# ---- mode7_frame_ctrl ----
### Cell placement, mode7_frame_ctrl

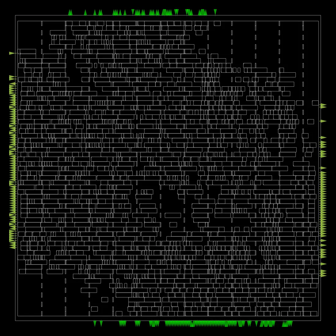

**config.mk**
```make
export PLATFORM = sky130hd
export DESIGN_NAME = mode7_frame_ctrl
export DESIGN_NICKNAME = d
export VERILOG_FILES = /design/src/rtl/mode7_frame_ctrl.sv
export SDC_FILE = /design/constraint.sdc
export NUM_CORES = 1
export LEC_CHECK = 0
export CORE_UTILIZATION = 48
export CTS_BUF_LIST = sky130_fd_sc_hd__clkbuf_16
export DETAILED_ROUTE_END_ITERATION = 6
export PLACE_DENSITY = 0.8
export SKIP_CTS_REPAIR_TIMING = 1
export SYNTH_ARGS = -nofsm -noshare
export SYNTH_HDL_FRONTEND = slang
export SYNTH_SLANG_ARGS = --single-unit
```
**constraint.sdc**
```tcl
create_clock -name clk -period 10.1 [get_ports clk]
set_input_delay 1.01 -clock clk [delete_from_list [all_inputs] [get_ports clk]]
set_output_delay 1.01 -clock clk [all_outputs]
set_load 0.01 [all_outputs]
```
**src/rtl/mode7_frame_ctrl.sv**
```systemverilog
// Mode 7 frame sequencer: keeps shadow/active transform parameters, commits
// them at frame start (with optional auto-rotation), sweeps pixel coordinates
// into the affine datapath and streams the returned colours out.
//
// Pixel stream: a pixel transfers on any cycle where pix_valid && pix_ready.
// While pix_valid is high and pix_ready is low, pix_color/pix_x/pix_y and the
// swept coordinate x/y are frozen, so no pixel is lost or duplicated.
module mode7_frame_ctrl #(
    parameter int H_ACTIVE  = 640,
    parameter int V_ACTIVE  = 480,
    parameter int ANGLE_MOD = 360
) (
    input  logic        clk,
    input  logic        reset,
    input  logic        start,
    input  logic        cfg_we,
    input  logic [3:0]  cfg_addr,
    input  logic [23:0] cfg_wdata,
    output logic [15:0] x,
    output logic [15:0] y,
    output logic [15:0] originx,
    output logic [15:0] originy,
    output logic [15:0] offsetx,
    output logic [15:0] offsety,
    output logic [23:0] scalex,
    output logic [23:0] scaley,
    output logic [15:0] angle,
    input  logic [7:0]  color,
    output logic        pix_valid,
    input  logic        pix_ready,
    output logic [7:0]  pix_color,
    output logic [15:0] pix_x,
    output logic [15:0] pix_y,
    output logic        busy,
    output logic        frame_done,
    output logic        overrun
);

    typedef enum logic [2:0] {S_IDLE, S_COMMIT, S_RUN, S_DRAIN, S_DONE} state_t;

    localparam logic [15:0] X_LAST = 16'(H_ACTIVE - 1);
    localparam logic [15:0] Y_LAST = 16'(V_ACTIVE - 1);
    localparam logic [16:0] AMOD   = 17'(ANGLE_MOD);
    localparam logic [23:0] ONE_FX = 24'h000100;

    state_t      state_q, state_d;
    logic [15:0] x_q, x_d, y_q, y_d;
    logic        pv_q, pv_d;
    logic [7:0]  pc_q, pc_d;
    logic [15:0] px_q, px_d, py_q, py_d;
    logic        ovr_q, ovr_d;
    logic        dirty_q, dirty_d;

    logic [15:0] sh_originx_q, sh_originy_q, sh_offsetx_q, sh_offsety_q;
    logic [23:0] sh_scalex_q, sh_scaley_q;
    logic [15:0] sh_angle_q, sh_step_q;

    logic [15:0] act_originx_q, act_originy_q, act_offsetx_q, act_offsety_q;
    logic [23:0] act_scalex_q, act_scaley_q;
    logic [15:0] act_angle_q, angle_d;

    logic        angle_legal, angle_wr;
    logic [16:0] angle_sum;
    logic        advance;

    assign angle_legal = ({1'b0, cfg_wdata[15:0]} < AMOD);
    assign angle_wr    = cfg_we && (cfg_addr == 4'd6) && angle_legal;
    assign angle_sum   = {1'b0, act_angle_q} + {1'b0, sh_step_q};
    assign advance     = !pv_q || pix_ready;

    // Shadow registers: written by the config port in any state
    always_ff @(posedge clk or posedge reset) begin
        if (reset) begin
            sh_originx_q <= '0;
            sh_originy_q <= '0;
            sh_offsetx_q <= '0;
            sh_offsety_q <= '0;
            sh_scalex_q  <= ONE_FX;
            sh_scaley_q  <= ONE_FX;
            sh_angle_q   <= '0;
            sh_step_q    <= '0;
        end else if (cfg_we) begin
            case (cfg_addr)
                4'd0: sh_originx_q <= cfg_wdata[15:0];
                4'd1: sh_originy_q <= cfg_wdata[15:0];
                4'd2: sh_offsetx_q <= cfg_wdata[15:0];
                4'd3: sh_offsety_q <= cfg_wdata[15:0];
                4'd4: sh_scalex_q  <= cfg_wdata;
                4'd5: sh_scaley_q  <= cfg_wdata;
                4'd6: if (angle_legal) sh_angle_q <= cfg_wdata[15:0];
                4'd7: if (angle_legal) sh_step_q  <= cfg_wdata[15:0];
                default: ;
            endcase
        end
    end

    // Active angle: fresh written angle wins, otherwise auto-rotate by step
    always_comb begin
        angle_d = act_angle_q;
        if (dirty_q)
            angle_d = sh_angle_q;
        else if (angle_sum >= AMOD)
            angle_d = 16'(angle_sum - AMOD);
        else
            angle_d = angle_sum[15:0];
    end

    // Active registers: loaded atomically only during COMMIT
    always_ff @(posedge clk or posedge reset) begin
        if (reset) begin
            act_originx_q <= '0;
            act_originy_q <= '0;
            act_offsetx_q <= '0;
            act_offsety_q <= '0;
            act_scalex_q  <= ONE_FX;
            act_scaley_q  <= ONE_FX;
            act_angle_q   <= '0;
        end else if (state_q == S_COMMIT) begin
            act_originx_q <= sh_originx_q;
            act_originy_q <= sh_originy_q;
            act_offsetx_q <= sh_offsetx_q;
            act_offsety_q <= sh_offsety_q;
            act_scalex_q  <= sh_scalex_q;
            act_scaley_q  <= sh_scaley_q;
            act_angle_q   <= angle_d;
        end
    end

    // Next-state, sweep counters, output pixel register and flags
    always_comb begin
        state_d = state_q;
        x_d     = x_q;
        y_d     = y_q;
        pv_d    = pv_q;
        pc_d    = pc_q;
        px_d    = px_q;
        py_d    = py_q;
        ovr_d   = ovr_q || (start && (state_q != S_IDLE));
        // A write landing in the COMMIT cycle keeps dirty set for next frame
        dirty_d = angle_wr ? 1'b1 : ((state_q == S_COMMIT) ? 1'b0 : dirty_q);
        if (pv_q && pix_ready)
            pv_d = 1'b0;
        case (state_q)
            S_IDLE: begin
                x_d = '0;
                y_d = '0;
                if (start) state_d = S_COMMIT;
            end
            S_COMMIT: begin
                x_d     = '0;
                y_d     = '0;
                state_d = S_RUN;
            end
            S_RUN: begin
                if (advance) begin
                    pc_d = color;
                    px_d = x_q;
                    py_d = y_q;
                    pv_d = 1'b1;
                    if (x_q == X_LAST) begin
                        x_d = '0;
                        if (y_q == Y_LAST) begin
                            y_d     = '0;
                            state_d = S_DRAIN;
                        end else begin
                            y_d = y_q + 16'd1;
                        end
                    end else begin
                        x_d = x_q + 16'd1;
                    end
                end
            end
            S_DRAIN: begin
                if (pv_q && pix_ready) state_d = S_DONE;
            end
            S_DONE: state_d = S_IDLE;
            default: state_d = S_IDLE;
        endcase
    end

    // State, sweep and stream registers
    always_ff @(posedge clk or posedge reset) begin
        if (reset) begin
            state_q <= S_IDLE;
            x_q     <= '0;
            y_q     <= '0;
            pv_q    <= 1'b0;
            pc_q    <= '0;
            px_q    <= '0;
            py_q    <= '0;
            ovr_q   <= 1'b0;
            dirty_q <= 1'b0;
        end else begin
            state_q <= state_d;
            x_q     <= x_d;
            y_q     <= y_d;
            pv_q    <= pv_d;
            pc_q    <= pc_d;
            px_q    <= px_d;
            py_q    <= py_d;
            ovr_q   <= ovr_d;
            dirty_q <= dirty_d;
        end
    end

    assign x          = x_q;
    assign y          = y_q;
    assign originx    = act_originx_q;
    assign originy    = act_originy_q;
    assign offsetx    = act_offsetx_q;
    assign offsety    = act_offsety_q;
    assign scalex     = act_scalex_q;
    assign scaley     = act_scaley_q;
    assign angle      = act_angle_q;
    assign pix_valid  = pv_q;
    assign pix_color  = pc_q;
    assign pix_x      = px_q;
    assign pix_y      = py_q;
    assign busy       = (state_q != S_IDLE);
    assign frame_done = (state_q == S_DONE);
    assign overrun    = ovr_q;

endmodule

```
# ---- mux_rr_scheduler ----
## config.mk

```make
export PLATFORM = sky130hd
export DESIGN_NAME = mux_rr_scheduler
export DESIGN_NICKNAME = d
export VERILOG_FILES = /design/src/rtl/mux_rr_scheduler.sv
export SDC_FILE = /design/constraint.sdc
export NUM_CORES = 1
export LEC_CHECK = 0
export ABC_AREA = 1
export ABC_CLOCK_PERIOD_IN_PS = 3240
export CAP_MARGIN = 20
export CORE_MARGIN = 2
export CORE_UTILIZATION = 35
export CTS_BUF_LIST = sky130_fd_sc_hd__clkbuf_16
export CTS_CLUSTER_SIZE = 40
export DETAILED_ROUTE_END_ITERATION = 10
export HOLD_SLACK_MARGIN = 0.06
export PLACE_DENSITY = 0.62
export SKIP_LAST_GASP = 1
export SYNTH_ARGS = -nofsm -noshare
export SYNTH_HDL_FRONTEND = slang
export SYNTH_SLANG_ARGS = --single-unit
```

## constraint.sdc

```tcl
create_clock -name clk -period 3.24 [get_ports clk]
set_input_delay 0.648 -clock clk [delete_from_list [all_inputs] [get_ports clk]]
set_output_delay 0.648 -clock clk [all_outputs]
set_load 0.05 [all_outputs]
```

## src/rtl/mux_rr_scheduler.sv

```systemverilog
// mux_rr_scheduler: round-robin owner scheduler for an 8-way shared mux.
//
// Picks one of eight requesters and holds it as mux owner until one of these happens:
// - the owner signals done,
// - the owner drops its request,
// - the owner reaches the HOLD_MAX cycle limit.
// Each grant is followed by a one-cycle GAP (break-before-make) and then an IDLE cycle,
// so two grants are always separated by two cycles with En low.
//
// Ports:
//   clk      rising-edge clock
//   rst      synchronous active-high reset
//   req      [7:0] request vector, bit i = requester i
//   done     owner release, only looked at while serving
//   s        [2:0] registered mux select (binary index of owner)
//   En       registered mux enable, high only while serving
//   gnt      [7:0] registered one-hot grant, (1 << s) while serving, else 0
//   busy     registered, high while serving or in the turnaround gap
//   timeout  registered one-cycle pulse when a grant is revoked by the hold limit
module mux_rr_scheduler #(
  parameter int unsigned HOLD_MAX = 16
) (
  input  logic       clk,
  input  logic       rst,
  input  logic [7:0] req,
  input  logic       done,
  output logic [2:0] s,
  output logic       En,
  output logic [7:0] gnt,
  output logic       busy,
  output logic       timeout
);

  localparam logic [1:0] StIdle  = 2'd0;
  localparam logic [1:0] StServe = 2'd1;
  localparam logic [1:0] StGap   = 2'd2;

  localparam logic [7:0] HoldLast = 8'(HOLD_MAX - 1);

  logic [1:0] state_q, state_d;
  logic [2:0] s_q, s_d;
  logic [2:0] ptr_q, ptr_d;
  logic [7:0] hold_q, hold_d;
  logic       en_q, en_d;
  logic [7:0] gnt_q, gnt_d;
  logic       busy_q, busy_d;
  logic       timeout_q, timeout_d;

  // Round-robin search starting just after the last owner; offset 8 wraps back to ptr
  // itself, so the last owner is considered only when nobody else is requesting.
  logic [2:0] win;
  logic [2:0] idx;
  logic       found;

  always_comb begin
    win   = 3'd0;
    idx   = 3'd0;
    found = 1'b0;
    for (int i = 1; i <= 8; i++) begin
      idx = ptr_q + 3'(i);
      if (!found && req[idx]) begin
        win   = idx;
        found = 1'b1;
      end
    end
  end

  logic rel_done;
  logic rel_drop;
  logic rel_limit;

  assign rel_done  = done;
  assign rel_drop  = ~req[s_q];
  assign rel_limit = (hold_q == HoldLast);

  always_comb begin
    state_d   = state_q;
    s_d       = s_q;
    ptr_d     = ptr_q;
    hold_d    = hold_q;
    en_d      = 1'b0;
    gnt_d     = 8'd0;
    busy_d    = 1'b0;
    timeout_d = 1'b0;

    case (state_q)
      StIdle: begin
        if (found) begin
          state_d = StServe;
          s_d     = win;
          ptr_d   = win;
          hold_d  = 8'd0;
          en_d    = 1'b1;
          gnt_d   = 8'd1 << win;
          busy_d  = 1'b1;
        end
      end

      StServe: begin
        if (rel_done || rel_drop || rel_limit) begin
          state_d = StGap;
          busy_d  = 1'b1;
          // Only a pure hold-limit release counts as a timeout.
          timeout_d = rel_limit && !rel_done && !rel_drop;
        end else begin
          en_d   = 1'b1;
          gnt_d  = gnt_q;
          busy_d = 1'b1;
          if (hold_q != 8'hFF) begin
            hold_d = hold_q + 8'd1;
          end
        end
      end

      StGap: begin
        state_d = StIdle;
      end

      default: begin
        state_d = StIdle;
      end
    endcase
  end

  always_ff @(posedge clk) begin
    if (rst) begin
      state_q   <= StIdle;
      s_q       <= 3'd0;
      ptr_q     <= 3'd7;
      hold_q    <= 8'd0;
      en_q      <= 1'b0;
      gnt_q     <= 8'd0;
      busy_q    <= 1'b0;
      timeout_q <= 1'b0;
    end else begin
      state_q   <= state_d;
      s_q       <= s_d;
      ptr_q     <= ptr_d;
      hold_q    <= hold_d;
      en_q      <= en_d;
      gnt_q     <= gnt_d;
      busy_q    <= busy_d;
      timeout_q <= timeout_d;
    end
  end

  assign s       = s_q;
  assign En      = en_q;
  assign gnt     = gnt_q;
  assign busy    = busy_q;
  assign timeout = timeout_q;

endmodule

```

# ---- serial_magnitude_comparator_flat ----
==> config.mk <==
export PLATFORM = sky130hd
export DESIGN_NAME = serial_magnitude_comparator_flat
export DESIGN_NICKNAME = d
export VERILOG_FILES = /design/src/rtl/serial_magnitude_comparator_if.sv /design/src/rtl/serial_magnitude_comparator.sv /design/src/flat_wrapper.sv
export SDC_FILE = /design/constraint.sdc
export NUM_CORES = 1
export LEC_CHECK = 0
export ABC_AREA = 1
export CAP_MARGIN = 20
export CORE_MARGIN = 5
export CORE_UTILIZATION = 45
export DETAILED_ROUTE_END_ITERATION = 6
export GPL_ROUTABILITY_DRIVEN = 1
export PLACE_DENSITY_LB_ADDON = 0.15
export SLEW_MARGIN = 40
export SYNTH_ARGS = -nofsm -noshare
export SYNTH_HDL_FRONTEND = slang
export SYNTH_SLANG_ARGS = --single-unit
==> constraint.sdc <==
create_clock -name clk -period 2.6 [get_ports clk]
set_input_delay 0.52 -clock clk [delete_from_list [all_inputs] [get_ports clk]]
set_output_delay 0.52 -clock clk [all_outputs]
set_load 0.1 [all_outputs]
==> src/rtl/serial_magnitude_comparator_if.sv <==
// Operand/result bundle for serial_magnitude_comparator; the requester owns start/x/y,
// the comparator owns busy/done and the gt/eq/lt flags.
interface serial_magnitude_comparator_if #(
    parameter int WIDTH = 8
);
    logic             start;
    logic [WIDTH-1:0] x;
    logic [WIDTH-1:0] y;
    logic             busy;
    logic             done;
    logic             gt;
    logic             eq;
    logic             lt;

    modport master (
        output start, x, y,
        input  busy, done, gt, eq, lt
    );

    modport slave (
        input  start, x, y,
        output busy, done, gt, eq, lt
    );
endinterface

==> src/rtl/serial_magnitude_comparator.sv <==
// MSB-first serial magnitude compare, SLICE bits per clock; done pulses NSLICE (or first-difference) edges after start.
// start is ignored while busy. Define CMP_SIGNED_EN for a two's-complement compare.
module serial_magnitude_comparator #(
    parameter int WIDTH      = 8,
    parameter int SLICE      = 2,
    parameter int EARLY_EXIT = 0
) (
    input  logic                          clk,
    input  logic                          rst,
    serial_magnitude_comparator_if.slave  bus
);
    localparam int NSLICE = WIDTH / SLICE;
    localparam int CW     = (NSLICE > 1) ? $clog2(NSLICE) : 1;
    localparam logic [WIDTH-1:0] MSB_MASK = WIDTH'(1) << (WIDTH - 1);

    typedef enum logic {IDLE, RUN} state_t;

    state_t           state_q, state_d;
    logic [WIDTH-1:0] xs_q, xs_d;
    logic [WIDTH-1:0] ys_q, ys_d;
    logic [CW-1:0]    cnt_q, cnt_d;
    logic             dgt_q, dgt_d;
    logic             dlt_q, dlt_d;
    logic             done_q, done_d;
    logic             gt_q, gt_d;
    logic             eq_q, eq_d;
    logic             lt_q, lt_d;

    logic [SLICE-1:0] xa, ya;
    logic [WIDTH-1:0] cap_x, cap_y;
    logic             dgt_nxt, dlt_nxt, last_slice;

    assign xa = xs_q[WIDTH-1 -: SLICE];
    assign ya = ys_q[WIDTH-1 -: SLICE];

`ifdef CMP_SIGNED_EN
    // Flipping the sign bit maps two's-complement order onto unsigned order.
    assign cap_x = bus.x ^ MSB_MASK;
    assign cap_y = bus.y ^ MSB_MASK;
`else
    assign cap_x = bus.x;
    assign cap_y = bus.y;
`endif

    // Only the first differing slice decides; later slices are ignored.
    assign dgt_nxt    = dgt_q | (~dgt_q & ~dlt_q & (xa > ya));
    assign dlt_nxt    = dlt_q | (~dgt_q & ~dlt_q & (xa < ya));
    assign last_slice = (cnt_q == CW'(NSLICE - 1));

    always_comb begin
        state_d = state_q;
        xs_d    = xs_q;
        ys_d    = ys_q;
        cnt_d   = cnt_q;
        dgt_d   = dgt_q;
        dlt_d   = dlt_q;
        done_d  = 1'b0;
        gt_d    = gt_q;
        eq_d    = eq_q;
        lt_d    = lt_q;
        case (state_q)
            IDLE: begin
                if (bus.start) begin
                    xs_d    = cap_x;
                    ys_d    = cap_y;
                    cnt_d   = '0;
                    dgt_d   = 1'b0;
                    dlt_d   = 1'b0;
                    state_d = RUN;
                end
            end
            RUN: begin
                xs_d  = xs_q << SLICE;
                ys_d  = ys_q << SLICE;
                cnt_d = cnt_q + CW'(1);
                dgt_d = dgt_nxt;
                dlt_d = dlt_nxt;
                if (last_slice || ((EARLY_EXIT != 0) && (dgt_nxt || dlt_nxt))) begin
                    state_d = IDLE;
                    done_d  = 1'b1;
                    gt_d    = dgt_nxt;
                    lt_d    = dlt_nxt;
                    eq_d    = ~(dgt_nxt | dlt_nxt);
                end
            end
            default: state_d = IDLE;
        endcase
    end

    always_ff @(posedge clk or posedge rst) begin
        if (rst) begin
            state_q <= IDLE;
            xs_q    <= '0;
            ys_q    <= '0;
            cnt_q   <= '0;
            dgt_q   <= 1'b0;
            dlt_q   <= 1'b0;
            done_q  <= 1'b0;
            gt_q    <= 1'b0;
            eq_q    <= 1'b0;
            lt_q    <= 1'b0;
        end else begin
            state_q <= state_d;
            xs_q    <= xs_d;
            ys_q    <= ys_d;
            cnt_q   <= cnt_d;
            dgt_q   <= dgt_d;
            dlt_q   <= dlt_d;
            done_q  <= done_d;
            gt_q    <= gt_d;
            eq_q    <= eq_d;
            lt_q    <= lt_d;
        end
    end

    assign bus.busy = (state_q == RUN);
    assign bus.done = done_q;
    assign bus.gt   = gt_q;
    assign bus.eq   = eq_q;
    assign bus.lt   = lt_q;
endmodule
==> src/flat_wrapper.sv <==
// flat-port wrapper written by rule: the top's interface ports become plain ports
module serial_magnitude_comparator_flat 
#(
    parameter int WIDTH      = 8,
    parameter int SLICE      = 2,
    parameter int EARLY_EXIT = 0
)
  (clk, rst, bus_start, bus_x, bus_y, bus_busy, bus_done, bus_gt, bus_eq, bus_lt);
  serial_magnitude_comparator_if #(.WIDTH(WIDTH)) bus_i ();
  input  logic clk;
  input  logic rst;
  input wire logic [$bits(bus_i.start)-1:0] bus_start;
  input wire logic [$bits(bus_i.x)-1:0] bus_x;
  input wire logic [$bits(bus_i.y)-1:0] bus_y;
  output wire logic [$bits(bus_i.busy)-1:0] bus_busy;
  output wire logic [$bits(bus_i.done)-1:0] bus_done;
  output wire logic [$bits(bus_i.gt)-1:0] bus_gt;
  output wire logic [$bits(bus_i.eq)-1:0] bus_eq;
  output wire logic [$bits(bus_i.lt)-1:0] bus_lt;
  assign bus_i.start = bus_start;
  assign bus_i.x = bus_x;
  assign bus_i.y = bus_y;
  assign bus_busy = bus_i.busy;
  assign bus_done = bus_i.done;
  assign bus_gt = bus_i.gt;
  assign bus_eq = bus_i.eq;
  assign bus_lt = bus_i.lt;
  serial_magnitude_comparator #(.WIDTH(WIDTH), .SLICE(SLICE), .EARLY_EXIT(EARLY_EXIT)) u_core (.clk(clk), .rst(rst), .bus(bus_i));
endmodule
### Where the registers sit, mux_rr_scheduler

Scale bar: 20 um. Other sequential cells in the stronger grey, the rest of the logic in the fainter grey.
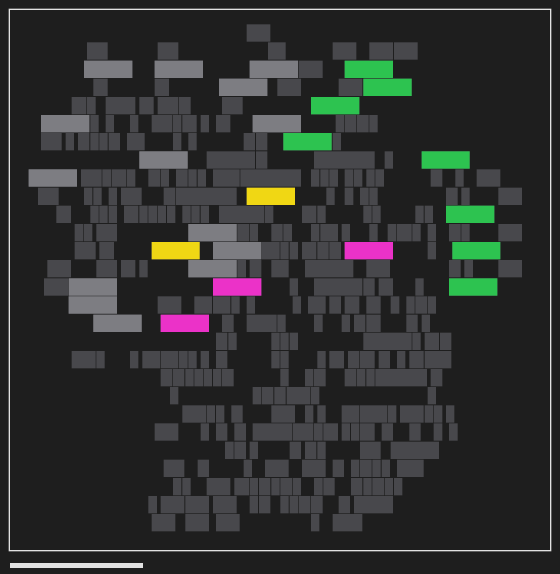
`ptr_q`: drawn in magenta, placed flops 3. `state_q`: drawn in yellow, placed flops 2. `gnt`: drawn in green, placed flops 8.
Another 14 sequential cells are not coloured.
final core utilization: 42.4%
Seq. pwr: 0.487 mW
fraction of area in registers: 21.9%
Flop area: 541 um^2

==> impl_metrics.env, mux_rr_scheduler <==
# implementation run metrics
export IMPL_wp_data_required_ps=3390
export IMPL_nonClockBufferCount=27
export IMPL_critPathArrivalTime_ps=2680
export IMPL_p_clk_mw=0.276
export IMPL_io_pin_count=25
export IMPL_tapCellCount=75
export IMPL_synthesized_chip_area_reported_by_yosys_mm2=0.00207
export IMPL_yosysTopAreaCellShare_pct=26.1
export IMPL_route_met3_wl_um=199
export IMPL_status="finished, final reports clean"
export IMPL_crit_cells=16
export IMPL_holdPathEnd="gnt[1]"
export IMPL_synth_cells=303
export IMPL_timing_critical_path_to="gnt[2]"
export IMPL_post_synth_most_frequent_cells="sky130_fd_sc_hd__nand2_1, sky130_fd_sc_hd__nor2_1, sky130_fd_sc_hd__nand3_1"
export IMPL_synth_cells_yosys=303
export IMPL_crit_top_cell="sky130_fd_sc_hd__inv_2"
export IMPL_yosysUniqueCellTypes=37
export IMPL_powerComb_mw=2.04
export IMPL_slew_violations=0
export IMPL_numPlacedInstances=399
export IMPL_placementRows=28
export IMPL_timing_critical_path_fanout_max=10
export IMPL_clock_tree_buf_depth=2
export IMPL_layout_cells_non_filler=403
export IMPL_power_report_internal_total_mw=1.23
export IMPL_tally_of_filler_cells_in_the_layout=633
export IMPL_timing_worst_slew_pin_value_ps=510
export IMPL_antenna_cells_inserted=0
export IMPL_netlist_top_cell_by_instances="sky130_fd_sc_hd__nand2_1"
export IMPL_final_setup_skew_ps=4.47
export IMPL_worst_setup_path_end_kind="flop"
export IMPL_area_leaders="sky130_fd_sc_hd__dfxtp_1, sky130_fd_sc_hd__nand2_1, sky130_fd_sc_hd__nand3_1"
export IMPL_synthesis_area_mm2=0.00207
export IMPL_postCtsResizedCells=0
export IMPL_slowest_delay_ps=430
export IMPL_clk_pin_slew_worst_paths_ps=70
export IMPL_register_to_register_path_setup_slack_ps=710
export IMPL_number_of_drc_violations_after_detailed_routing=0
export IMPL_worst_r2r_startpoint="ptr_q[0]"
export IMPL_hold_ws_ps=463
export IMPL_worst_skew_pair_late_latency_ps=260
export IMPL_cellLeakagePower_nw=1.07
export IMPL_via_per_inst=4.97
export IMPL_cts_hold_buffers=0
export IMPL_grt_use_met1_pct=20.6
export IMPL_switchingPower_mw=1.58
export IMPL_edf_count=0
export IMPL_hold_depth=2
export IMPL_critical_path_buf_inv_count=4
export IMPL_drt_iter0_markers=100
[mux_rr_scheduler: flip-flops by register name, indices dropped and copies added (netlist names)]
| register | flops |
|---|---|
| En | 1 |
| timeout | 1 |
| s | 3 |
| ptr_q | 3 |
| busy | 1 |
| state_q | 2 |
| gnt | 8 |
| hold_q | 8 |
[mux_rr_scheduler: logic make-up after synthesis]
kind of cell / Yosys count / share of synthesized area [%]
AOI/OAI and AO/OA: 38 / 12.4
xor gates and xnor gates: 8 / 4.10
adders and majority gates: 3 / 1.81
buffers and inverters: 33 / 7.12
DFF: 27 / 26.1
and+or+nand+nor: 194 / 48.5
### Close-up of the layout, mode7_frame_ctrl

Scale bar: 10 um. Window x 76 to 101, y 112 to 137 um. Cells in grey, sequential cells in the stronger grey; small squares are vias.
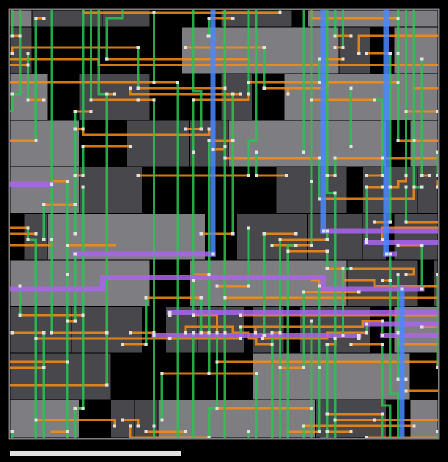
met3: drawn in purple. met2: drawn in green. met4: drawn in blue. met1: drawn in orange.
Netlist names of flops here include `sh_angle_q` (5). 33 logic cells have their middle in the window. Most frequent: dfrtp_1 (8), mux2_2 (7), nand2_1 (5). Sequential cells in the window: 8.

Notes on 'Cell placement' of mode7_frame_ctrl above:
tapcells inserted: 390
final standard cell count with taps included and fillers excluded: 1978
FFs & Latches: 350
fraction of area in registers: 46.9%
tally of filler cells in the layout: 2369

==> impl_metrics.env, mode7_frame_ctrl <==
# implementation run metrics
export IMPL_synthesis_area_mm2=0.0148
export IMPL_drive_above_1_share_pct=16.1
export IMPL_synth_cellmix_compoundShare_pct=5.79
export IMPL_status="finished, final reports clean"
export IMPL_via_per_inst=5.40
export IMPL_floorplan_die_height_um=177
export IMPL_fmaxAchievable_mhz=289
export IMPL_ff_latch_area_mm2=0.00876
export IMPL_r2r_end="angle[4]"
export IMPL_first_pass_grt_wire_length_um=59400
export IMPL_timing_worst_slew_pin_value_ps=1010
export IMPL_register_to_register_path_setup_slack_ps=6630
export IMPL_worst_setup_path_end_kind="flop"
export IMPL_post_route_wl_um=37200
export IMPL_cts_htree_levels=2
export IMPL_standard_cell_core_area_mm2=0.0300
export IMPL_area_share_combinational_pct=30.8
export IMPL_rsz_0062_raised_after_global_routing="no"
export IMPL_postPlaceCellArea_mm2=0.0176
export IMPL_netlist_top_cell_by_instances="sky130_fd_sc_hd__nand2_1"
export IMPL_critPathArrivalTime_ps=3900
export IMPL_finalSetupTns_ps=0
export IMPL_clk_pin_slew_worst_paths_ps=60
export IMPL_clock_tree_buf_depth=3
export IMPL_avgSynthCellArea_um2=11.2
export IMPL_placementRows=63
export IMPL_io_pin_count=245
export IMPL_slowest_delay_ps=420
export IMPL_syn_num_nets=1383
export IMPL_number_of_drc_violations_after_detailed_routing=0
export IMPL_wp_data_required_ps=10530
export IMPL_crit_top_cell="sky130_fd_sc_hd__ha_1"
export IMPL_clockNetworkAreaShare_pct=6.02
export IMPL_postSynthSeqShare_pct=59.3
export IMPL_numPlacedInstances=1910
export IMPL_initial_antenna_violation_count=0
export IMPL_hpwlAfterDp_um=25000
[mode7_frame_ctrl: metal layers]
| metal | GRT usage, % | up-vias | wire, um |
|---|---|---|---|
| li1 | - | 4953 | - |
| met1 | 31.9 | 5363 | 15900 |
| met2 | 39.6 | 311 | 18000 |
| met3 | 5.74 | 63 | 2480 |
| met4 | 6.73 | 0 | 859 |
| met5 | 0 | - | 0 |
[mode7_frame_ctrl: where the power goes]
part	switching, mW	total (mW)	leakage (nW)	internal, mW
combinational	0.871	1.66	3.84	0.790
sequential	0.236	2.00	4.50	1.76
clock	0.540	1.26	0.597	0.723
total	1.65	4.92	8.93	3.27
### Wire density map, serial_magnitude_comparator_flat

The die is cut into 12 by 12 equal tiles; dark blue is low, red is high, scaled to the fullest tile. Values are wire area over tile area, all layers added.
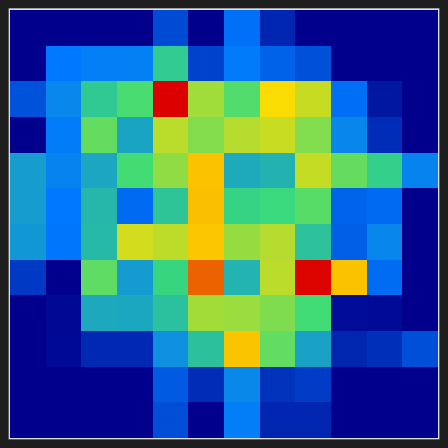
The mean over all tiles is 0.094. 28% of the tiles are nearly empty. 24% of the tiles are over half the peak. The emptiest ninth of the die: bottom left.

### Cell sizes after repair, serial_magnitude_comparator_flat

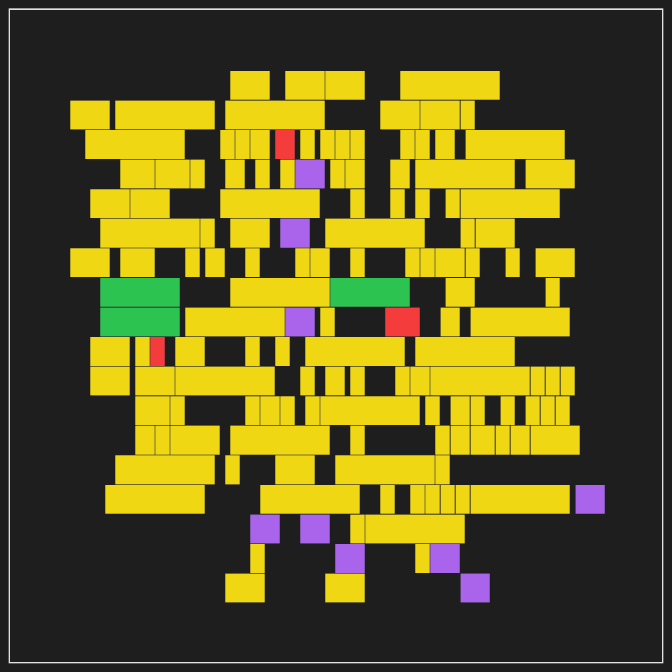
drive 3 to 4: drawn in purple, cells 9, share 6.2%. drive 1 or less: drawn in yellow, cells 131, share 90%. drive 6 and up: drawn in green, cells 3, share 2.1%. drive 2: drawn in red, cells 3, share 2.1%.

==> impl_metrics.env, serial_magnitude_comparator_flat <==
# implementation run metrics
export IMPL_status="finished, final reports clean"
export IMPL_postSynthSeqShare_pct=55.7
export IMPL_holdPathEnd="u_core.cnt_q[0]"
export IMPL_preCtsSetupSlack_ps=882
export IMPL_most_common_layout_cells="sky130_fd_sc_hd__nand2_1, sky130_fd_sc_hd__dfrtp_1, sky130_fd_sc_hd__clkdlybuf4s50_1, sky130_fd_sc_hd__nand3_1, sky130_fd_sc_hd__inv_1"
export IMPL_route_antenna_remaining_nets=0
export IMPL_postCtsResizedCells=0
export IMPL_cts_htree_levels=1
export IMPL_worstHoldStart="u_core.cnt_q[0]"
export IMPL_synth_cells_yosys=121
export IMPL_die_width_um=60.0
export IMPL_grt_overflow=0
export IMPL_final_setup_skew_ps=8.48
export IMPL_post_synth_mux_area_share_pct=0
export IMPL_r2r_end="u_core.ys_q[7]"
export IMPL_grt_pass1_vias=866
export IMPL_chip_area_mm2=0.00360
export IMPL_route_met3_wl_um=88
export IMPL_detail_route_wirelength_met1_um=996
export IMPL_worst_skew_pair_late_latency_ps=320
export IMPL_wp_data_required_ps=2080
export IMPL_edf_count=0
export IMPL_top_layer="met4"
export IMPL_path_class="flop to output pin"
export IMPL_drt_iter0_markers=27
export IMPL_post_synth_most_frequent_cells="sky130_fd_sc_hd__nand2_1, sky130_fd_sc_hd__dfrtp_1, sky130_fd_sc_hd__nand3_1"
export IMPL_grt_use_met1_pct=19.2
export IMPL_top_logic_kind="simple AND/OR/NAND/NOR gates"
export IMPL_gr_usage_all_layers_pct=14.4
export IMPL_cts_buffers_inserted=3
export IMPL_synthesis_area_mm2=0.00112
export IMPL_floorplan_die_height_um=60.0
export IMPL_globalRouteMet3Util_pct=2.81
export IMPL_ff_latch_area_um2=626
export IMPL_critical_path_startpoint="u_core.bus.busy"
export IMPL_critical_path_buf_inv_count=1
export IMPL_route_vias_total=861
export IMPL_layout_cells_most_common="sky130_fd_sc_hd__nand2_1"
export IMPL_rsz_0062_raised_after_global_routing="no"
export IMPL_yosysTopAreaCellShare_pct=55.7
export IMPL_ys_warnings_count=0
export IMPL_synth_async_reset_ratio_pct=100
export IMPL_yosysUniqueCellTypes=17
export IMPL_via_per_inst=4.89
export IMPL_number_of_drc_violations_after_detailed_routing=0
export IMPL_ys_ff=25
export IMPL_multiInputGateArea_um2=420
export IMPL_hold_depth=1
-- serial_magnitude_comparator_flat: final cells by class --
cell class	count	area share [%]
Clock inverter	1	0.358
Timing Repair Buffer	25	17.5
Inverter	11	2.95
Tap cell	30	2.69
Sequential cell	25	44.8
Clock buffer	3	1.61
Multi-Input combinational cell	81	30.1
-- serial_magnitude_comparator_flat: power by group --
group          leakage, nW  switching, mW  total [mW]  internal [mW]
Sequential           0.325         0.0965       0.628          0.532
Clock               0.0177          0.114       0.172         0.0576
Combinational        0.367          0.502       0.743          0.241
Total                0.709          0.713        1.54          0.831

==> screenshots <==
Clock network drawn from the DEF.
image #1
Scale bar: 20 um.
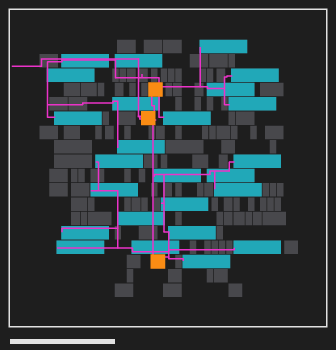
image #2
Scale bar: 20 um.
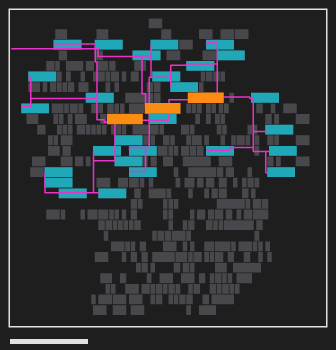
image #3
Scale bar: 50 um.
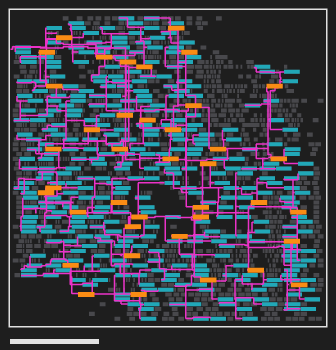
- serial_magnitude_comparator_flat = image #1
- mode7_frame_ctrl = image #3
- mux_rr_scheduler = image #2
- most sequential cells: image #3
- smallest die: image #1


# ---- alu_issuer ----
==> src/rtl/alu_issuer.sv <==
// Single-outstanding issuer for R-type ALU operations: decodes a request, drives
// the ALU for exactly one cycle, then holds the captured result until it is consumed.
module alu_issuer #(
  parameter int CNT_W = 16
) (
  input  logic             clk,
  input  logic             rst_n,
  input  logic             req_valid,
  output logic             req_ready,
  input  logic [5:0]       req_funct,
  input  logic [31:0]      req_rs,
  input  logic [31:0]      req_rt,
  input  logic [4:0]       req_shamt,
  output logic [31:0]      alu_a,
  output logic [31:0]      alu_b,
  output logic [2:0]       alu_op,
  input  logic [31:0]      alu_c,
  output logic             rsp_valid,
  input  logic             rsp_ready,
  output logic [31:0]      rsp_data,
  output logic             rsp_err,
  output logic [CNT_W-1:0] op_count
);

  typedef enum logic [1:0] {IDLE, ISSUE, RESP} state_t;

  state_t           state_q, state_d;
  logic             req_ready_q, req_ready_d;
  logic             rsp_valid_q, rsp_valid_d;
  logic [31:0]      alu_a_q, alu_a_d;
  logic [31:0]      alu_b_q, alu_b_d;
  logic [2:0]       alu_op_q, alu_op_d;
  logic             err_q, err_d;
  logic [31:0]      rsp_data_q, rsp_data_d;
  logic             rsp_err_q, rsp_err_d;
  logic [CNT_W-1:0] cnt_q, cnt_d;

  logic [31:0] dec_a;
  logic [31:0] dec_b;
  logic [2:0]  dec_op;
  logic        dec_err;

  // Variable shifts use only rs[4:0], so the ALU never sees a shift of 32 or more.
  always_comb begin
    dec_a   = req_rs;
    dec_b   = req_rt;
    dec_op  = 3'b000;
    dec_err = 1'b0;
    case (req_funct)
      6'h20: dec_op = 3'b000;
      6'h22: dec_op = 3'b001;
      6'h24: dec_op = 3'b010;
      6'h25: dec_op = 3'b011;
      6'h02: begin dec_op = 3'b100; dec_a = req_rt; dec_b = {27'b0, req_shamt}; end
      6'h03: begin dec_op = 3'b101; dec_a = req_rt; dec_b = {27'b0, req_shamt}; end
      6'h06: begin dec_op = 3'b100; dec_a = req_rt; dec_b = {27'b0, req_rs[4:0]}; end
      6'h07: begin dec_op = 3'b101; dec_a = req_rt; dec_b = {27'b0, req_rs[4:0]}; end
      default: begin dec_op = 3'b111; dec_a = 32'b0; dec_b = 32'b0; dec_err = 1'b1; end
    endcase
  end

  always_comb begin
    state_d    = state_q;
    alu_a_d    = 32'b0;
    alu_b_d    = 32'b0;
    alu_op_d   = 3'b000;
    err_d      = err_q;
    rsp_data_d = rsp_data_q;
    rsp_err_d  = rsp_err_q;
    cnt_d      = cnt_q;
    case (state_q)
      IDLE: begin
        if (req_valid && req_ready_q) begin
          state_d  = ISSUE;
          alu_a_d  = dec_a;
          alu_b_d  = dec_b;
          alu_op_d = dec_op;
          err_d    = dec_err;
          cnt_d    = cnt_q + {{(CNT_W-1){1'b0}}, 1'b1};
        end
      end
      ISSUE: begin
        state_d    = RESP;
        rsp_data_d = err_q ? 32'b0 : alu_c;
        rsp_err_d  = err_q;
      end
      RESP: begin
        if (rsp_valid_q && rsp_ready) state_d = IDLE;
      end
      default: state_d = IDLE;
    endcase
    // Handshake flags are registered copies of the next state.
    req_ready_d = (state_d == IDLE);
    rsp_valid_d = (state_d == RESP);
  end

  always_ff @(posedge clk or negedge rst_n) begin
    if (!rst_n) begin
      state_q     <= IDLE;
      req_ready_q <= 1'b1;
      rsp_valid_q <= 1'b0;
      alu_a_q     <= 32'b0;
      alu_b_q     <= 32'b0;
      alu_op_q    <= 3'b000;
      err_q       <= 1'b0;
      rsp_data_q  <= 32'b0;
      rsp_err_q   <= 1'b0;
      cnt_q       <= '0;
    end else begin
      state_q     <= state_d;
      req_ready_q <= req_ready_d;
      rsp_valid_q <= rsp_valid_d;
      alu_a_q     <= alu_a_d;
      alu_b_q     <= alu_b_d;
      alu_op_q    <= alu_op_d;
      err_q       <= err_d;
      rsp_data_q  <= rsp_data_d;
      rsp_err_q   <= rsp_err_d;
      cnt_q       <= cnt_d;
    end
  end

  assign req_ready = req_ready_q;
  assign rsp_valid = rsp_valid_q;
  assign alu_a     = alu_a_q;
  assign alu_b     = alu_b_q;
  assign alu_op    = alu_op_q;
  assign rsp_data  = rsp_data_q;
  assign rsp_err   = rsp_err_q;
  assign op_count  = cnt_q;

endmodule

==> config.mk <==
export PLATFORM = sky130hd
export DESIGN_NAME = alu_issuer
export DESIGN_NICKNAME = d
export VERILOG_FILES = /design/src/rtl/alu_issuer.sv
export SDC_FILE = /design/constraint.sdc
export NUM_CORES = 1
export LEC_CHECK = 0
export ABC_CLOCK_PERIOD_IN_PS = 1800
export CORE_MARGIN = 2
export CORE_UTILIZATION = 41
export DETAILED_ROUTE_END_ITERATION = 7
export PLACE_DENSITY = 0.81
export SLEW_MARGIN = 30
export SYNTH_ARGS = -nofsm -noshare
export SYNTH_HDL_FRONTEND = slang
export SYNTH_SLANG_ARGS = --single-unit
==> constraint.sdc <==
create_clock -name clk -period 1.8 [get_ports clk]
set_input_delay 0.36 -clock clk [delete_from_list [all_inputs] [get_ports clk]]
set_output_delay 0.36 -clock clk [all_outputs]
set_load 0.02 [all_outputs]
# ---- pid_coeff_sched ----
`src/rtl/pid_coeff_sched.sv`:
```
// ============================================================================
// Module   : pid_coeff_sched
// Purpose  : PID coefficient loader (4-bit nibble stream into shadow registers),
//            atomic commit at idle sample boundaries, sample strobe generator.
// Option   : PID_CFG_READBACK_EN adds a registered active-coefficient readback.
// Revision : 1.0 - initial release
// ============================================================================
`default_nettype none

module pid_coeff_sched #(
    parameter int REG_BITWIDTH = 32,
    parameter int SAMPLE_DIV   = 1000,
    parameter int CNT_BITWIDTH = 10
) (
    input  logic                           clk_i,
    input  logic                           rst_i,
    input  logic                           run_i,
    input  logic                           pid_busy_i,
    input  logic                           cfg_valid_i,
    input  logic [3:0]                     cfg_nibble_i,
    output logic                           cfg_ready_o,
    output logic                           cfg_err_o,
    output logic                           clk_en_PID_o,
    output logic                           overrun_o,
    output logic                           commit_pending_o,
    output logic signed [REG_BITWIDTH-1:0] b0_reg_o,
    output logic signed [REG_BITWIDTH-1:0] b1_reg_o,
    output logic signed [REG_BITWIDTH-1:0] b2_reg_o,
    output logic signed [REG_BITWIDTH-1:0] a0_reg_o,
    output logic signed [REG_BITWIDTH-1:0] a1_reg_o
`ifdef PID_CFG_READBACK_EN
    ,
    input  logic [2:0]                     cfg_rd_addr_i,
    output logic [REG_BITWIDTH-1:0]        cfg_rdata_o
`endif
);

    localparam int NIB   = REG_BITWIDTH / 4;
    localparam int IDX_W = (NIB > 1) ? $clog2(NIB) : 1;
    localparam logic [IDX_W-1:0]        c_last_idx = IDX_W'(NIB - 1);
    localparam logic [CNT_BITWIDTH-1:0] c_cnt_max  = CNT_BITWIDTH'(SAMPLE_DIV - 1);

    typedef enum logic [0:0] {
        ST_IDLE = 1'b0,
        ST_DATA = 1'b1
    } state_t;

    state_t                   state_q,   state_d;
    logic [2:0]               sel_q,     sel_d;
    logic [IDX_W-1:0]         idx_q,     idx_d;
    logic [REG_BITWIDTH-1:0]  stage_q,   stage_d;
    logic [REG_BITWIDTH-1:0]  shadow_q [5];
    logic [REG_BITWIDTH-1:0]  shadow_d [5];
    logic [REG_BITWIDTH-1:0]  active_q [5];
    logic [REG_BITWIDTH-1:0]  active_d [5];
    logic                     pending_q, pending_d;
    logic                     err_q,     err_d;
    logic [CNT_BITWIDTH-1:0]  cnt_q,     cnt_d;
    logic                     clk_en_q,  clk_en_d;
    logic                     overrun_q, overrun_d;

    logic [REG_BITWIDTH-1:0]  w_word;
    logic                     w_wr;
    logic                     w_tick;
    logic                     w_commit;

    always_comb begin
        state_d   = state_q;
        sel_d     = sel_q;
        idx_d     = idx_q;
        stage_d   = stage_q;
        err_d     = err_q;
        shadow_d  = shadow_q;
        active_d  = active_q;
        w_wr      = 1'b0;
        w_word    = REG_BITWIDTH'({stage_q, cfg_nibble_i});

        // cfg_ready_o is constantly 1, so cfg_valid_i alone qualifies a nibble
        if (cfg_valid_i) begin
            case (state_q)
                ST_IDLE: begin
                    if (cfg_nibble_i < 4'd5) begin
                        state_d = ST_DATA;
                        sel_d   = cfg_nibble_i[2:0];
                        idx_d   = '0;
                    end else begin
                        err_d   = 1'b1;
                    end
                end
                ST_DATA: begin
                    stage_d = w_word;
                    if (idx_q == c_last_idx) begin
                        w_wr    = 1'b1;
                        state_d = ST_IDLE;
                    end else begin
                        idx_d   = idx_q + IDX_W'(1);
                    end
                end
                default: state_d = ST_IDLE;
            endcase
        end

        w_tick   = run_i && (cnt_q == c_cnt_max);
        w_commit = pending_q && !pid_busy_i && (w_tick || !run_i);
        cnt_d    = (!run_i || w_tick) ? '0 : cnt_q + CNT_BITWIDTH'(1);

        // Commit copies pre-edge shadow, so a word landing this edge stays pending
        if (w_commit) begin
            active_d = shadow_q;
        end
        for (int i = 0; i < 5; i++) begin
            if (w_wr && (sel_q == 3'(i))) begin
                shadow_d[i] = w_word;
            end
        end

        pending_d = w_wr | (pending_q & ~w_commit);
        clk_en_d  = w_tick & ~pid_busy_i;
        overrun_d = overrun_q | (w_tick & pid_busy_i);
    end

    always_ff @(posedge clk_i) begin
        if (rst_i) begin
            state_q   <= ST_IDLE;
            sel_q     <= '0;
            idx_q     <= '0;
            stage_q   <= '0;
            pending_q <= 1'b0;
            err_q     <= 1'b0;
            cnt_q     <= '0;
            clk_en_q  <= 1'b0;
            overrun_q <= 1'b0;
            for (int i = 0; i < 5; i++) begin
                shadow_q[i] <= '0;
                active_q[i] <= '0;
            end
        end else begin
            state_q   <= state_d;
            sel_q     <= sel_d;
            idx_q     <= idx_d;
            stage_q   <= stage_d;
            pending_q <= pending_d;
            err_q     <= err_d;
            cnt_q     <= cnt_d;
            clk_en_q  <= clk_en_d;
            overrun_q <= overrun_d;
            for (int i = 0; i < 5; i++) begin
                shadow_q[i] <= shadow_d[i];
                active_q[i] <= active_d[i];
            end
        end
    end

    assign cfg_ready_o      = 1'b1;
    assign cfg_err_o        = err_q;
    assign clk_en_PID_o     = clk_en_q;
    assign overrun_o        = overrun_q;
    assign commit_pending_o = pending_q;
    assign b0_reg_o         = active_q[0];
    assign b1_reg_o         = active_q[1];
    assign b2_reg_o         = active_q[2];
    assign a0_reg_o         = active_q[3];
    assign a1_reg_o         = active_q[4];

`ifdef PID_CFG_READBACK_EN
    logic [REG_BITWIDTH-1:0] rdata_q, rdata_d;

    always_comb begin
        rdata_d = '0;
        for (int i = 0; i < 5; i++) begin
            if (cfg_rd_addr_i == 3'(i)) begin
                rdata_d = active_q[i];
            end
        end
    end

    always_ff @(posedge clk_i) begin
        if (rst_i) begin
            rdata_q <= '0;
        end else begin
            rdata_q <= rdata_d;
        end
    end

    assign cfg_rdata_o = rdata_q;
`endif

endmodule

`default_nettype wire

```
`config.mk`:
```
export PLATFORM = sky130hd
export DESIGN_NAME = pid_coeff_sched
export DESIGN_NICKNAME = d
export VERILOG_FILES = /design/src/rtl/pid_coeff_sched.sv
export SDC_FILE = /design/constraint.sdc
export NUM_CORES = 1
export LEC_CHECK = 0
export CORE_ASPECT_RATIO = 1.4
export CORE_MARGIN = 2
export CORE_UTILIZATION = 40
export CTS_BUF_LIST = sky130_fd_sc_hd__clkbuf_2 sky130_fd_sc_hd__clkbuf_4 sky130_fd_sc_hd__clkbuf_8
export DETAILED_ROUTE_END_ITERATION = 16
export SYNTH_ARGS = -nofsm -noshare
export SYNTH_HDL_FRONTEND = slang
export SYNTH_SLANG_ARGS = --single-unit
```
`constraint.sdc`:
```
create_clock -name clk_i -period 3.3 [get_ports clk_i]
set_clock_uncertainty 0.1 [all_clocks]
set_input_delay 0.99 -clock clk_i [delete_from_list [all_inputs] [get_ports clk_i]]
set_output_delay 0.99 -clock clk_i [all_outputs]
set_load 0.02 [all_outputs]
```
### Where the registers sit, alu_issuer

Scale bar: 20 um. Other sequential cells in the stronger grey, the rest of the logic in the fainter grey.
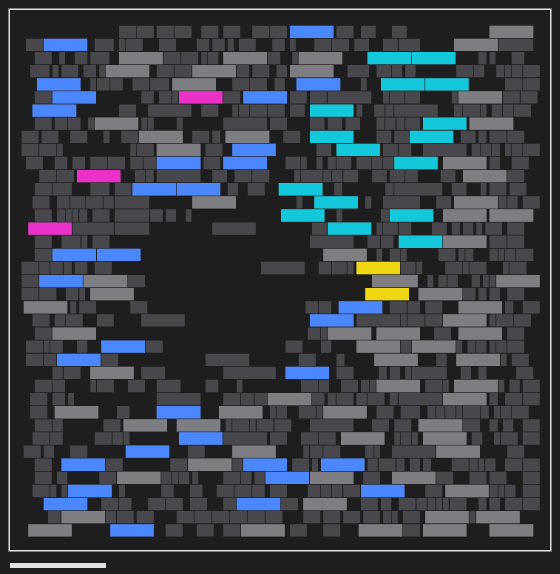
`alu_b`: drawn in blue, placed flops 32. `state_q`: drawn in yellow, placed flops 2. `alu_op`: drawn in magenta, placed flops 3. `op_count`: drawn in cyan, placed flops 16.

==> impl_metrics.env, alu_issuer <==
# implementation run metrics
export IMPL_status="finished, final reports clean"
export IMPL_initial_antenna_violation_count=0
export IMPL_simple_gate_share_pct=18.5
export IMPL_floorplan_initialDensity_pct=41.9
export IMPL_powerSeq_mw=3.61
export IMPL_chip_area_mm2=0.0125
export IMPL_synthesized_chip_area_reported_by_yosys_mm2=0.00478
export IMPL_fin_ws_ps=49.1
export IMPL_synth_async_reset_ratio_pct=100
export IMPL_power_density_mw_per_mm2=1240
export IMPL_globalRouteMet3Util_pct=8.82
export IMPL_top_logic_kind="simple AND/OR/NAND/NOR gates"
export IMPL_placementRows=39
export IMPL_postCtsResizedCells=14
export IMPL_antenna_cells_inserted=0
export IMPL_area_share_nonclk_buffers_pct=31.4
export IMPL_worst_min_delay_path_category="primary input to asynchronous set/reset pin"
export IMPL_cts_sink_count=121
export IMPL_hold_ws_ps=25.1
export IMPL_multiInputGateArea_mm2=0.00159
export IMPL_p_clk_mw=3.06
export IMPL_place_gp_congestion=0.821
export IMPL_rsz_0062_raised_after_global_routing="no"
export IMPL_standard_cell_core_area_mm2=0.0114
export IMPL_root_buf_cell="sky130_fd_sc_hd__clkbuf_16"
export IMPL_final_util_pct=68.2
export IMPL_preCtsSetupSlack_ps=-57.1
export IMPL_place_port_buffers=228
export IMPL_fmaxAchievable_mhz=571
export IMPL_synth_cells_yosys=418
export IMPL_route_met2_wl_um=6880
export IMPL_numPlacedInstances=774
export IMPL_maxSlewHeadroom_pct=44.9
export IMPL_1st_pass_router_iterations=5
export IMPL_clockNetworkAreaShare_pct=6.89
export IMPL_swShare_pct=31.7
export IMPL_clk_pin_slew_worst_paths_ps=50
export IMPL_power_report_internal_total_mw=6.62
export IMPL_route_met3_wl_um=1100
export IMPL_top_power_group="registers"
export IMPL_logic_gate_count=266
export IMPL_wl_per_cell_um=16.9
export IMPL_top_usage_layer="met2"
export IMPL_yosysUniqueCellTypes=32
export IMPL_cts_buffers_inserted=17
export IMPL_layout_cells_most_common="sky130_fd_sc_hd__clkdlybuf4s50_1"
export IMPL_worst_path_max_delay_cell="sky130_fd_sc_hd__clkdlybuf4s50_1"
export IMPL_min_period_ps=1750
export IMPL_edf_count=0
-- alu_issuer: flip-flops by register name, indices dropped and copies added (netlist names) --
signal,flops
rsp_err,1
req_ready,1
alu_b,32
alu_a,32
err_q,1
op_count,16
alu_op,3
rsp_valid,1
state_q,2
rsp_data,32
-- alu_issuer: final timing paths --
kind,end,cells past startpoint,start,slack (ps)
max in group asynchronous,alu_b[21],2,rst_n,1270
worst min register to register,rsp_data[26],2,rsp_data[26],480
worst min-delay path,rsp_data[5],2,rst_n,30
min in group clk,rsp_data[26],2,rsp_data[26],480
worst max-delay path,op_count[15],1,op_count[15],50
worst max register to register,op_count[15],4,req_ready,280
### Wire density map, pid_coeff_sched

The die is cut into 16 by 22 equal tiles; dark blue is low, red is high, scaled to the fullest tile. Values are wire area over tile area, all layers added.
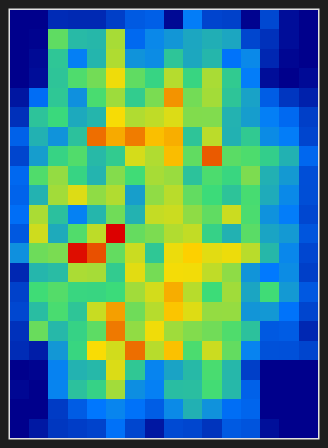
8.8% of the tiles are nearly empty. 36% of the tiles are over half the peak. The fullest tile reaches 0.50.
Post-Route WL: 43100 um
Routed WL per cell: 18.5 um

==> impl_metrics.env, pid_coeff_sched <==
# implementation run metrics
export IMPL_status="finished, final reports clean"
export IMPL_n_sequential_cell=369
export IMPL_preCtsSetupSlack_ps=324
export IMPL_wp_data_required_ps=2210
export IMPL_cts_sink_count=369
export IMPL_critPathArrivalTime_ps=1720
export IMPL_top_logic_kind="AND-OR/OR-AND gates"
export IMPL_area_share_nonclk_buffers_pct=12.6
export IMPL_worst_min_delay_path_category="flop to flop"
export IMPL_yosysUniqueCellTypes=46
export IMPL_tapCellCount=451
export IMPL_timing_critical_path_fanout_max=4
export IMPL_floorplan_initialDensity_pct=40.7
export IMPL_worst_path_dominant_cell_family="buffers and inverters"
export IMPL_timing_critical_path_to="commit_pending_o"
export IMPL_power_total_mw=8.49
export IMPL_path_class="flop to output pin"
export IMPL_ff_latch_area_mm2=0.00739
export IMPL_root_buf_cell="sky130_fd_sc_hd__clkbuf_8"
export IMPL_min_period_ps=2810
export IMPL_syn_num_nets=1735
export IMPL_cts_hold_buffers=0
export IMPL_grt_pass1_vias=12000
export IMPL_worst_skew_pair_late_latency_ps=610
export IMPL_worst_r2r_startpoint="cnt_q[0]"
export IMPL_r2r_end="cnt_q[7]"
export IMPL_setup_viol=0
export IMPL_numPlacedInstances=2235
export IMPL_power_density_mw_per_mm2=493
export IMPL_crit_cells=1
export IMPL_area_leaders="sky130_fd_sc_hd__dfxtp_1, sky130_fd_sc_hd__nand2_1, sky130_fd_sc_hd__a21oi_1"
export IMPL_timing_worst_slew_pin_value_ps=748
export IMPL_critical_path_startpoint="commit_pending_o"
export IMPL_ys_ff=369
export IMPL_clock_tree_buf_depth=3
export IMPL_timing_reg2reg_worst_path_depth=6
export IMPL_cts_htree_levels=2
export IMPL_area_growth_from_synthesis_to_layout_pct=23.9
export IMPL_tally_of_filler_cells_in_the_layout=3286
export IMPL_place_gp_congestion=0.790
[pid_coeff_sched: routing by layer]
| layer | part of all wire, % | wire [um] | GRT usage, % | up-vias |
|---|---|---|---|---|
| li1 | - | - | - | 6064 |
| met1 | 42 | 18100 | 28.9 | 5987 |
| met3 | 6.2 | 2680 | 4.35 | 99 |
| met5 | 0.026 | 11 | 0 | - |
| met2 | 48 | 20700 | 39.2 | 416 |
| met4 | 3.7 | 1590 | 9.88 | 2 |
[pid_coeff_sched: where the power goes]
group	internal, mW	switching (mW)	leakage [nW]
clock	2.10	1.73	0.602
combinational	0.0416	0.144	1.75
sequential	4.46	0.0154	2.97

==> gallery <==
Cell sizes after repair.
picture 1
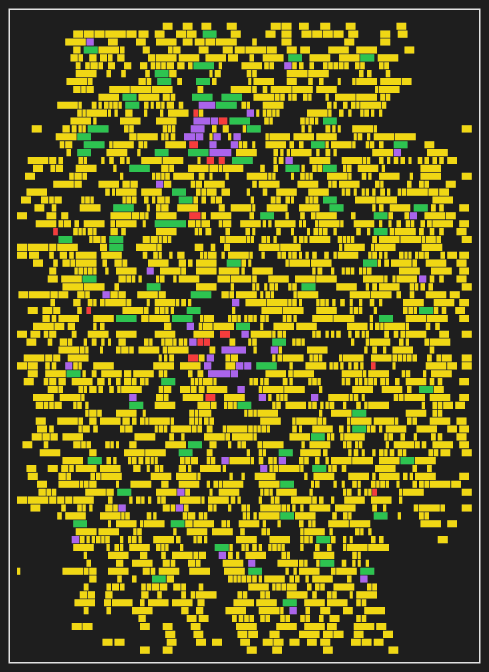
picture 2
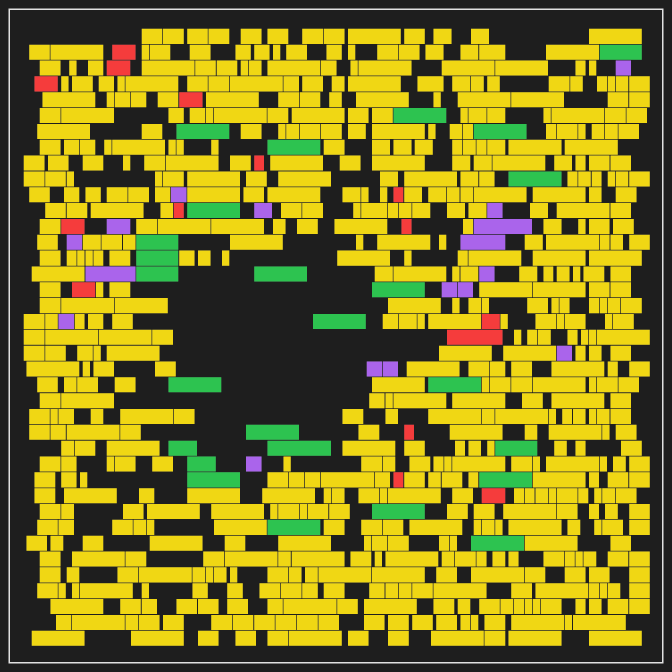
| picture | from |
|---|---|
| picture 1 | pid_coeff_sched |
| picture 2 | alu_issuer |
- most cells: picture 1

Key to picture 1:
drive 6 and up: drawn in green, cells 82, share 4.4%. drive 2: drawn in red, cells 15, share 0.80%. drive 3 to 4: drawn in purple, cells 49, share 2.6%. drive 1 or less: drawn in yellow, cells 1732, share 92%.


# ---- de_coder_config_seq ----
### Cell placement, de_coder_config_seq

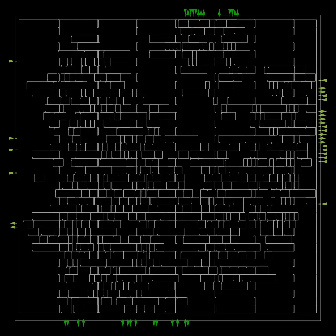

[src/rtl/de_coder_config_seq.sv]
// -----------------------------------------------------------------------------
// de_coder_config_seq
//
// Walks a register table held in an external synchronous ROM and hands each
// entry to the downstream video-decoder I2C register writer. An entry whose
// sub-address is 8'hFF is a delay entry: it waits data*256 cycles and issues
// no write. A failed write attempt is retried up to MAX_RETRY times. The
// sequence stops in DONE when every entry has completed, or in FAIL with the
// failing index when an entry runs out of retries.
//
// Parameters
//   N_REGS      number of table entries (indices 0..N_REGS-1)
//   ADDR_W      rom_addr_o width, 2**ADDR_W >= N_REGS
//   MAX_RETRY   re-issues allowed per entry after a failed attempt
//   TIMEOUT     cycles allowed in each handshake wait state (>= 1)
//   GAP_CYCLES  idle cycles after every completed attempt
//
// Ports
//   clk_i        clock, shared with the downstream writer
//   rst_i        asynchronous, active-high reset
//   start_i      level-sampled; starts a sequence at index 0 when not busy
//   rom_addr_o   table index (registered)
//   rom_data_i   {subaddr[15:8], data[7:0]}, valid one cycle after rom_addr_o
//   sub_addr_l_o sub-address to the writer (registered)
//   data_o       register data to the writer (registered)
//   write_o      one-cycle write request to the writer
//   ready_i      writer idle/complete indication
//   errory_i     writer error flag, sampled when ready_i rises
//   busy_o       sequence in progress
//   done_o       level: all entries completed
//   fail_o       level: an entry exhausted its retries
//   err_index_o  index of the failing entry, valid while fail_o is high
// -----------------------------------------------------------------------------
module de_coder_config_seq #(
   parameter int N_REGS     = 64,
   parameter int ADDR_W     = 6,
   parameter int MAX_RETRY  = 3,
   parameter int TIMEOUT    = 4095,
   parameter int GAP_CYCLES = 16
) (
   input  logic              clk_i,
   input  logic              rst_i,
   input  logic              start_i,
   output logic [ADDR_W-1:0] rom_addr_o,
   input  logic [15:0]       rom_data_i,
   output logic [7:0]        sub_addr_l_o,
   output logic [7:0]        data_o,
   output logic              write_o,
   input  logic              ready_i,
   input  logic              errory_i,
   output logic              busy_o,
   output logic              done_o,
   output logic              fail_o,
   output logic [ADDR_W-1:0] err_index_o
);

   localparam int RETRY_W = (MAX_RETRY  > 0) ? $clog2(MAX_RETRY + 1)  : 1;
   localparam int TO_W    = (TIMEOUT    > 0) ? $clog2(TIMEOUT + 1)    : 1;
   localparam int GAP_W   = (GAP_CYCLES > 0) ? $clog2(GAP_CYCLES + 1) : 1;

   localparam logic [ADDR_W-1:0]  LAST_ADDR = ADDR_W'(N_REGS - 1);
   localparam logic [RETRY_W-1:0] RETRY_MAX = RETRY_W'(MAX_RETRY);
   // Wait and gap counters hold "cycles remaining after this one", so a load
   // of N-1 keeps the state for exactly N cycles.
   localparam logic [TO_W-1:0]    TO_LOAD   = TO_W'((TIMEOUT > 0) ? TIMEOUT - 1 : 0);
   localparam logic [GAP_W-1:0]   GAP_LOAD  = GAP_W'((GAP_CYCLES > 0) ? GAP_CYCLES - 1 : 0);
   localparam logic [7:0]         DELAY_TAG = 8'hFF;

   typedef enum logic [3:0] {
      S_IDLE,
      S_FETCH,
      S_LATCH,
      S_ISSUE,
      S_WAIT_BUSY,
      S_WAIT_DONE,
      S_DELAY,
      S_GAP,
      S_DONE,
      S_FAIL
   } state_t;

   state_t              state_q, state_d;
   logic [ADDR_W-1:0]   rom_addr_q, rom_addr_d;
   logic [7:0]          sub_addr_q, sub_addr_d;
   logic [7:0]          data_q, data_d;
   logic                write_q, write_d;
   logic                busy_q, busy_d;
   logic                done_q, done_d;
   logic                fail_q, fail_d;
   logic [ADDR_W-1:0]   err_index_q, err_index_d;
   logic [RETRY_W-1:0]  retry_q, retry_d;
   logic [TO_W-1:0]     to_q, to_d;
   logic [15:0]         dly_q, dly_d;
   logic [GAP_W-1:0]    gap_q, gap_d;
   logic                gap_to_issue_q, gap_to_issue_d;  // GAP exits to ISSUE (retry) vs FETCH

   logic attempt_ok;
   logic attempt_err;

   always_comb begin
      // NOTE: every signal written here gets its default first; a path that
      // leaves one unassigned would infer a latch.
      state_d        = state_q;
      rom_addr_d     = rom_addr_q;
      sub_addr_d     = sub_addr_q;
      data_d         = data_q;
      err_index_d    = err_index_q;
      retry_d        = retry_q;
      to_d           = to_q;
      dly_d          = dly_q;
      gap_d          = gap_q;
      gap_to_issue_d = gap_to_issue_q;
      attempt_ok     = 1'b0;
      attempt_err    = 1'b0;

      unique case (state_q)
         S_IDLE, S_DONE, S_FAIL: begin
            if (start_i) begin
               state_d     = S_FETCH;
               rom_addr_d  = '0;
               retry_d     = '0;
               err_index_d = '0;
            end
         end

         // ROM latency cycle: rom_data_i follows rom_addr_o one edge later.
         S_FETCH: state_d = S_LATCH;

         S_LATCH: begin
            sub_addr_d = rom_data_i[15:8];
            data_d     = rom_data_i[7:0];
            if (rom_data_i[15:8] == DELAY_TAG) begin
               state_d = S_DELAY;
               dly_d   = {rom_data_i[7:0], 8'h00};
            end else begin
               state_d = S_ISSUE;
            end
         end

         S_ISSUE: begin
            state_d = S_WAIT_BUSY;
            to_d    = TO_LOAD;
         end

         // ready_i may still be high from the previous transfer; only its fall
         // shows that the writer took the request.
         S_WAIT_BUSY: begin
            if (!ready_i) begin
               state_d = S_WAIT_DONE;
               to_d    = TO_LOAD;
            end else if (to_q == '0) begin
               attempt_err = 1'b1;
            end else begin
               to_d = to_q - 1'b1;
            end
         end

         // ready_i is checked before the timeout so it wins a same-cycle tie.
         S_WAIT_DONE: begin
            if (ready_i) begin
               attempt_err = errory_i;
               attempt_ok  = !errory_i;
            end else if (to_q == '0) begin
               attempt_err = 1'b1;
            end else begin
               to_d = to_q - 1'b1;
            end
         end

         S_DELAY: begin
            if (dly_q == '0) begin
               attempt_ok = 1'b1;
            end else begin
               dly_d = dly_q - 1'b1;
            end
         end

         S_GAP: begin
            if (gap_q == '0) begin
               state_d = gap_to_issue_q ? S_ISSUE : S_FETCH;
            end else begin
               gap_d = gap_q - 1'b1;
            end
         end

         default: state_d = S_IDLE;
      endcase

      // Success: advance to the next entry, or finish after the last one.
      if (attempt_ok) begin
         retry_d = '0;
         if (rom_addr_q == LAST_ADDR) begin
            state_d = S_DONE;
         end else begin
            rom_addr_d     = rom_addr_q + 1'b1;
            gap_to_issue_d = 1'b0;
            gap_d          = GAP_LOAD;
            state_d        = (GAP_CYCLES > 0) ? S_GAP : S_FETCH;
         end
      end

      // Error: re-issue the latched entry without re-reading the ROM, or give up.
      if (attempt_err) begin
         if (retry_q < RETRY_MAX) begin
            retry_d        = retry_q + 1'b1;
            gap_to_issue_d = 1'b1;
            gap_d          = GAP_LOAD;
            state_d        = (GAP_CYCLES > 0) ? S_GAP : S_ISSUE;
         end else begin
            err_index_d = rom_addr_q;
            state_d     = S_FAIL;
         end
      end

      // Status outputs are registered copies decoded from the next state.
      write_d = (state_d == S_ISSUE);
      busy_d  = !(state_d inside {S_IDLE, S_DONE, S_FAIL});
      done_d  = (state_d == S_DONE);
      fail_d  = (state_d == S_FAIL);
   end

   // NOTE: sequential state uses non-blocking assignments so every register
   // samples the pre-edge values regardless of statement order.
   always_ff @(posedge clk_i or posedge rst_i) begin
      if (rst_i) begin
         state_q        <= S_IDLE;
         rom_addr_q     <= '0;
         sub_addr_q     <= '0;
         data_q         <= '0;
         write_q        <= 1'b0;
         busy_q         <= 1'b0;
         done_q         <= 1'b0;
         fail_q         <= 1'b0;
         err_index_q    <= '0;
         retry_q        <= '0;
         to_q           <= '0;
         dly_q          <= '0;
         gap_q          <= '0;
         gap_to_issue_q <= 1'b0;
      end else begin
         state_q        <= state_d;
         rom_addr_q     <= rom_addr_d;
         sub_addr_q     <= sub_addr_d;
         data_q         <= data_d;
         write_q        <= write_d;
         busy_q         <= busy_d;
         done_q         <= done_d;
         fail_q         <= fail_d;
         err_index_q    <= err_index_d;
         retry_q        <= retry_d;
         to_q           <= to_d;
         dly_q          <= dly_d;
         gap_q          <= gap_d;
         gap_to_issue_q <= gap_to_issue_d;
      end
   end

   assign rom_addr_o   = rom_addr_q;
   assign sub_addr_l_o = sub_addr_q;
   assign data_o       = data_q;
   assign write_o      = write_q;
   assign busy_o       = busy_q;
   assign done_o       = done_q;
   assign fail_o       = fail_q;
   assign err_index_o  = err_index_q;

endmodule

[config.mk]
export PLATFORM = sky130hd
export DESIGN_NAME = de_coder_config_seq
export DESIGN_NICKNAME = d
export VERILOG_FILES = /design/src/rtl/de_coder_config_seq.sv
export SDC_FILE = /design/constraint.sdc
export NUM_CORES = 1
export LEC_CHECK = 0
export CORE_UTILIZATION = 35
export CTS_CLUSTER_SIZE = 40
export DETAILED_ROUTE_END_ITERATION = 6
export PLACE_DENSITY = 0.69
export REMOVE_ABC_BUFFERS = 1
export SLEW_MARGIN = 40
export SYNTH_ARGS = -nofsm -noshare
export SYNTH_HDL_FRONTEND = slang
export SYNTH_SLANG_ARGS = --single-unit
[constraint.sdc]
create_clock -name clk_i -period 2.19 [get_ports clk_i]
set_input_delay 0.438 -clock clk_i [delete_from_list [all_inputs] [get_ports clk_i]]
set_output_delay 0.438 -clock clk_i [all_outputs]
set_load 0.02 [all_outputs]
# ---- adc_sequencer ----
File: config.mk
export PLATFORM = sky130hd
export DESIGN_NAME = adc_sequencer
export DESIGN_NICKNAME = d
export VERILOG_FILES = /design/src/rtl/adc_sequencer.sv
export SDC_FILE = /design/constraint.sdc
export NUM_CORES = 1
export LEC_CHECK = 0
export ABC_AREA = 0
export CAP_MARGIN = 40
export CORE_UTILIZATION = 45
export CTS_CLUSTER_DIAMETER = 60
export CTS_CLUSTER_SIZE = 24
export DETAILED_ROUTE_END_ITERATION = 10
export PLACE_DENSITY = 0.74
export SYNTH_ARGS = -nofsm -noshare
export SYNTH_HDL_FRONTEND = slang
export SYNTH_SLANG_ARGS = --single-unit
File: constraint.sdc
create_clock -name aclk -period 10.43 [get_ports aclk]
set_input_delay 2.086 -clock aclk [delete_from_list [all_inputs] [get_ports aclk]]
set_output_delay 2.086 -clock aclk [all_outputs]
set_load 0.05 [all_outputs]
File: src/rtl/adc_sequencer.sv
// adc_sequencer: paces conversions of a multiplexed ADC, averages completions
// into output samples and groups samples into bursts.
//
// Optional feature: define ADC_SEQUENCER_OVERRUN_EN to enable sticky overrun
// detection. When it is undefined, overrun is tied low.
//
// Ports:
//   aclk, areset       clock, synchronous active-high reset
//   cfg_divider        conversion period in aclk cycles (0 = no conversions)
//   cfg_averages       conversions per output sample (0 treated as 1)
//   cfg_burst          output samples per acquisition (0 = unlimited)
//   cfg_mode           00 single-shot, 01 continuous, 10 external trigger
//   start, stop        one-cycle acquisition requests (stop wins)
//   ext_trig, busy     asynchronous pins, double-synchronised internally
//   ready              downstream ready, gates conversion starts
//   cnv                one-cycle conversion-start pulse
//   ch_sel             channel for the current conversion
//   trigger, last      output sample complete / final sample of a burst
//   active             high whenever the sequencer is not idle
//   overrun            sticky: a period elapsed with a conversion in flight
module adc_sequencer #(
    parameter int unsigned N_CH  = 4,
    parameter int unsigned CNT_W = 32,
    parameter int unsigned AVG_W = 16,
    localparam int unsigned CH_W = (N_CH > 1) ? $clog2(N_CH) : 1
) (
    input  logic             aclk,
    input  logic             areset,
    input  logic [CNT_W-1:0] cfg_divider,
    input  logic [AVG_W-1:0] cfg_averages,
    input  logic [CNT_W-1:0] cfg_burst,
    input  logic [1:0]       cfg_mode,
    input  logic             start,
    input  logic             stop,
    input  logic             ext_trig,
    input  logic             busy,
    input  logic             ready,
    output logic             cnv,
    output logic [CH_W-1:0]  ch_sel,
    output logic             trigger,
    output logic             last,
    output logic             active,
    output logic             overrun
);

    typedef enum logic [1:0] {IDLE = 2'd0, ARMED = 2'd1, RUN = 2'd2, DRAIN = 2'd3} state_t;

    state_t state_q, state_d;

    logic             busy_s1_q, busy_s2_q;
    logic             trig_s1_q, trig_s2_q, trig_s3_q;
    logic [CNT_W-1:0] div_q, burst_q;
    logic [AVG_W-1:0] avg_q;
    logic [1:0]       mode_q;
    logic [CNT_W-1:0] div_cnt_q, div_cnt_d;
    logic [CNT_W-1:0] burst_cnt_q, burst_cnt_d;
    logic [AVG_W-1:0] avg_cnt_q, avg_cnt_d;
    logic [CH_W-1:0]  ch_q, ch_d;
    logic             inflight_q, inflight_d;
    logic             seen_hi_q, seen_hi_d;
    logic             cnv_q, cnv_d;
    logic             trigger_q, trigger_d;
    logic             last_q, last_d;
    logic             active_q, active_d;

    logic             start_ok, trig_rise, div_tick, cnv_fire, completion;
    logic             sample_done, burst_done;
    logic [AVG_W-1:0] avg_lim;

    // Control decode shared by the FSM and the datapath
    assign start_ok    = (state_q == IDLE) && start && !stop;
    assign trig_rise   = trig_s2_q && !trig_s3_q;
    assign div_tick    = (state_q == RUN) && (div_q != '0) && (div_cnt_q == div_q - CNT_W'(1));
    assign cnv_fire    = div_tick && ready && !inflight_q && !stop;
    // Completion is the synchronised falling edge of busy after it was seen high
    assign completion  = inflight_q && seen_hi_q && !busy_s2_q;
    assign avg_lim     = (avg_q == '0) ? AVG_W'(1) : avg_q;
    assign sample_done = (state_q == RUN) && completion && !stop &&
                         (avg_cnt_q + AVG_W'(1) == avg_lim);
    assign burst_done  = sample_done && (burst_q != '0) &&
                         (burst_cnt_q + CNT_W'(1) == burst_q);

    // State register
    always_ff @(posedge aclk) begin
        if (areset) state_q <= IDLE;
        else        state_q <= state_d;
    end

    // Next-state logic
    always_comb begin
        state_d = state_q;
        case (state_q)
            IDLE:  if (start_ok) state_d = (cfg_mode == 2'b10) ? ARMED : RUN;
            ARMED: begin
                if (stop)           state_d = IDLE;
                else if (trig_rise) state_d = RUN;
            end
            RUN: begin
                if (stop) begin
                    state_d = (inflight_q && !completion) ? DRAIN : IDLE;
                end else if (burst_done) begin
                    case (mode_q)
                        2'b01:   state_d = RUN;
                        2'b10:   state_d = ARMED;
                        default: state_d = IDLE;
                    endcase
                end
            end
            DRAIN: if (completion) state_d = IDLE;
            default: state_d = IDLE;
        endcase
    end

    // Output and datapath next values
    always_comb begin
        div_cnt_d   = '0;
        avg_cnt_d   = avg_cnt_q;
        burst_cnt_d = burst_cnt_q;
        ch_d        = ch_q;
        inflight_d  = inflight_q;
        seen_hi_d   = seen_hi_q;
        cnv_d       = cnv_fire;
        trigger_d   = sample_done;
        last_d      = burst_done;
        active_d    = (state_d != IDLE);

        if ((state_q == RUN) && (state_d == RUN) && (div_q != '0))
            div_cnt_d = div_tick ? '0 : div_cnt_q + CNT_W'(1);

        if (cnv_fire) begin
            inflight_d = 1'b1;
            seen_hi_d  = 1'b0;
        end else if (completion) begin
            inflight_d = 1'b0;
            seen_hi_d  = 1'b0;
        end else if (inflight_q && busy_s2_q) begin
            seen_hi_d = 1'b1;
        end

        if ((state_q == RUN) && completion && !stop)
            avg_cnt_d = sample_done ? '0 : avg_cnt_q + AVG_W'(1);

        if (sample_done) begin
            burst_cnt_d = burst_done ? '0 : burst_cnt_q + CNT_W'(1);
            if (burst_done)                    ch_d = '0;
            else if (ch_q == CH_W'(N_CH - 1))  ch_d = '0;
            else                               ch_d = ch_q + CH_W'(1);
        end

        if (state_d == IDLE) begin
            avg_cnt_d   = '0;
            burst_cnt_d = '0;
            ch_d        = '0;
        end
    end

    // Datapath, synchronisers and configuration latch
    always_ff @(posedge aclk) begin
        if (areset) begin
            busy_s1_q   <= 1'b0;
            busy_s2_q   <= 1'b0;
            trig_s1_q   <= 1'b0;
            trig_s2_q   <= 1'b0;
            trig_s3_q   <= 1'b0;
            div_q       <= '0;
            avg_q       <= '0;
            burst_q     <= '0;
            mode_q      <= 2'b00;
            div_cnt_q   <= '0;
            avg_cnt_q   <= '0;
            burst_cnt_q <= '0;
            ch_q        <= '0;
            inflight_q  <= 1'b0;
            seen_hi_q   <= 1'b0;
            cnv_q       <= 1'b0;
            trigger_q   <= 1'b0;
            last_q      <= 1'b0;
            active_q    <= 1'b0;
        end else begin
            busy_s1_q   <= busy;
            busy_s2_q   <= busy_s1_q;
            trig_s1_q   <= ext_trig;
            trig_s2_q   <= trig_s1_q;
            trig_s3_q   <= trig_s2_q;
            if (start_ok) begin
                div_q   <= cfg_divider;
                avg_q   <= cfg_averages;
                burst_q <= cfg_burst;
                mode_q  <= cfg_mode;
            end
            div_cnt_q   <= div_cnt_d;
            avg_cnt_q   <= avg_cnt_d;
            burst_cnt_q <= burst_cnt_d;
            ch_q        <= ch_d;
            inflight_q  <= inflight_d;
            seen_hi_q   <= seen_hi_d;
            cnv_q       <= cnv_d;
            trigger_q   <= trigger_d;
            last_q      <= last_d;
            active_q    <= active_d;
        end
    end

`ifdef ADC_SEQUENCER_OVERRUN_EN
    logic overrun_q;

    // Sticky flag: a period tick arrived while the ADC was still converting
    always_ff @(posedge aclk) begin
        if (areset)                       overrun_q <= 1'b0;
        else if (start_ok)                overrun_q <= 1'b0;
        else if (div_tick && inflight_q)  overrun_q <= 1'b1;
    end

    assign overrun = overrun_q;
`else
    assign overrun = 1'b0;
`endif

    assign cnv     = cnv_q;
    assign ch_sel  = ch_q;
    assign trigger = trigger_q;
    assign last    = last_q;
    assign active  = active_q;

endmodule


==> gallery <==
Where the registers sit.
(a)
Scale bar: 50 um. Other sequential cells in the stronger grey, the rest of the logic in the fainter grey.
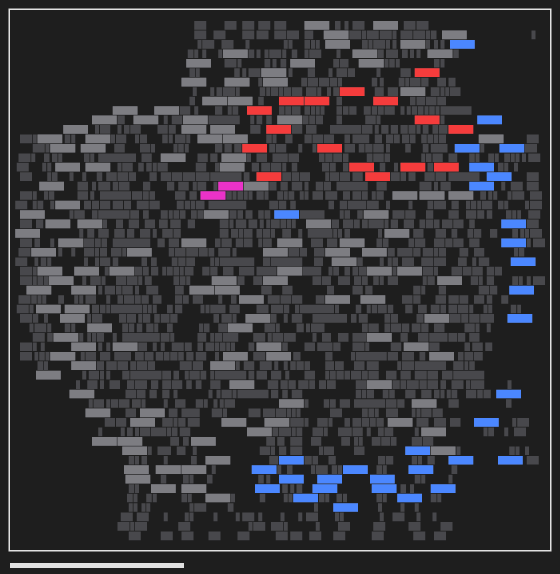
(b)
Scale bar: 20 um. Other sequential cells in the stronger grey, the rest of the logic in the fainter grey.
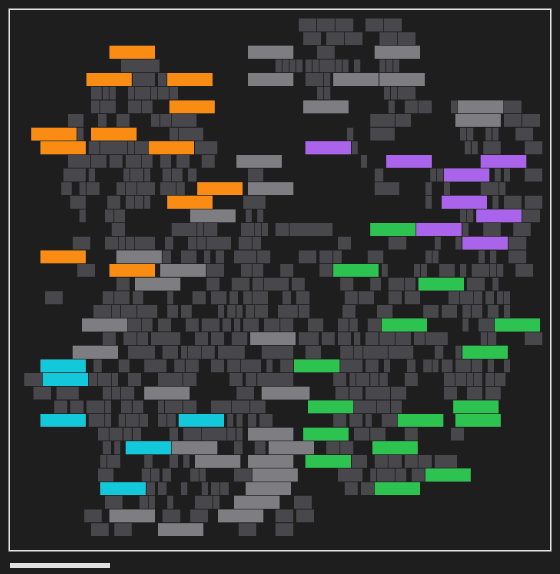
Of these, most cells: (a)
(b) comes from de_coder_config_seq.
(a) comes from adc_sequencer.

Key to (b):
`to_q`: drawn in orange, placed flops 12, where top left. `data_o`: drawn in purple, placed flops 8. `rom_addr_o`: drawn in cyan, placed flops 6, where bottom left. `dly_q`: drawn in green, placed flops 16.
Another 30 sequential cells are not coloured.

### Cell sizes after repair, de_coder_config_seq

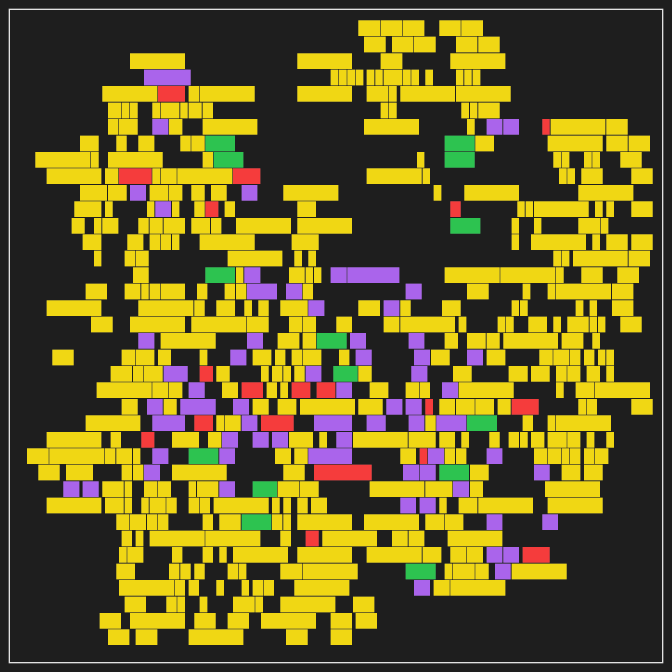
drive 2: drawn in red, cells 19, share 3.6%. drive 3 to 4: drawn in purple, cells 65, share 12%. drive 1 or less: drawn in yellow, cells 424, share 81%. drive 6 and up: drawn in green, cells 14, share 2.7%.
fin area: 0.00519 mm^2
Final WS setup: -31.6 ps
number of buffers outside the clock class in the layout: 108
area growth from synthesis to layout: 32.7%

### Wire density map, de_coder_config_seq

The die is cut into 22 by 22 equal tiles; dark blue is low, red is high, scaled to the fullest tile. Values are wire area over tile area, all layers added.
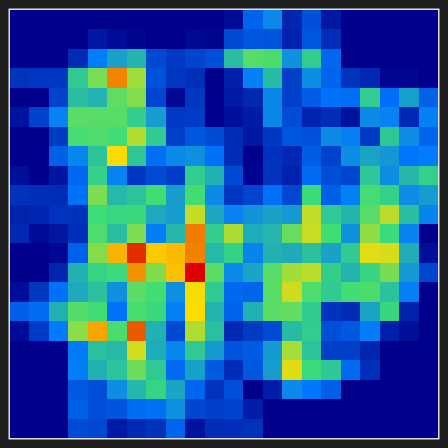
The fullest tile reaches 0.54. 22% of the tiles are nearly empty. 15% of the tiles are over half the peak.
Post-Route WL: 9810 um
total routing usage reported by global routing: 17.9%
routed vias: 3570
Routed WL per cell: 14.8 um

About 'Cell placement' of de_coder_config_seq:
standard cell core area: 0.0108 mm^2
final standard cell count with taps included and fillers excluded: 662
tapcells inserted: 140
number of placement rows: 38
fraction of area in registers: 34.7%

==> impl_metrics.env, de_coder_config_seq <==
# implementation run metrics
export IMPL_status="complete, but fails checks"
export IMPL_failed_checks="setup timing"
export IMPL_register_to_register_path_setup_slack_ps=-30
export IMPL_worst_setup_path_end_kind="flop"
export IMPL_timing_critical_path_fanout_max=5
export IMPL_drt_iter0_markers=202
export IMPL_fin_ws_ps=-31.6
export IMPL_setup_viol=3
export IMPL_cts_hold_buffers=0
export IMPL_grt_pass1_vias=3505
export IMPL_postSynthSeqShare_pct=46.1
export IMPL_finalSetupTns_ps=-84.7
export IMPL_initial_antenna_violation_count=0
export IMPL_grt_overflow=0
export IMPL_postCtsResizedCells=9
export IMPL_detail_route_wirelength_met1_um=4500
export IMPL_yosysUniqueCellTypes=66
export IMPL_worst_skew_pair_late_latency_ps=360
export IMPL_ys_ff=72
export IMPL_route_antenna_remaining_nets=0
export IMPL_preCtsSetupSlack_ps=-69.9
export IMPL_most_common_layout_cells="sky130_fd_sc_hd__dfrtp_1, sky130_fd_sc_hd__nand2_1, sky130_fd_sc_hd__buf_4, sky130_fd_sc_hd__clkdlybuf4s50_1, sky130_fd_sc_hd__nor2_1"
export IMPL_worst_path_dominant_cell_family="simple AND/OR/NAND/NOR gates"
export IMPL_hpwlAfterDp_um=7120
export IMPL_worst_ir_drop_vdd_uv=620
export IMPL_crit_cells=8
export IMPL_postCtsSetupBuffers=1
export IMPL_ff_type="sky130_fd_sc_hd__dfrtp_1"
export IMPL_setup_worst_path_start_class="flop"
export IMPL_r2r_end="rom_addr_o[3]"
export IMPL_simple_gate_share_pct=26.1
export IMPL_number_of_drc_violations_after_detailed_routing=0
export IMPL_area_share_nonclk_buffers_pct=18.3
export IMPL_timing_worst_slew_pin_value_ps=560
export IMPL_clockNetworkAreaShare_pct=3.57
export IMPL_synthesis_area_mm2=0.00391
export IMPL_numPlacedInstances=643
export IMPL_slowest_delay_ps=470
export IMPL_io_pin_count=53
export IMPL_power_density_mw_per_mm2=1260
export IMPL_synth_cells=421
export IMPL_route_met2_wl_um=4750
export IMPL_top_logic_kind="simple AND/OR/NAND/NOR gates"
export IMPL_place_port_buffers=52
export IMPL_first_pass_grt_wire_length_um=16300
export IMPL_floorplan_die_height_um=108
export IMPL_die_width_um=108
export IMPL_clock_tree_buf_depth=2
export IMPL_critical_path_startpoint="dly_q[1]"
==> de_coder_config_seq: where the power goes <==
group	switching [mW]	internal (mW)	total (mW)	leakage [nW]
clock	0.504	0.504	1.01	0.0927
combinational	1.69	1.58	3.28	1.23
sequential	0.424	1.82	2.25	0.845
==> de_coder_config_seq: flip-flops by register name, indices dropped and copies added (netlist names), 2 cells and up <==
| name | cells |
|---|---|
| data_o | 8 |
| dly_q | 16 |
| err_index_o | 6 |
| gap_q | 5 |
| retry_q | 2 |
| rom_addr_o | 6 |
| state_q | 4 |
| sub_addr_l_o | 8 |
| to_q | 12 |
### Wire density map, adc_sequencer

The die is cut into 31 by 31 equal tiles; dark blue is low, red is high, scaled to the fullest tile. Values are wire area over tile area, all layers added.
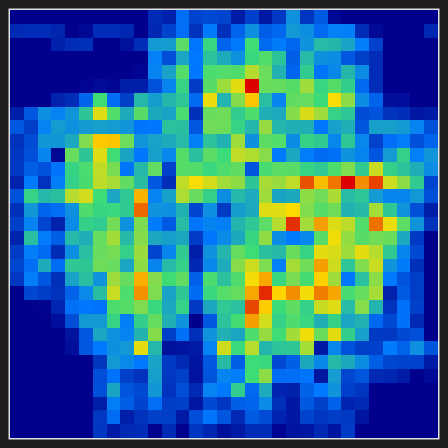
17% of the tiles are nearly empty. 22% of the tiles are over half the peak. The mean over all tiles is 0.19. The fullest tile reaches 0.65.
Routed WL per cell: 16.4 um
routed vias: 10100
Post-Route WL: 28600 um
total routing usage reported by global routing: 23.8%

==> impl_metrics.env, adc_sequencer <==
# implementation run metrics
export IMPL_register_to_register_path_setup_slack_ps=5580
export IMPL_crit_top_cell="sky130_fd_sc_hd__nor3b_1"
export IMPL_synth_adder_area_share_pct=0.591
export IMPL_worst_skew_pair_late_latency_ps=440
export IMPL_floorplan_initialDensity_pct=46.3
export IMPL_layout_cells_non_filler=1743
export IMPL_fmaxAchievable_mhz=183
export IMPL_holdPathEnd="trig_s2_q"
export IMPL_postCtsSetupBuffers=0
export IMPL_rsz_0062_raised_after_global_routing="no"
export IMPL_grt_max_degree=51
export IMPL_area_dominant_class="multi-input combinational cells"
export IMPL_power_density_mw_per_mm2=137
export IMPL_nonClockBufferCount=105
export IMPL_synth_area_leader_cell="sky130_fd_sc_hd__dfxtp_1"
export IMPL_critical_path_startpoint="stop"
export IMPL_timing_critical_path_to="burst_cnt_q[12]"
export IMPL_hold_ws_ps=457
export IMPL_setup_worst_path_start_class="primary input"
export IMPL_postCtsResizedCells=0
export IMPL_via_per_inst=5.78
export IMPL_synthesis_area_mm2=0.0106
export IMPL_cts_hold_buffers=0
export IMPL_yosysTopAreaCellShare_pct=33.5
export IMPL_hold_depth=1
export IMPL_status="finished, final reports clean"
export IMPL_final_util_pct=53.9
export IMPL_die_width_um=155
export IMPL_logic_gate_count=1092
export IMPL_standard_cell_core_area_mm2=0.0228
export IMPL_ordered_list_of_cells_on_the_worst_path="clkdlybuf4s50_1 > nor3b_1 > nand4_1 > nor3_1 > nand2_1 > or4b_1 > nor3b_1 > nand3b_1 > clkinv_1 > buf_16 > nor3_2"
export IMPL_antenna_cells_inserted=0
export IMPL_ff_type="sky130_fd_sc_hd__dfxtp_1"
export IMPL_top_logic_kind="simple AND/OR/NAND/NOR gates"
export IMPL_area_leaders="sky130_fd_sc_hd__dfxtp_1, sky130_fd_sc_hd__nand2_1, sky130_fd_sc_hd__xor2_1"
export IMPL_chip_area_mm2=0.0241
export IMPL_worst_path_max_delay_cell="sky130_fd_sc_hd__or4b_1"
export IMPL_synthesized_chip_area_reported_by_yosys_mm2=0.0106
export IMPL_cts_sink_count=177
export IMPL_area_share_combinational_pct=53.2
-- adc_sequencer: power breakdown --
group | internal, mW | switching (mW) | total (mW) | leakage (nW)
combinational | 0.114 | 0.143 | 0.256 | 2.38
clock | 0.423 | 0.284 | 0.707 | 0.308
sequential | 0.695 | 0.0266 | 0.722 | 1.44
-- adc_sequencer: layer usage --
metal	track usage [%]	up-vias	part of all wire, %
met5	0	-	0
met4	9.24	0	2.8
met3	4.48	52	5.7
met2	41.3	312	49
met1	29.0	4745	42
li1	-	4961	-

# ---- mult_ctrl ----
### Close-up of the layout, mult_ctrl

Scale bar: 10 um. Window x 11 to 36, y 22 to 47 um. Cells in grey, sequential cells in the stronger grey; small squares are vias.
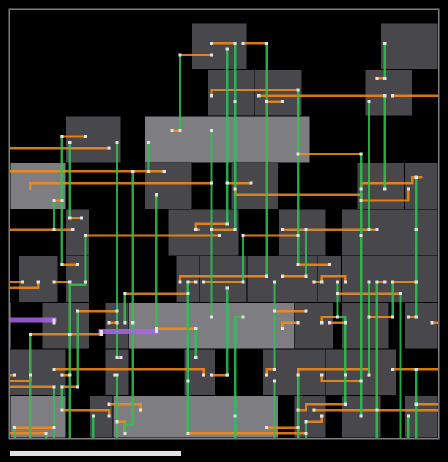

### src/rtl/mult_ctrl.sv
// mult_ctrl: control FSM for a shift-add sequential multiplier datapath.
// Sequences load / test / add / shift of the a, b and p registers and
// provides a start/busy/done handshake. Outputs are Moore; iter and
// overrun are registered.
module mult_ctrl #(
    parameter int WIDTH = 4,
    parameter int CNT_W = 3
) (
    input  logic             clk,
    input  logic             clr,
    input  logic             start,
    input  logic             zero,
    input  logic             lsb_b,
    output logic             en_a,
    output logic             ld_shift_a,
    output logic             en_b,
    output logic             ld_shift_b,
    output logic             en_p,
    output logic             ld_add_p,
    output logic             busy,
    output logic             done,
    output logic             overrun,
    output logic [CNT_W-1:0] iter
);

    typedef enum logic [2:0] {
        IDLE  = 3'd0,
        LOAD  = 3'd1,
        SYNC  = 3'd2,
        TEST  = 3'd3,
        ADD   = 3'd4,
        SHIFT = 3'd5,
        DONE  = 3'd6
    } state_t;

    state_t state, state_nxt;

    logic iter_at_max;
    assign iter_at_max = (iter == CNT_W'(WIDTH));

    // State register; clr abandons any operation in flight.
    always_ff @(posedge clk or negedge clr) begin
        if (!clr) state <= IDLE;
        else      state <= state_nxt;
    end

    // Next-state and Moore output decode; unused encodings fall to IDLE.
    always_comb begin
        state_nxt  = IDLE;
        en_a       = 1'b0;
        ld_shift_a = 1'b0;
        en_b       = 1'b0;
        ld_shift_b = 1'b0;
        en_p       = 1'b0;
        ld_add_p   = 1'b0;
        busy       = 1'b0;
        done       = 1'b0;
        unique case (state)
            IDLE: begin
                state_nxt = start ? LOAD : IDLE;
            end
            LOAD: begin
                en_a      = 1'b1;
                en_b      = 1'b1;
                en_p      = 1'b1;
                busy      = 1'b1;
                state_nxt = SYNC;
            end
            SYNC: begin
                busy      = 1'b1;
                state_nxt = TEST;
            end
            TEST: begin
                busy = 1'b1;
                if (zero)             state_nxt = DONE;
                else if (iter_at_max) state_nxt = DONE;
                else if (lsb_b)       state_nxt = ADD;
                else                  state_nxt = SHIFT;
            end
            ADD: begin
                en_p      = 1'b1;
                ld_add_p  = 1'b1;
                busy      = 1'b1;
                state_nxt = SHIFT;
            end
            SHIFT: begin
                en_a       = 1'b1;
                ld_shift_a = 1'b1;
                en_b       = 1'b1;
                ld_shift_b = 1'b1;
                busy       = 1'b1;
                state_nxt  = SYNC;
            end
            DONE: begin
                busy      = 1'b1;
                done      = 1'b1;
                state_nxt = IDLE;
            end
            default: state_nxt = IDLE;
        endcase
    end

    // Iteration counter and sticky overrun flag; both clear on an accepted start.
    always_ff @(posedge clk or negedge clr) begin
        if (!clr) begin
            iter    <= '0;
            overrun <= 1'b0;
        end else if (state == IDLE && start) begin
            iter    <= '0;
            overrun <= 1'b0;
        end else if (state == SHIFT) begin
            iter <= iter + CNT_W'(1);
        end else if (state == TEST && !zero && iter_at_max) begin
            overrun <= 1'b1;
        end
    end

endmodule
### config.mk
export PLATFORM = sky130hd
export DESIGN_NAME = mult_ctrl
export DESIGN_NICKNAME = d
export VERILOG_FILES = /design/src/rtl/mult_ctrl.sv
export SDC_FILE = /design/constraint.sdc
export NUM_CORES = 1
export LEC_CHECK = 0
export ABC_AREA = 1
export CORE_AREA = 2 2 45 47
export CTS_CLUSTER_SIZE = 16
export DETAILED_ROUTE_END_ITERATION = 16
export DIE_AREA = 0 0 47 49
export PLACE_DENSITY = 0.47
export SLEW_MARGIN = 10
export SYNTH_ARGS = -nofsm -noshare
export SYNTH_HDL_FRONTEND = slang
export SYNTH_SLANG_ARGS = --single-unit
### constraint.sdc
create_clock -name clk -period 1.1 [get_ports clk]
set_input_delay 0.275 -clock clk [delete_from_list [all_inputs] [get_ports clk]]
set_output_delay 0.275 -clock clk [all_outputs]
set_load 0.05 [all_outputs]
# ---- sample_sequencer ----
<file path="src/rtl/sample_sequencer.sv">
// Launches one filter job at a time from a small sample FIFO and holds the result for downstream.
// Build option: define SEQ_TIMEOUT_EN to flag (sticky err) and abandon a job whose srdyo never arrives.
module sample_sequencer #(
  parameter int DW      = 16,
  parameter int RW      = 32,
  parameter int DEPTH   = 4,
  parameter int TIMEOUT = 220
) (
  input  logic          clk,
  input  logic          GlobalReset,
  input  logic          in_valid,
  output logic          in_ready,
  input  logic [DW-1:0] in_data,
  output logic          srdyi,
  output logic [DW-1:0] sample_out,
  input  logic          srdyo,
  input  logic [RW-1:0] result_in,
  output logic          out_valid,
  input  logic          out_ready,
  output logic [RW-1:0] out_data,
  output logic          busy,
  output logic          err
);

  localparam int AW = $clog2(DEPTH);

  typedef enum logic {S_IDLE, S_WAIT} stateT;

  logic [DW-1:0] r_mem [DEPTH];
  logic [AW-1:0] r_wptr;
  logic [AW-1:0] r_rptr;
  logic [AW:0]   r_count;

  stateT         r_state;
  logic          r_srdyi;
  logic [DW-1:0] r_sample;
  logic          r_outValid;
  logic [RW-1:0] r_outData;
  logic [7:0]    r_waitCnt;
  logic          r_err;

  logic w_full;
  logic w_empty;
  logic w_push;
  logic w_launch;
  logic w_timeoutHit;

  assign w_full       = (r_count == (AW+1)'(DEPTH));
  assign w_empty      = (r_count == '0);
  assign w_push       = in_valid && !w_full;
  assign w_launch     = (r_state == S_IDLE) && !w_empty && (!r_outValid || out_ready);
  assign w_timeoutHit = (r_waitCnt == 8'(TIMEOUT - 1));

  assign in_ready   = !w_full;
  assign srdyi      = r_srdyi;
  assign sample_out = r_sample;
  assign out_valid  = r_outValid;
  assign out_data   = r_outData;
  assign busy       = (r_state == S_WAIT);

  always_ff @(posedge clk) begin
    if (w_push) begin
      r_mem[r_wptr] <= in_data;
    end
  end

  // Pointers wrap on their own; the extra count bit separates full from empty.
  always_ff @(posedge clk) begin
    if (GlobalReset) begin
      r_wptr  <= '0;
      r_rptr  <= '0;
      r_count <= '0;
    end else begin
      if (w_push) begin
        r_wptr <= r_wptr + AW'(1);
      end
      if (w_launch) begin
        r_rptr <= r_rptr + AW'(1);
      end
      case ({w_push, w_launch})
        2'b10:   r_count <= r_count + (AW+1)'(1);
        2'b01:   r_count <= r_count - (AW+1)'(1);
        default: r_count <= r_count;
      endcase
    end
  end

  always_ff @(posedge clk) begin
    if (GlobalReset) begin
      r_state    <= S_IDLE;
      r_srdyi    <= 1'b0;
      r_sample   <= '0;
      r_outValid <= 1'b0;
      r_outData  <= '0;
      r_waitCnt  <= '0;
      r_err      <= 1'b0;
    end else begin
      r_srdyi <= 1'b0;
      if (r_outValid && out_ready) begin
        r_outValid <= 1'b0;
      end
      case (r_state)
        S_IDLE: begin
          if (w_launch) begin
            r_state   <= S_WAIT;
            r_sample  <= r_mem[r_rptr];
            r_srdyi   <= 1'b1;
            r_waitCnt <= '0;
          end
        end
        S_WAIT: begin
          if (r_waitCnt != 8'hFF) begin
            r_waitCnt <= r_waitCnt + 8'd1;
          end
          // A result on the timeout edge still counts as success.
          if (srdyo) begin
            r_outData  <= result_in;
            r_outValid <= 1'b1;
            r_state    <= S_IDLE;
          end
`ifdef SEQ_TIMEOUT_EN
          else if (w_timeoutHit) begin
            r_err   <= 1'b1;
            r_state <= S_IDLE;
          end
`endif
        end
        default: r_state <= S_IDLE;
      endcase
    end
  end

`ifdef SEQ_TIMEOUT_EN
  assign err = r_err;
`else
  logic w_unused;
  assign w_unused = &{1'b0, w_timeoutHit, r_err};
  assign err      = 1'b0;
`endif

endmodule

</file>
<file path="config.mk">
export PLATFORM = sky130hd
export DESIGN_NAME = sample_sequencer
export DESIGN_NICKNAME = d
export VERILOG_FILES = /design/src/rtl/sample_sequencer.sv
export SDC_FILE = /design/constraint.sdc
export NUM_CORES = 1
export LEC_CHECK = 0
export CAP_MARGIN = 20
export CORE_MARGIN = 10
export CORE_UTILIZATION = 23
export DETAILED_ROUTE_END_ITERATION = 6
export PLACE_DENSITY = 0.45
export SLEW_MARGIN = 40
export SYNTH_ARGS = -nofsm -noshare
export SYNTH_HDL_FRONTEND = slang
export SYNTH_SLANG_ARGS = --single-unit
</file>
<file path="constraint.sdc">
create_clock -name clk -period 4.7 [get_ports clk]
set_input_delay 1.41 -clock clk [delete_from_list [all_inputs] [get_ports clk]]
set_output_delay 1.41 -clock clk [all_outputs]
set_load 0.02 [all_outputs]
</file>
# ---- vga_pattern_gen ----
## src/rtl/vga_pattern_gen.sv

```systemverilog
// vga_pattern_gen: recovers pixel x/y from VGA sync timing and renders one of four test patterns
module vga_pattern_gen #(
  parameter int H_ACTIVE = 640,
  parameter int V_ACTIVE = 480,
  parameter int BAR_W    = 80,
  parameter int BOX      = 16
) (
  input  logic        vga_clk,
  input  logic        reset,
  input  logic        hs_in,
  input  logic        vs_in,
  input  logic        blank_n_in,
  input  logic [1:0]  mode_sel,
  output logic [3:0]  vga_r,
  output logic [3:0]  vga_g,
  output logic [3:0]  vga_b,
  output logic        vga_hs,
  output logic        vga_vs,
  output logic        vga_blank_n,
  output logic [15:0] frame_cnt
);
  localparam int BW = $clog2(BAR_W);
  localparam logic [10:0] BX_MAX = 11'(H_ACTIVE - BOX);
  localparam logic [9:0] BY_MAX = 10'(V_ACTIVE - BOX);
  localparam logic [11:0] BAR_LUT [8] = '{12'hFFF, 12'hFF0, 12'h0FF, 12'h0F0,
                                          12'hF0F, 12'hF00, 12'h00F, 12'h000};
  logic [10:0] x_cnt_q, x_cnt_d, box_x_q, box_x_d;
  logic [9:0] y_cnt_q, y_cnt_d, box_y_q, box_y_d;
  logic [BW-1:0] bar_px_q, bar_px_d;
  logic [2:0] bar_idx_q, bar_idx_d;
  logic [1:0] mode_q, mode_d;
  logic dx_neg_q, dx_neg_d, dy_neg_q, dy_neg_d;
  logic prev_blank_q, prev_vs_q;
  logic [11:0] rgb_q, rgb_d, pat_rgb;
  logic hs_q, vs_q, blank_q;
  logic [15:0] frame_cnt_q, frame_cnt_d;
  logic vs_fall, blank_fall, bar_end, in_box, visible;
  always_comb begin
    vs_fall = prev_vs_q & ~vs_in;
    blank_fall = prev_blank_q & ~blank_n_in;
    bar_end = bar_px_q == BW'(BAR_W - 1);
    x_cnt_d = !blank_n_in ? '0 : (&x_cnt_q) ? x_cnt_q : x_cnt_q + 11'd1;
    bar_px_d = (!blank_n_in || bar_end) ? '0 : bar_px_q + BW'(1);
    bar_idx_d = !blank_n_in ? '0 : (bar_end && bar_idx_q != 3'd7) ? bar_idx_q + 3'd1 : bar_idx_q;
    y_cnt_d = vs_fall ? '0 : (blank_fall && !(&y_cnt_q)) ? y_cnt_q + 10'd1 : y_cnt_q;
    mode_d = vs_fall ? mode_sel : mode_q;
    frame_cnt_d = frame_cnt_q + 16'(vs_fall);
    // a bounce flips direction and moves one step the new way in the same frame
    dx_neg_d = (vs_fall && (dx_neg_q ? box_x_q == '0 : box_x_q == BX_MAX)) ? ~dx_neg_q : dx_neg_q;
    dy_neg_d = (vs_fall && (dy_neg_q ? box_y_q == '0 : box_y_q == BY_MAX)) ? ~dy_neg_q : dy_neg_q;
    box_x_d = !vs_fall ? box_x_q : dx_neg_d ? box_x_q - 11'd1 : box_x_q + 11'd1;
    box_y_d = !vs_fall ? box_y_q : dy_neg_d ? box_y_q - 10'd1 : box_y_q + 10'd1;
    in_box = x_cnt_q >= box_x_q && x_cnt_q < box_x_q + 11'(BOX) &&
             y_cnt_q >= box_y_q && y_cnt_q < box_y_q + 10'(BOX);
    pat_rgb = mode_q == 2'd0 ? BAR_LUT[bar_idx_q] :
              mode_q == 2'd1 ? {12{x_cnt_q[5] ^ y_cnt_q[5]}} :
              mode_q == 2'd2 ? {3{x_cnt_q[9:6]}} :
              in_box ? 12'hFFF : 12'h008;
    visible = blank_n_in && x_cnt_q < 11'(H_ACTIVE) && y_cnt_q < 10'(V_ACTIVE);
    rgb_d = visible ? pat_rgb : '0;
  end
  always_ff @(posedge vga_clk) begin
    if (reset) begin
      x_cnt_q <= '0;
      y_cnt_q <= '0;
      bar_px_q <= '0;
      bar_idx_q <= '0;
      mode_q <= '0;
      box_x_q <= '0;
      box_y_q <= '0;
      dx_neg_q <= 1'b0;
      dy_neg_q <= 1'b0;
      prev_blank_q <= 1'b0;
      prev_vs_q <= 1'b1;
      rgb_q <= '0;
      hs_q <= 1'b1;
      vs_q <= 1'b1;
      blank_q <= 1'b0;
      frame_cnt_q <= '0;
    end else begin
      x_cnt_q <= x_cnt_d;
      y_cnt_q <= y_cnt_d;
      bar_px_q <= bar_px_d;
      bar_idx_q <= bar_idx_d;
      mode_q <= mode_d;
      box_x_q <= box_x_d;
      box_y_q <= box_y_d;
      dx_neg_q <= dx_neg_d;
      dy_neg_q <= dy_neg_d;
      prev_blank_q <= blank_n_in;
      prev_vs_q <= vs_in;
      rgb_q <= rgb_d;
      hs_q <= hs_in;
      vs_q <= vs_in;
      blank_q <= blank_n_in;
      frame_cnt_q <= frame_cnt_d;
    end
  end
  assign vga_r = rgb_q[11:8];
  assign vga_g = rgb_q[7:4];
  assign vga_b = rgb_q[3:0];
  assign vga_hs = hs_q;
  assign vga_vs = vs_q;
  assign vga_blank_n = blank_q;
  assign frame_cnt = frame_cnt_q;
endmodule

```

## config.mk

```make
export PLATFORM = sky130hd
export DESIGN_NAME = vga_pattern_gen
export DESIGN_NICKNAME = d
export VERILOG_FILES = /design/src/rtl/vga_pattern_gen.sv
export SDC_FILE = /design/constraint.sdc
export NUM_CORES = 1
export LEC_CHECK = 0
export CAP_MARGIN = 20
export CORE_MARGIN = 3
export CORE_UTILIZATION = 60
export DETAILED_ROUTE_END_ITERATION = 6
export PLACE_DENSITY = 0.81
export SYNTH_ARGS = -nofsm -noshare
export SYNTH_HDL_FRONTEND = slang
export SYNTH_SLANG_ARGS = --single-unit
```

## constraint.sdc

```tcl
create_clock -name vga_clk -period 6.6 [get_ports vga_clk]
set_input_delay 0.66 -clock vga_clk [delete_from_list [all_inputs] [get_ports vga_clk]]
set_output_delay 0.66 -clock vga_clk [all_outputs]
set_load 0.03 [all_outputs]
```

# ---- in_port_responder ----
`config.mk`:
```
export PLATFORM = sky130hd
export DESIGN_NAME = in_port_responder
export DESIGN_NICKNAME = d
export VERILOG_FILES = /design/src/rtl/in_port_responder_pkg.sv /design/src/rtl/in_port_responder_key_debouncer.sv /design/src/rtl/in_port_responder.sv
export SDC_FILE = /design/constraint.sdc
export NUM_CORES = 1
export LEC_CHECK = 0
export ABC_AREA = 1
export CAP_MARGIN = 30
export CELL_PAD_IN_SITES_DETAIL_PLACEMENT = 1
export CELL_PAD_IN_SITES_GLOBAL_PLACEMENT = 1
export CORE_ASPECT_RATIO = 0.5
export CORE_MARGIN = 8
export CORE_UTILIZATION = 43
export CTS_CLUSTER_SIZE = 10
export DETAILED_ROUTE_END_ITERATION = 8
export PLACE_DENSITY = 0.9
export SYNTH_ARGS = -nofsm -noshare
export SYNTH_HDL_FRONTEND = slang
export SYNTH_SLANG_ARGS = --single-unit
```
`constraint.sdc`:
```
create_clock -name clock -period 2.48 [get_ports clock]
set_clock_uncertainty 0.2 [all_clocks]
set_input_delay 0.372 -clock clock [delete_from_list [all_inputs] [get_ports clock]]
set_output_delay 0.372 -clock clock [all_outputs]
set_load 0.01 [all_outputs]
```
`src/rtl/in_port_responder_pkg.sv`:
```
// Shared definitions for the IN-instruction responder: FSM encoding and debounce default.
package in_port_responder_pkg;

  typedef enum logic [1:0] {
    ST_IDLE  = 2'd0,
    ST_ARMED = 2'd1,
    ST_ACK   = 2'd2
  } state_e;

  // 5 ms at 50 MHz
  localparam int unsigned DEBOUNCE_CYCLES_DEF = 250000;

endpackage

```
`src/rtl/in_port_responder_key_debouncer.sv`:
```
// Synchronizes and debounces the active-low enter key; pulses press_evt_o on an accepted press.
module key_debouncer
  import in_port_responder_pkg::*;
#(
  parameter int unsigned DEBOUNCE_CYCLES = DEBOUNCE_CYCLES_DEF
) (
  input  logic clk_i,
  input  logic rst_ni,
  input  logic key_n_i,
  output logic key_db_o,
  output logic press_evt_o
);

  localparam int unsigned CW = $clog2(DEBOUNCE_CYCLES);

  logic [1:0]    sync_q;
  logic          key_db_q, key_db_d;
  logic          press_q, press_d;
  logic [CW-1:0] cnt_q, cnt_d;
  logic          sync_key;

  assign sync_key = sync_q[1];

  always_comb begin
    cnt_d    = cnt_q;
    key_db_d = key_db_q;
    press_d  = 1'b0;
    if (sync_key == key_db_q) begin
      cnt_d = '0;
    end else if (cnt_q == CW'(DEBOUNCE_CYCLES - 1)) begin
      // this edge would make the count reach DEBOUNCE_CYCLES: accept the new level
      key_db_d = sync_key;
      cnt_d    = '0;
      press_d  = ~sync_key;
    end else begin
      cnt_d = cnt_q + CW'(1);
    end
  end

  always_ff @(posedge clk_i or negedge rst_ni) begin
    if (!rst_ni) begin
      sync_q   <= 2'b11;
      key_db_q <= 1'b1;
      press_q  <= 1'b0;
      cnt_q    <= '0;
    end else begin
      sync_q   <= {sync_q[0], key_n_i};
      key_db_q <= key_db_d;
      press_q  <= press_d;
      cnt_q    <= cnt_d;
    end
  end

  assign key_db_o    = key_db_q;
  assign press_evt_o = press_q;

endmodule

```
`src/rtl/in_port_responder.sv`:
```
// IN-instruction responder: answers the control unit's wait request with one debounced key press
// and the synchronized switch word.
module in_port_responder
  import in_port_responder_pkg::*;
#(
  parameter int unsigned BITS            = 32,
  parameter int unsigned SW_WIDTH        = 16,
  parameter int unsigned DEBOUNCE_CYCLES = DEBOUNCE_CYCLES_DEF
) (
  input  logic                clock,
  input  logic                reset,
  input  logic                req,
  input  logic                key_n,
  input  logic [SW_WIDTH-1:0] switches,
  output logic                enter,
  output logic [BITS-1:0]     data_in,
  output logic                waiting
);

  state_e              state_q, state_d;
  logic [BITS-1:0]     data_q, data_d;
  logic [SW_WIDTH-1:0] sw_s1_q, sw_s2_q;
  logic                key_db;
  logic                press_evt;

  key_debouncer #(
    .DEBOUNCE_CYCLES(DEBOUNCE_CYCLES)
  ) u_key_debouncer (
    .clk_i      (clock),
    .rst_ni     (reset),
    .key_n_i    (key_n),
    .key_db_o   (key_db),
    .press_evt_o(press_evt)
  );

  always_comb begin
    state_d = state_q;
    data_d  = data_q;
    unique case (state_q)
      ST_IDLE: begin
        if (req) state_d = ST_ARMED;
      end
      ST_ARMED: begin
        if (!req) begin
          state_d = ST_IDLE;
        end else if (press_evt && !key_db) begin
          data_d  = BITS'(sw_s2_q);
          state_d = ST_ACK;
        end
      end
      ST_ACK: begin
        if (!req) state_d = ST_IDLE;
      end
      default: state_d = ST_IDLE;
    endcase
  end

  always_ff @(posedge clock or negedge reset) begin
    if (!reset) begin
      state_q <= ST_IDLE;
      data_q  <= '0;
      sw_s1_q <= '0;
      sw_s2_q <= '0;
    end else begin
      state_q <= state_d;
      data_q  <= data_d;
      sw_s1_q <= switches;
      sw_s2_q <= sw_s1_q;
    end
  end

  assign enter   = (state_q == ST_ACK);
  assign waiting = (state_q == ST_ARMED);
  assign data_in = data_q;

endmodule

```

## Gallery

Cell sizes after repair.
Plate I
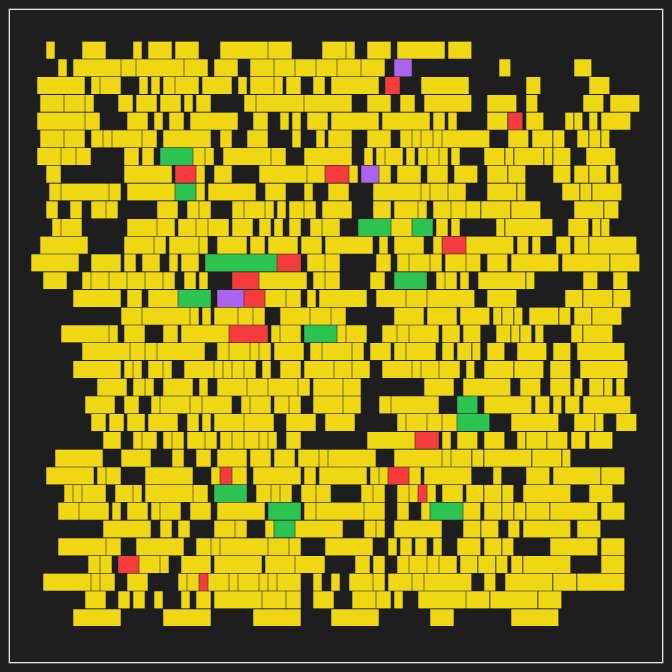
Plate II
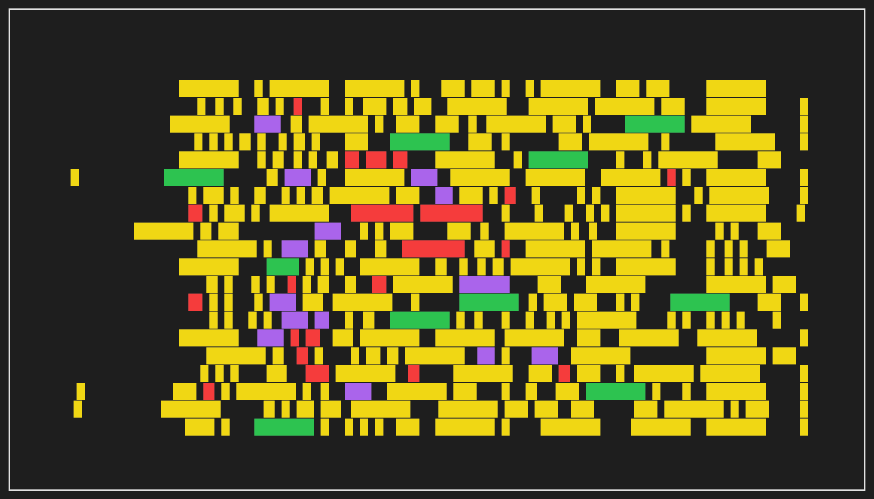
Plate III
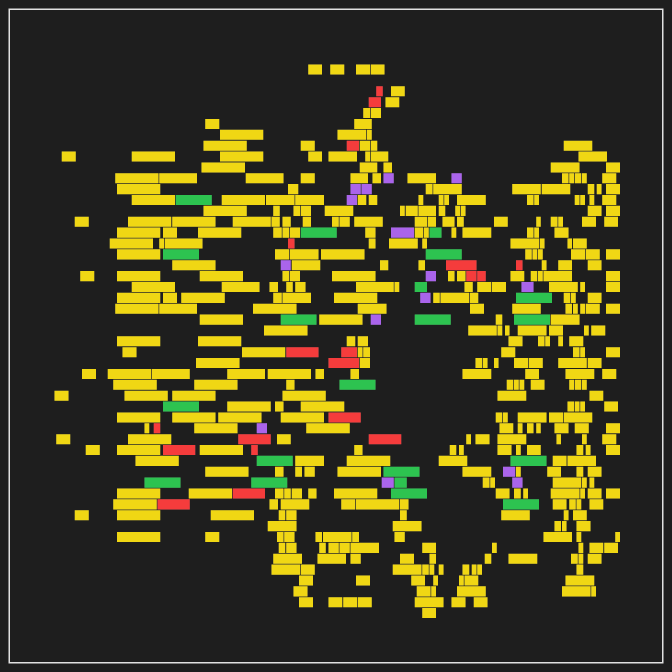
Plate IV
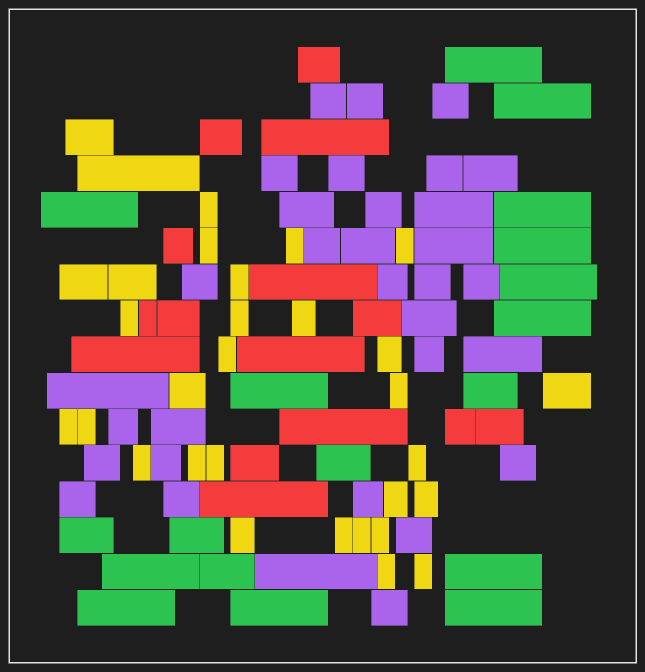
Of these, fewest cells: Plate IV
in_port_responder: Plate II
sample_sequencer: Plate III
vga_pattern_gen: Plate I
mult_ctrl: Plate IV

### Clock network drawn from the DEF, vga_pattern_gen

Scale bar: 20 um.
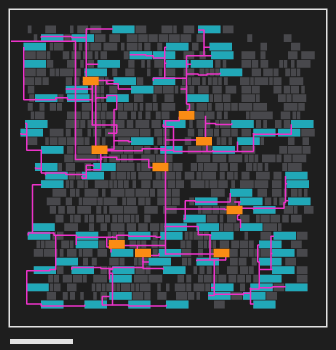
flip-flops: drawn in cyan, count 87. cells driving clock nets: drawn in orange, count 9. clock wires: drawn in magenta, length 1050 um.
There are 10 routed clock nets.

==> impl_metrics.env, vga_pattern_gen <==
# implementation run metrics
export IMPL_multiInputGateArea_mm2=0.00335
export IMPL_area_leaders="sky130_fd_sc_hd__dfxtp_1, sky130_fd_sc_hd__ha_1, sky130_fd_sc_hd__xor2_1"
export IMPL_ff_type="sky130_fd_sc_hd__dfxtp_1"
export IMPL_layout_cells_most_common="sky130_fd_sc_hd__dfxtp_1"
export IMPL_hold_depth=1
export IMPL_postPlaceCellArea_mm2=0.00574
export IMPL_final_setup_skew_ps=10.7
export IMPL_ys_ff=87
export IMPL_power_total_mw=1.03
export IMPL_cts_hold_buffers=0
export IMPL_holdPathEnd="bar_px_q[0]"
export IMPL_timing_reg2reg_worst_path_depth=13
export IMPL_status="finished, final reports clean"
export IMPL_edf_count=0
export IMPL_globalRouteMet3Util_pct=3.96
export IMPL_preCtsSetupSlack_ps=2240
export IMPL_synthesized_chip_area_reported_by_yosys_mm2=0.00530
export IMPL_chip_area_mm2=0.0100
export IMPL_fin_ws_ps=2560
export IMPL_top_usage_layer="met2"
export IMPL_worst_r2r_startpoint="box_y_q[4]"
export IMPL_rsz_0062_raised_after_global_routing="no"
export IMPL_ys_warnings_count=0
export IMPL_1st_pass_router_iterations=4
export IMPL_timing_critical_path_to="box_x_q[8]"
export IMPL_cellLeakagePower_nw=2.45
export IMPL_yosysUniqueCellTypes=58
export IMPL_netlist_top_cell_by_instances="sky130_fd_sc_hd__dfxtp_1"
export IMPL_initial_antenna_violation_count=0
export IMPL_cts_htree_levels=3
export IMPL_register_to_register_path_setup_slack_ps=2920
export IMPL_simple_gate_share_pct=20.2
export IMPL_r2r_end="box_y_q[9]"
export IMPL_place_port_buffers=37
export IMPL_ordered_list_of_cells_on_the_worst_path="clkdlybuf4s50_1 > nand2b_1 > o41ai_2 > o2bb2a_1 > ha_1 > nor2b_1 > o31a_1 > o41ai_1 > o21ba_2 > xor2_1 > o22ai_1"
-- vga_pattern_gen: cell type report --
cell class / instances / area share [%]
clock buffers: 9 / 2.08
well taps: 105 / 2.21
multi-input cells: 474 / 56.4
flip-flops and latches: 87 / 29.3
repair buffers: 38 / 6.36
clock inverters: 7 / 1.30
inverters: 37 / 2.34
-- vga_pattern_gen: where the power goes --
group / leakage, nW / switching (mW) / internal, mW / total [mW]
clock: 0.101 / 0.206 / 0.180 / 0.385
combinational: 1.64 / 0.0576 / 0.0369 / 0.0944
sequential: 0.706 / 0.00841 / 0.537 / 0.545
total: 2.45 / 0.272 / 0.754 / 1.03
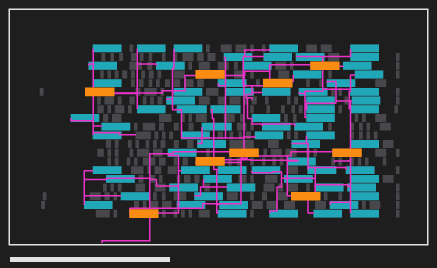
*Clock network drawn from the DEF, in_port_responder*
Scale bar: 50 um.
clock wires: drawn in magenta, length 962 um. flip-flops: drawn in cyan, count 72. cells driving clock nets: drawn in orange, count 9.
There are 10 routed clock nets.

==> impl_metrics.env, in_port_responder <==
# implementation run metrics
export IMPL_clock_tree_buf_depth=2
export IMPL_power_density_mw_per_mm2=713
export IMPL_postSynthSeqShare_pct=64.2
export IMPL_worst_setup_path_end_kind="output pin"
export IMPL_1st_pass_router_iterations=6
export IMPL_layout_cells_most_common="sky130_fd_sc_hd__nand2_1"
export IMPL_max_ffs_per_register=18
export IMPL_area_share_combinational_pct=24.1
export IMPL_holdPathEnd="sw_s2_q[2]"
export IMPL_cts_buffers_inserted=9
export IMPL_synth_cells_yosys=267
export IMPL_swShare_pct=22.2
export IMPL_status="finished, final reports clean"
export IMPL_multiInputGateArea_um2=843
export IMPL_ys_warnings_count=0
export IMPL_slowest_delay_ps=560
export IMPL_chip_area_mm2=0.00954
export IMPL_synth_cellmix_compoundShare_pct=1.78
export IMPL_final_hold_violation_count=0
export IMPL_power_sequential_fraction_pct=49.1
export IMPL_drt_iter0_markers=91
export IMPL_synth_async_reset_ratio_pct=100
export IMPL_tally_of_filler_cells_in_the_layout=683
export IMPL_nonClockBufferCount=40
[in_port_responder: cells by family after synthesis]
kind of cell               after synthesis
AOI/OAI and AO/OA                        9
xor gates and xnor gates                 8
adders and majority gates                1
buffers and inverters                   41
DFF                                     72
other                                    1
and+or+nand+nor                        135
[in_port_responder: per-stage QoR]
stage               util, %  instance area (um^2)  hold WS (ps)  setup slack [ps]
floorplan                 -                  2870          -124               998
global placement       52.0                  3230           133               599
detailed placement     52.0                  3230           136               410
CTS                    56.5                  3500           150               425
global route           56.5                  3500           162               330
finish                 56.5                  3500           151               432
### Wire density map, sample_sequencer

The die is cut into 33 by 33 equal tiles; dark blue is low, red is high, scaled to the fullest tile. Values are wire area over tile area, all layers added.
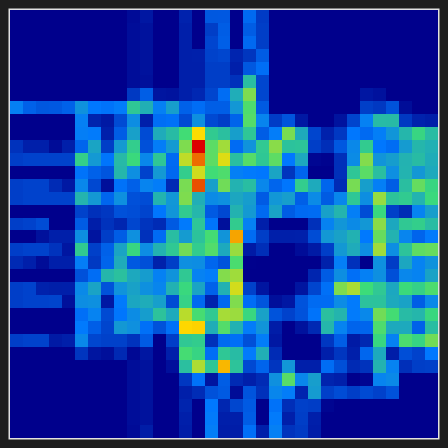
5.8% of the tiles are over half the peak. The mean over all tiles is 0.075. 33% of the tiles are nearly empty. The fullest tile reaches 0.44.

==> impl_metrics.env, sample_sequencer <==
# implementation run metrics
export IMPL_finalSetupTns_ps=0
export IMPL_yosysTopAreaCellShare_pct=40.8
export IMPL_die_width_um=163
export IMPL_period_used_pct=71.3
export IMPL_final_hold_violation_count=0
export IMPL_area_share_nonclk_buffers_pct=16.8
export IMPL_timing_worst_slew_pin_value_ps=785
export IMPL_final_setup_skew_ps=3.78
export IMPL_tally_of_filler_cells_in_the_layout=2026
export IMPL_layout_cells_most_common="sky130_fd_sc_hd__clkdlybuf4s50_1"
export IMPL_standard_cell_core_area_mm2=0.0202
export IMPL_postCtsSetupBuffers=0
export IMPL_use_met2_pct=15.7
export IMPL_worst_setup_path_end_kind="output pin"
export IMPL_clockNetworkAreaShare_pct=8.11
export IMPL_antenna_cells_inserted=1
export IMPL_switchingPower_mw=1.12
export IMPL_cts_tree="built"
export IMPL_p_clk_mw=1.15
export IMPL_root_buf_cell="sky130_fd_sc_hd__clkbuf_16"
export IMPL_postPlaceCellArea_mm2=0.00598
export IMPL_initial_antenna_violation_count=1
export IMPL_critical_path_startpoint="r_count[2]"
export IMPL_area_dominant_class="sequential cells"
export IMPL_edf_count=64
export IMPL_r2r_end="r_count[2]"
export IMPL_ys_ff=122
export IMPL_status="finished, final reports clean"
export IMPL_detail_route_wirelength_met1_um=5450
export IMPL_final_nets=525
export IMPL_critical_path_buf_inv_count=1
export IMPL_cellLeakagePower_nw=2.19
export IMPL_min_period_ps=3350
export IMPL_powerSeq_mw=1.39
export IMPL_postCtsResizedCells=0
export IMPL_cts_hold_buffers=0
export IMPL_cts_htree_levels=4
export IMPL_final_area_mm2=0.00651
export IMPL_wl_per_cell_um=16.7
export IMPL_hpwlAfterDp_um=8320
export IMPL_max_ffs_per_register=64
export IMPL_hold_depth=2
export IMPL_multiInputGateArea_mm2=0.00143
export IMPL_fin_ws_ps=1350
export IMPL_drive_above_1_share_pct=11.3
export IMPL_ys_warnings_count=0
export IMPL_n_clock_buffer=17
==> sample_sequencer: cells by family (layout without fill, tap and decap cells) <==
logic type      count (synthesis)  in the layout  share of synthesized area (%)
fa+ha+maj                       6              6                           1.75
compound gates                 75             75                           9.13
other cells                     1              2                         0.0796
xor+xnor                        2              2                          0.372
flops                         122            122                           65.4
buf+inv                        37            151                           4.27
simple gates                  105            105                           10.4
mux                            17             17                           8.60
### Clock network drawn from the DEF, mult_ctrl

Scale bar: 10 um.
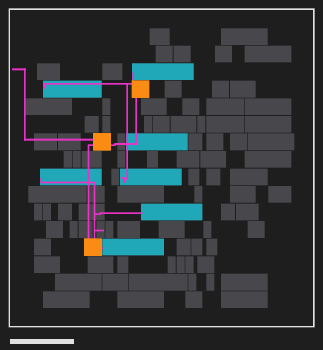
flip-flops: drawn in cyan, count 7. clock wires: drawn in magenta, length 117 um. cells driving clock nets: drawn in orange, count 3.
There are 4 routed clock nets.

Notes on 'Close-up of the layout' of mult_ctrl above:
met3: drawn in purple. met2: drawn in green. met1: drawn in orange.
Sequential cells in the window: 3. Most frequent: buf_4 (7), nand2_1 (4), dfrtp_2 (3). Netlist names of flops here include `state` (3). 35 logic cells have their middle in the window.

==> impl_metrics.env, mult_ctrl <==
# implementation run metrics
export IMPL_status="complete, but fails checks"
export IMPL_critical_path_buf_inv_count=1
export IMPL_power_frac_clock_pct=7.1
export IMPL_top_usage_layer="met2"
export IMPL_cts_htree_levels=1
export IMPL_period_used_pct=136
export IMPL_wp_data_required_ps=820
export IMPL_setup_viol=16
export IMPL_top_logic_kind="simple AND/OR/NAND/NOR gates"
export IMPL_grt_max_degree=8
export IMPL_powerSeq_mw=0.554
export IMPL_failed_checks="setup timing"
export IMPL_first_pass_grt_wire_length_um=2010
export IMPL_slowest_delay_ps=480
export IMPL_fin_ws_ps=-393
export IMPL_hold_ws_ps=284
export IMPL_logic_gate_count=38
export IMPL_grt_use_met1_pct=15.8
export IMPL_final_nets=104
export IMPL_clockNetworkAreaShare_pct=2.46
[mult_ctrl: layer usage]
layer	wire (um)	part of all wire [%]
met5	0	0
met2	613	51
met3	44	3.7
met4	10	0.84
met1	523	44
[mult_ctrl: what timing repair did]
action / 4_1_cts / 5_1_grt
pin swaps: 4 / 4
setup endpoints to repair: 17 / 19
resized: 8 / 14
hold buffers: 0 / 0
setup buffers: 5 / 2
[mult_ctrl: worst min-delay path by stage]
stage | endpoint | slack [ps]
after floorplan | iter[0] | -20
after global placement | overrun | 560
after detailed placement | overrun | 560
after CTS | overrun | 290
after global routing | iter[1] | 290
final | overrun | 280


==> notes/layouts.md <==
Pictures saved along the way, in no particular order.

Wire density map.
shot_01.png
The die is cut into 26 by 15 equal tiles; dark blue is low, red is high, scaled to the fullest tile. Values are wire area over tile area, all layers added.
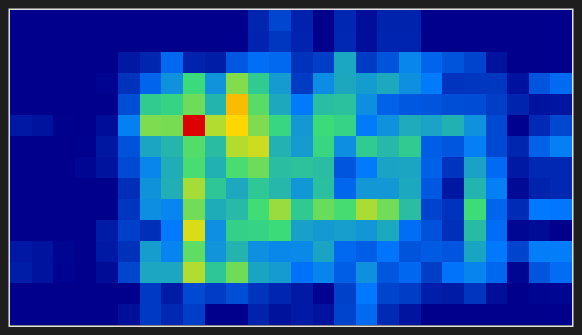
shot_02.png
The die is cut into 9 by 10 equal tiles; dark blue is low, red is high, scaled to the fullest tile. Values are wire area over tile area, all layers added.
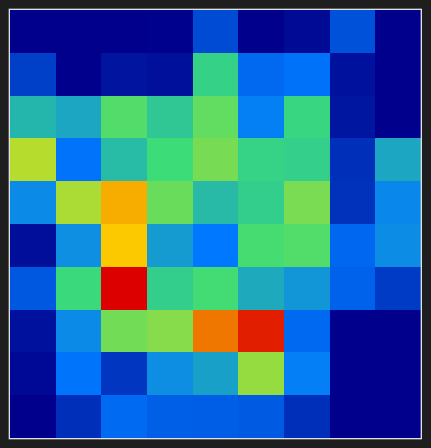
shot_03.png
The die is cut into 16 by 16 equal tiles; dark blue is low, red is high, scaled to the fullest tile. Values are wire area over tile area, all layers added.
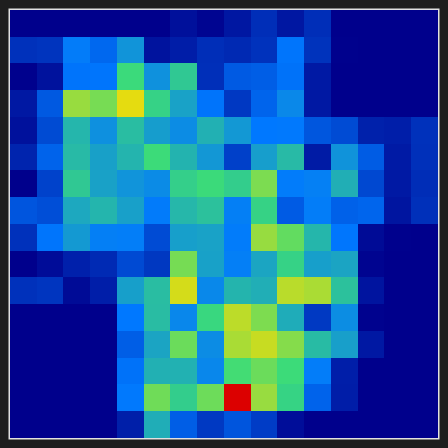
shot_04.png
The die is cut into 22 by 22 equal tiles; dark blue is low, red is high, scaled to the fullest tile. Values are wire area over tile area, all layers added.
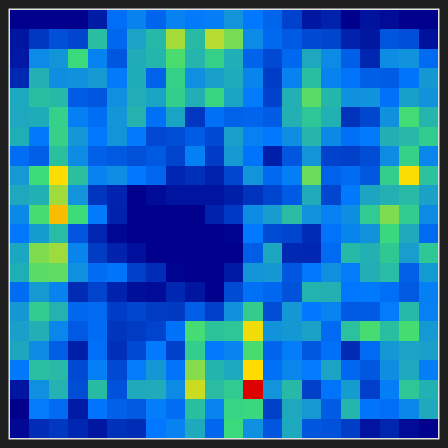
shot_05.png
The die is cut into 20 by 20 equal tiles; dark blue is low, red is high, scaled to the fullest tile. Values are wire area over tile area, all layers added.
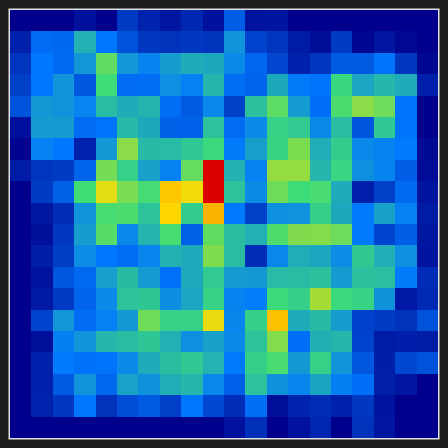
shot_06.png
The die is cut into 35 by 35 equal tiles; dark blue is low, red is high, scaled to the fullest tile. Values are wire area over tile area, all layers added.
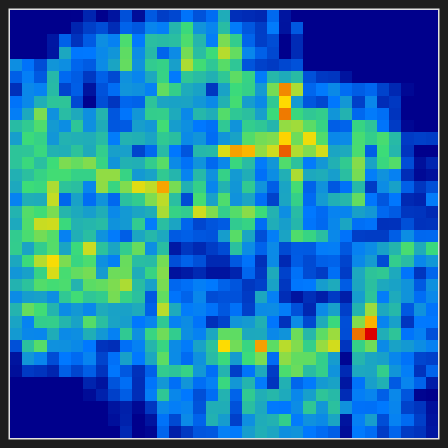
- vga_pattern_gen = shot_05.png
- alu_issuer = shot_04.png
- mult_ctrl = shot_02.png
- mux_rr_scheduler = shot_03.png
- mode7_frame_ctrl = shot_06.png
- in_port_responder = shot_01.png


## Gallery

Cell placement.
panel A
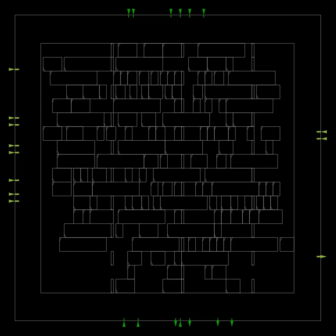
panel B
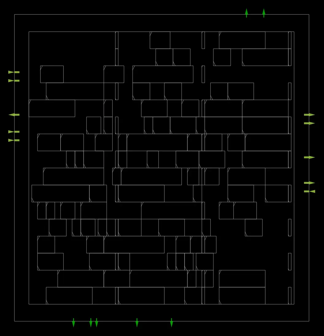
panel C
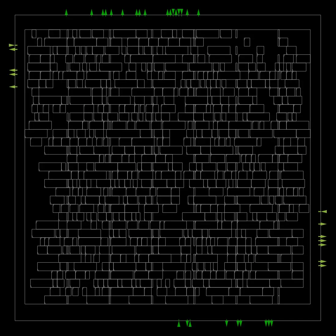
panel D
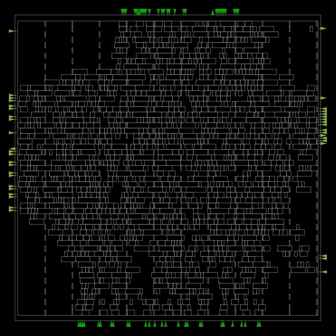
panel E
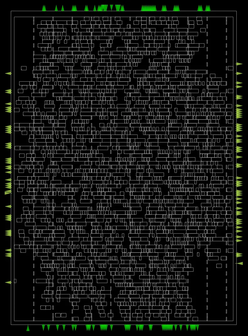
panel F
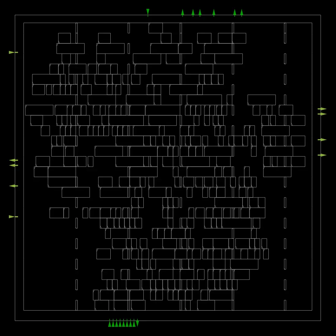
- fewest cells: panel B
- most cells: panel E
| picture | from |
|---|---|
| panel D | adc_sequencer |
| panel B | mult_ctrl |
| panel C | vga_pattern_gen |
| panel A | serial_magnitude_comparator_flat |
| panel F | mux_rr_scheduler |
| panel E | pid_coeff_sched |

Power is estimated from default activity; no workload was simulated.
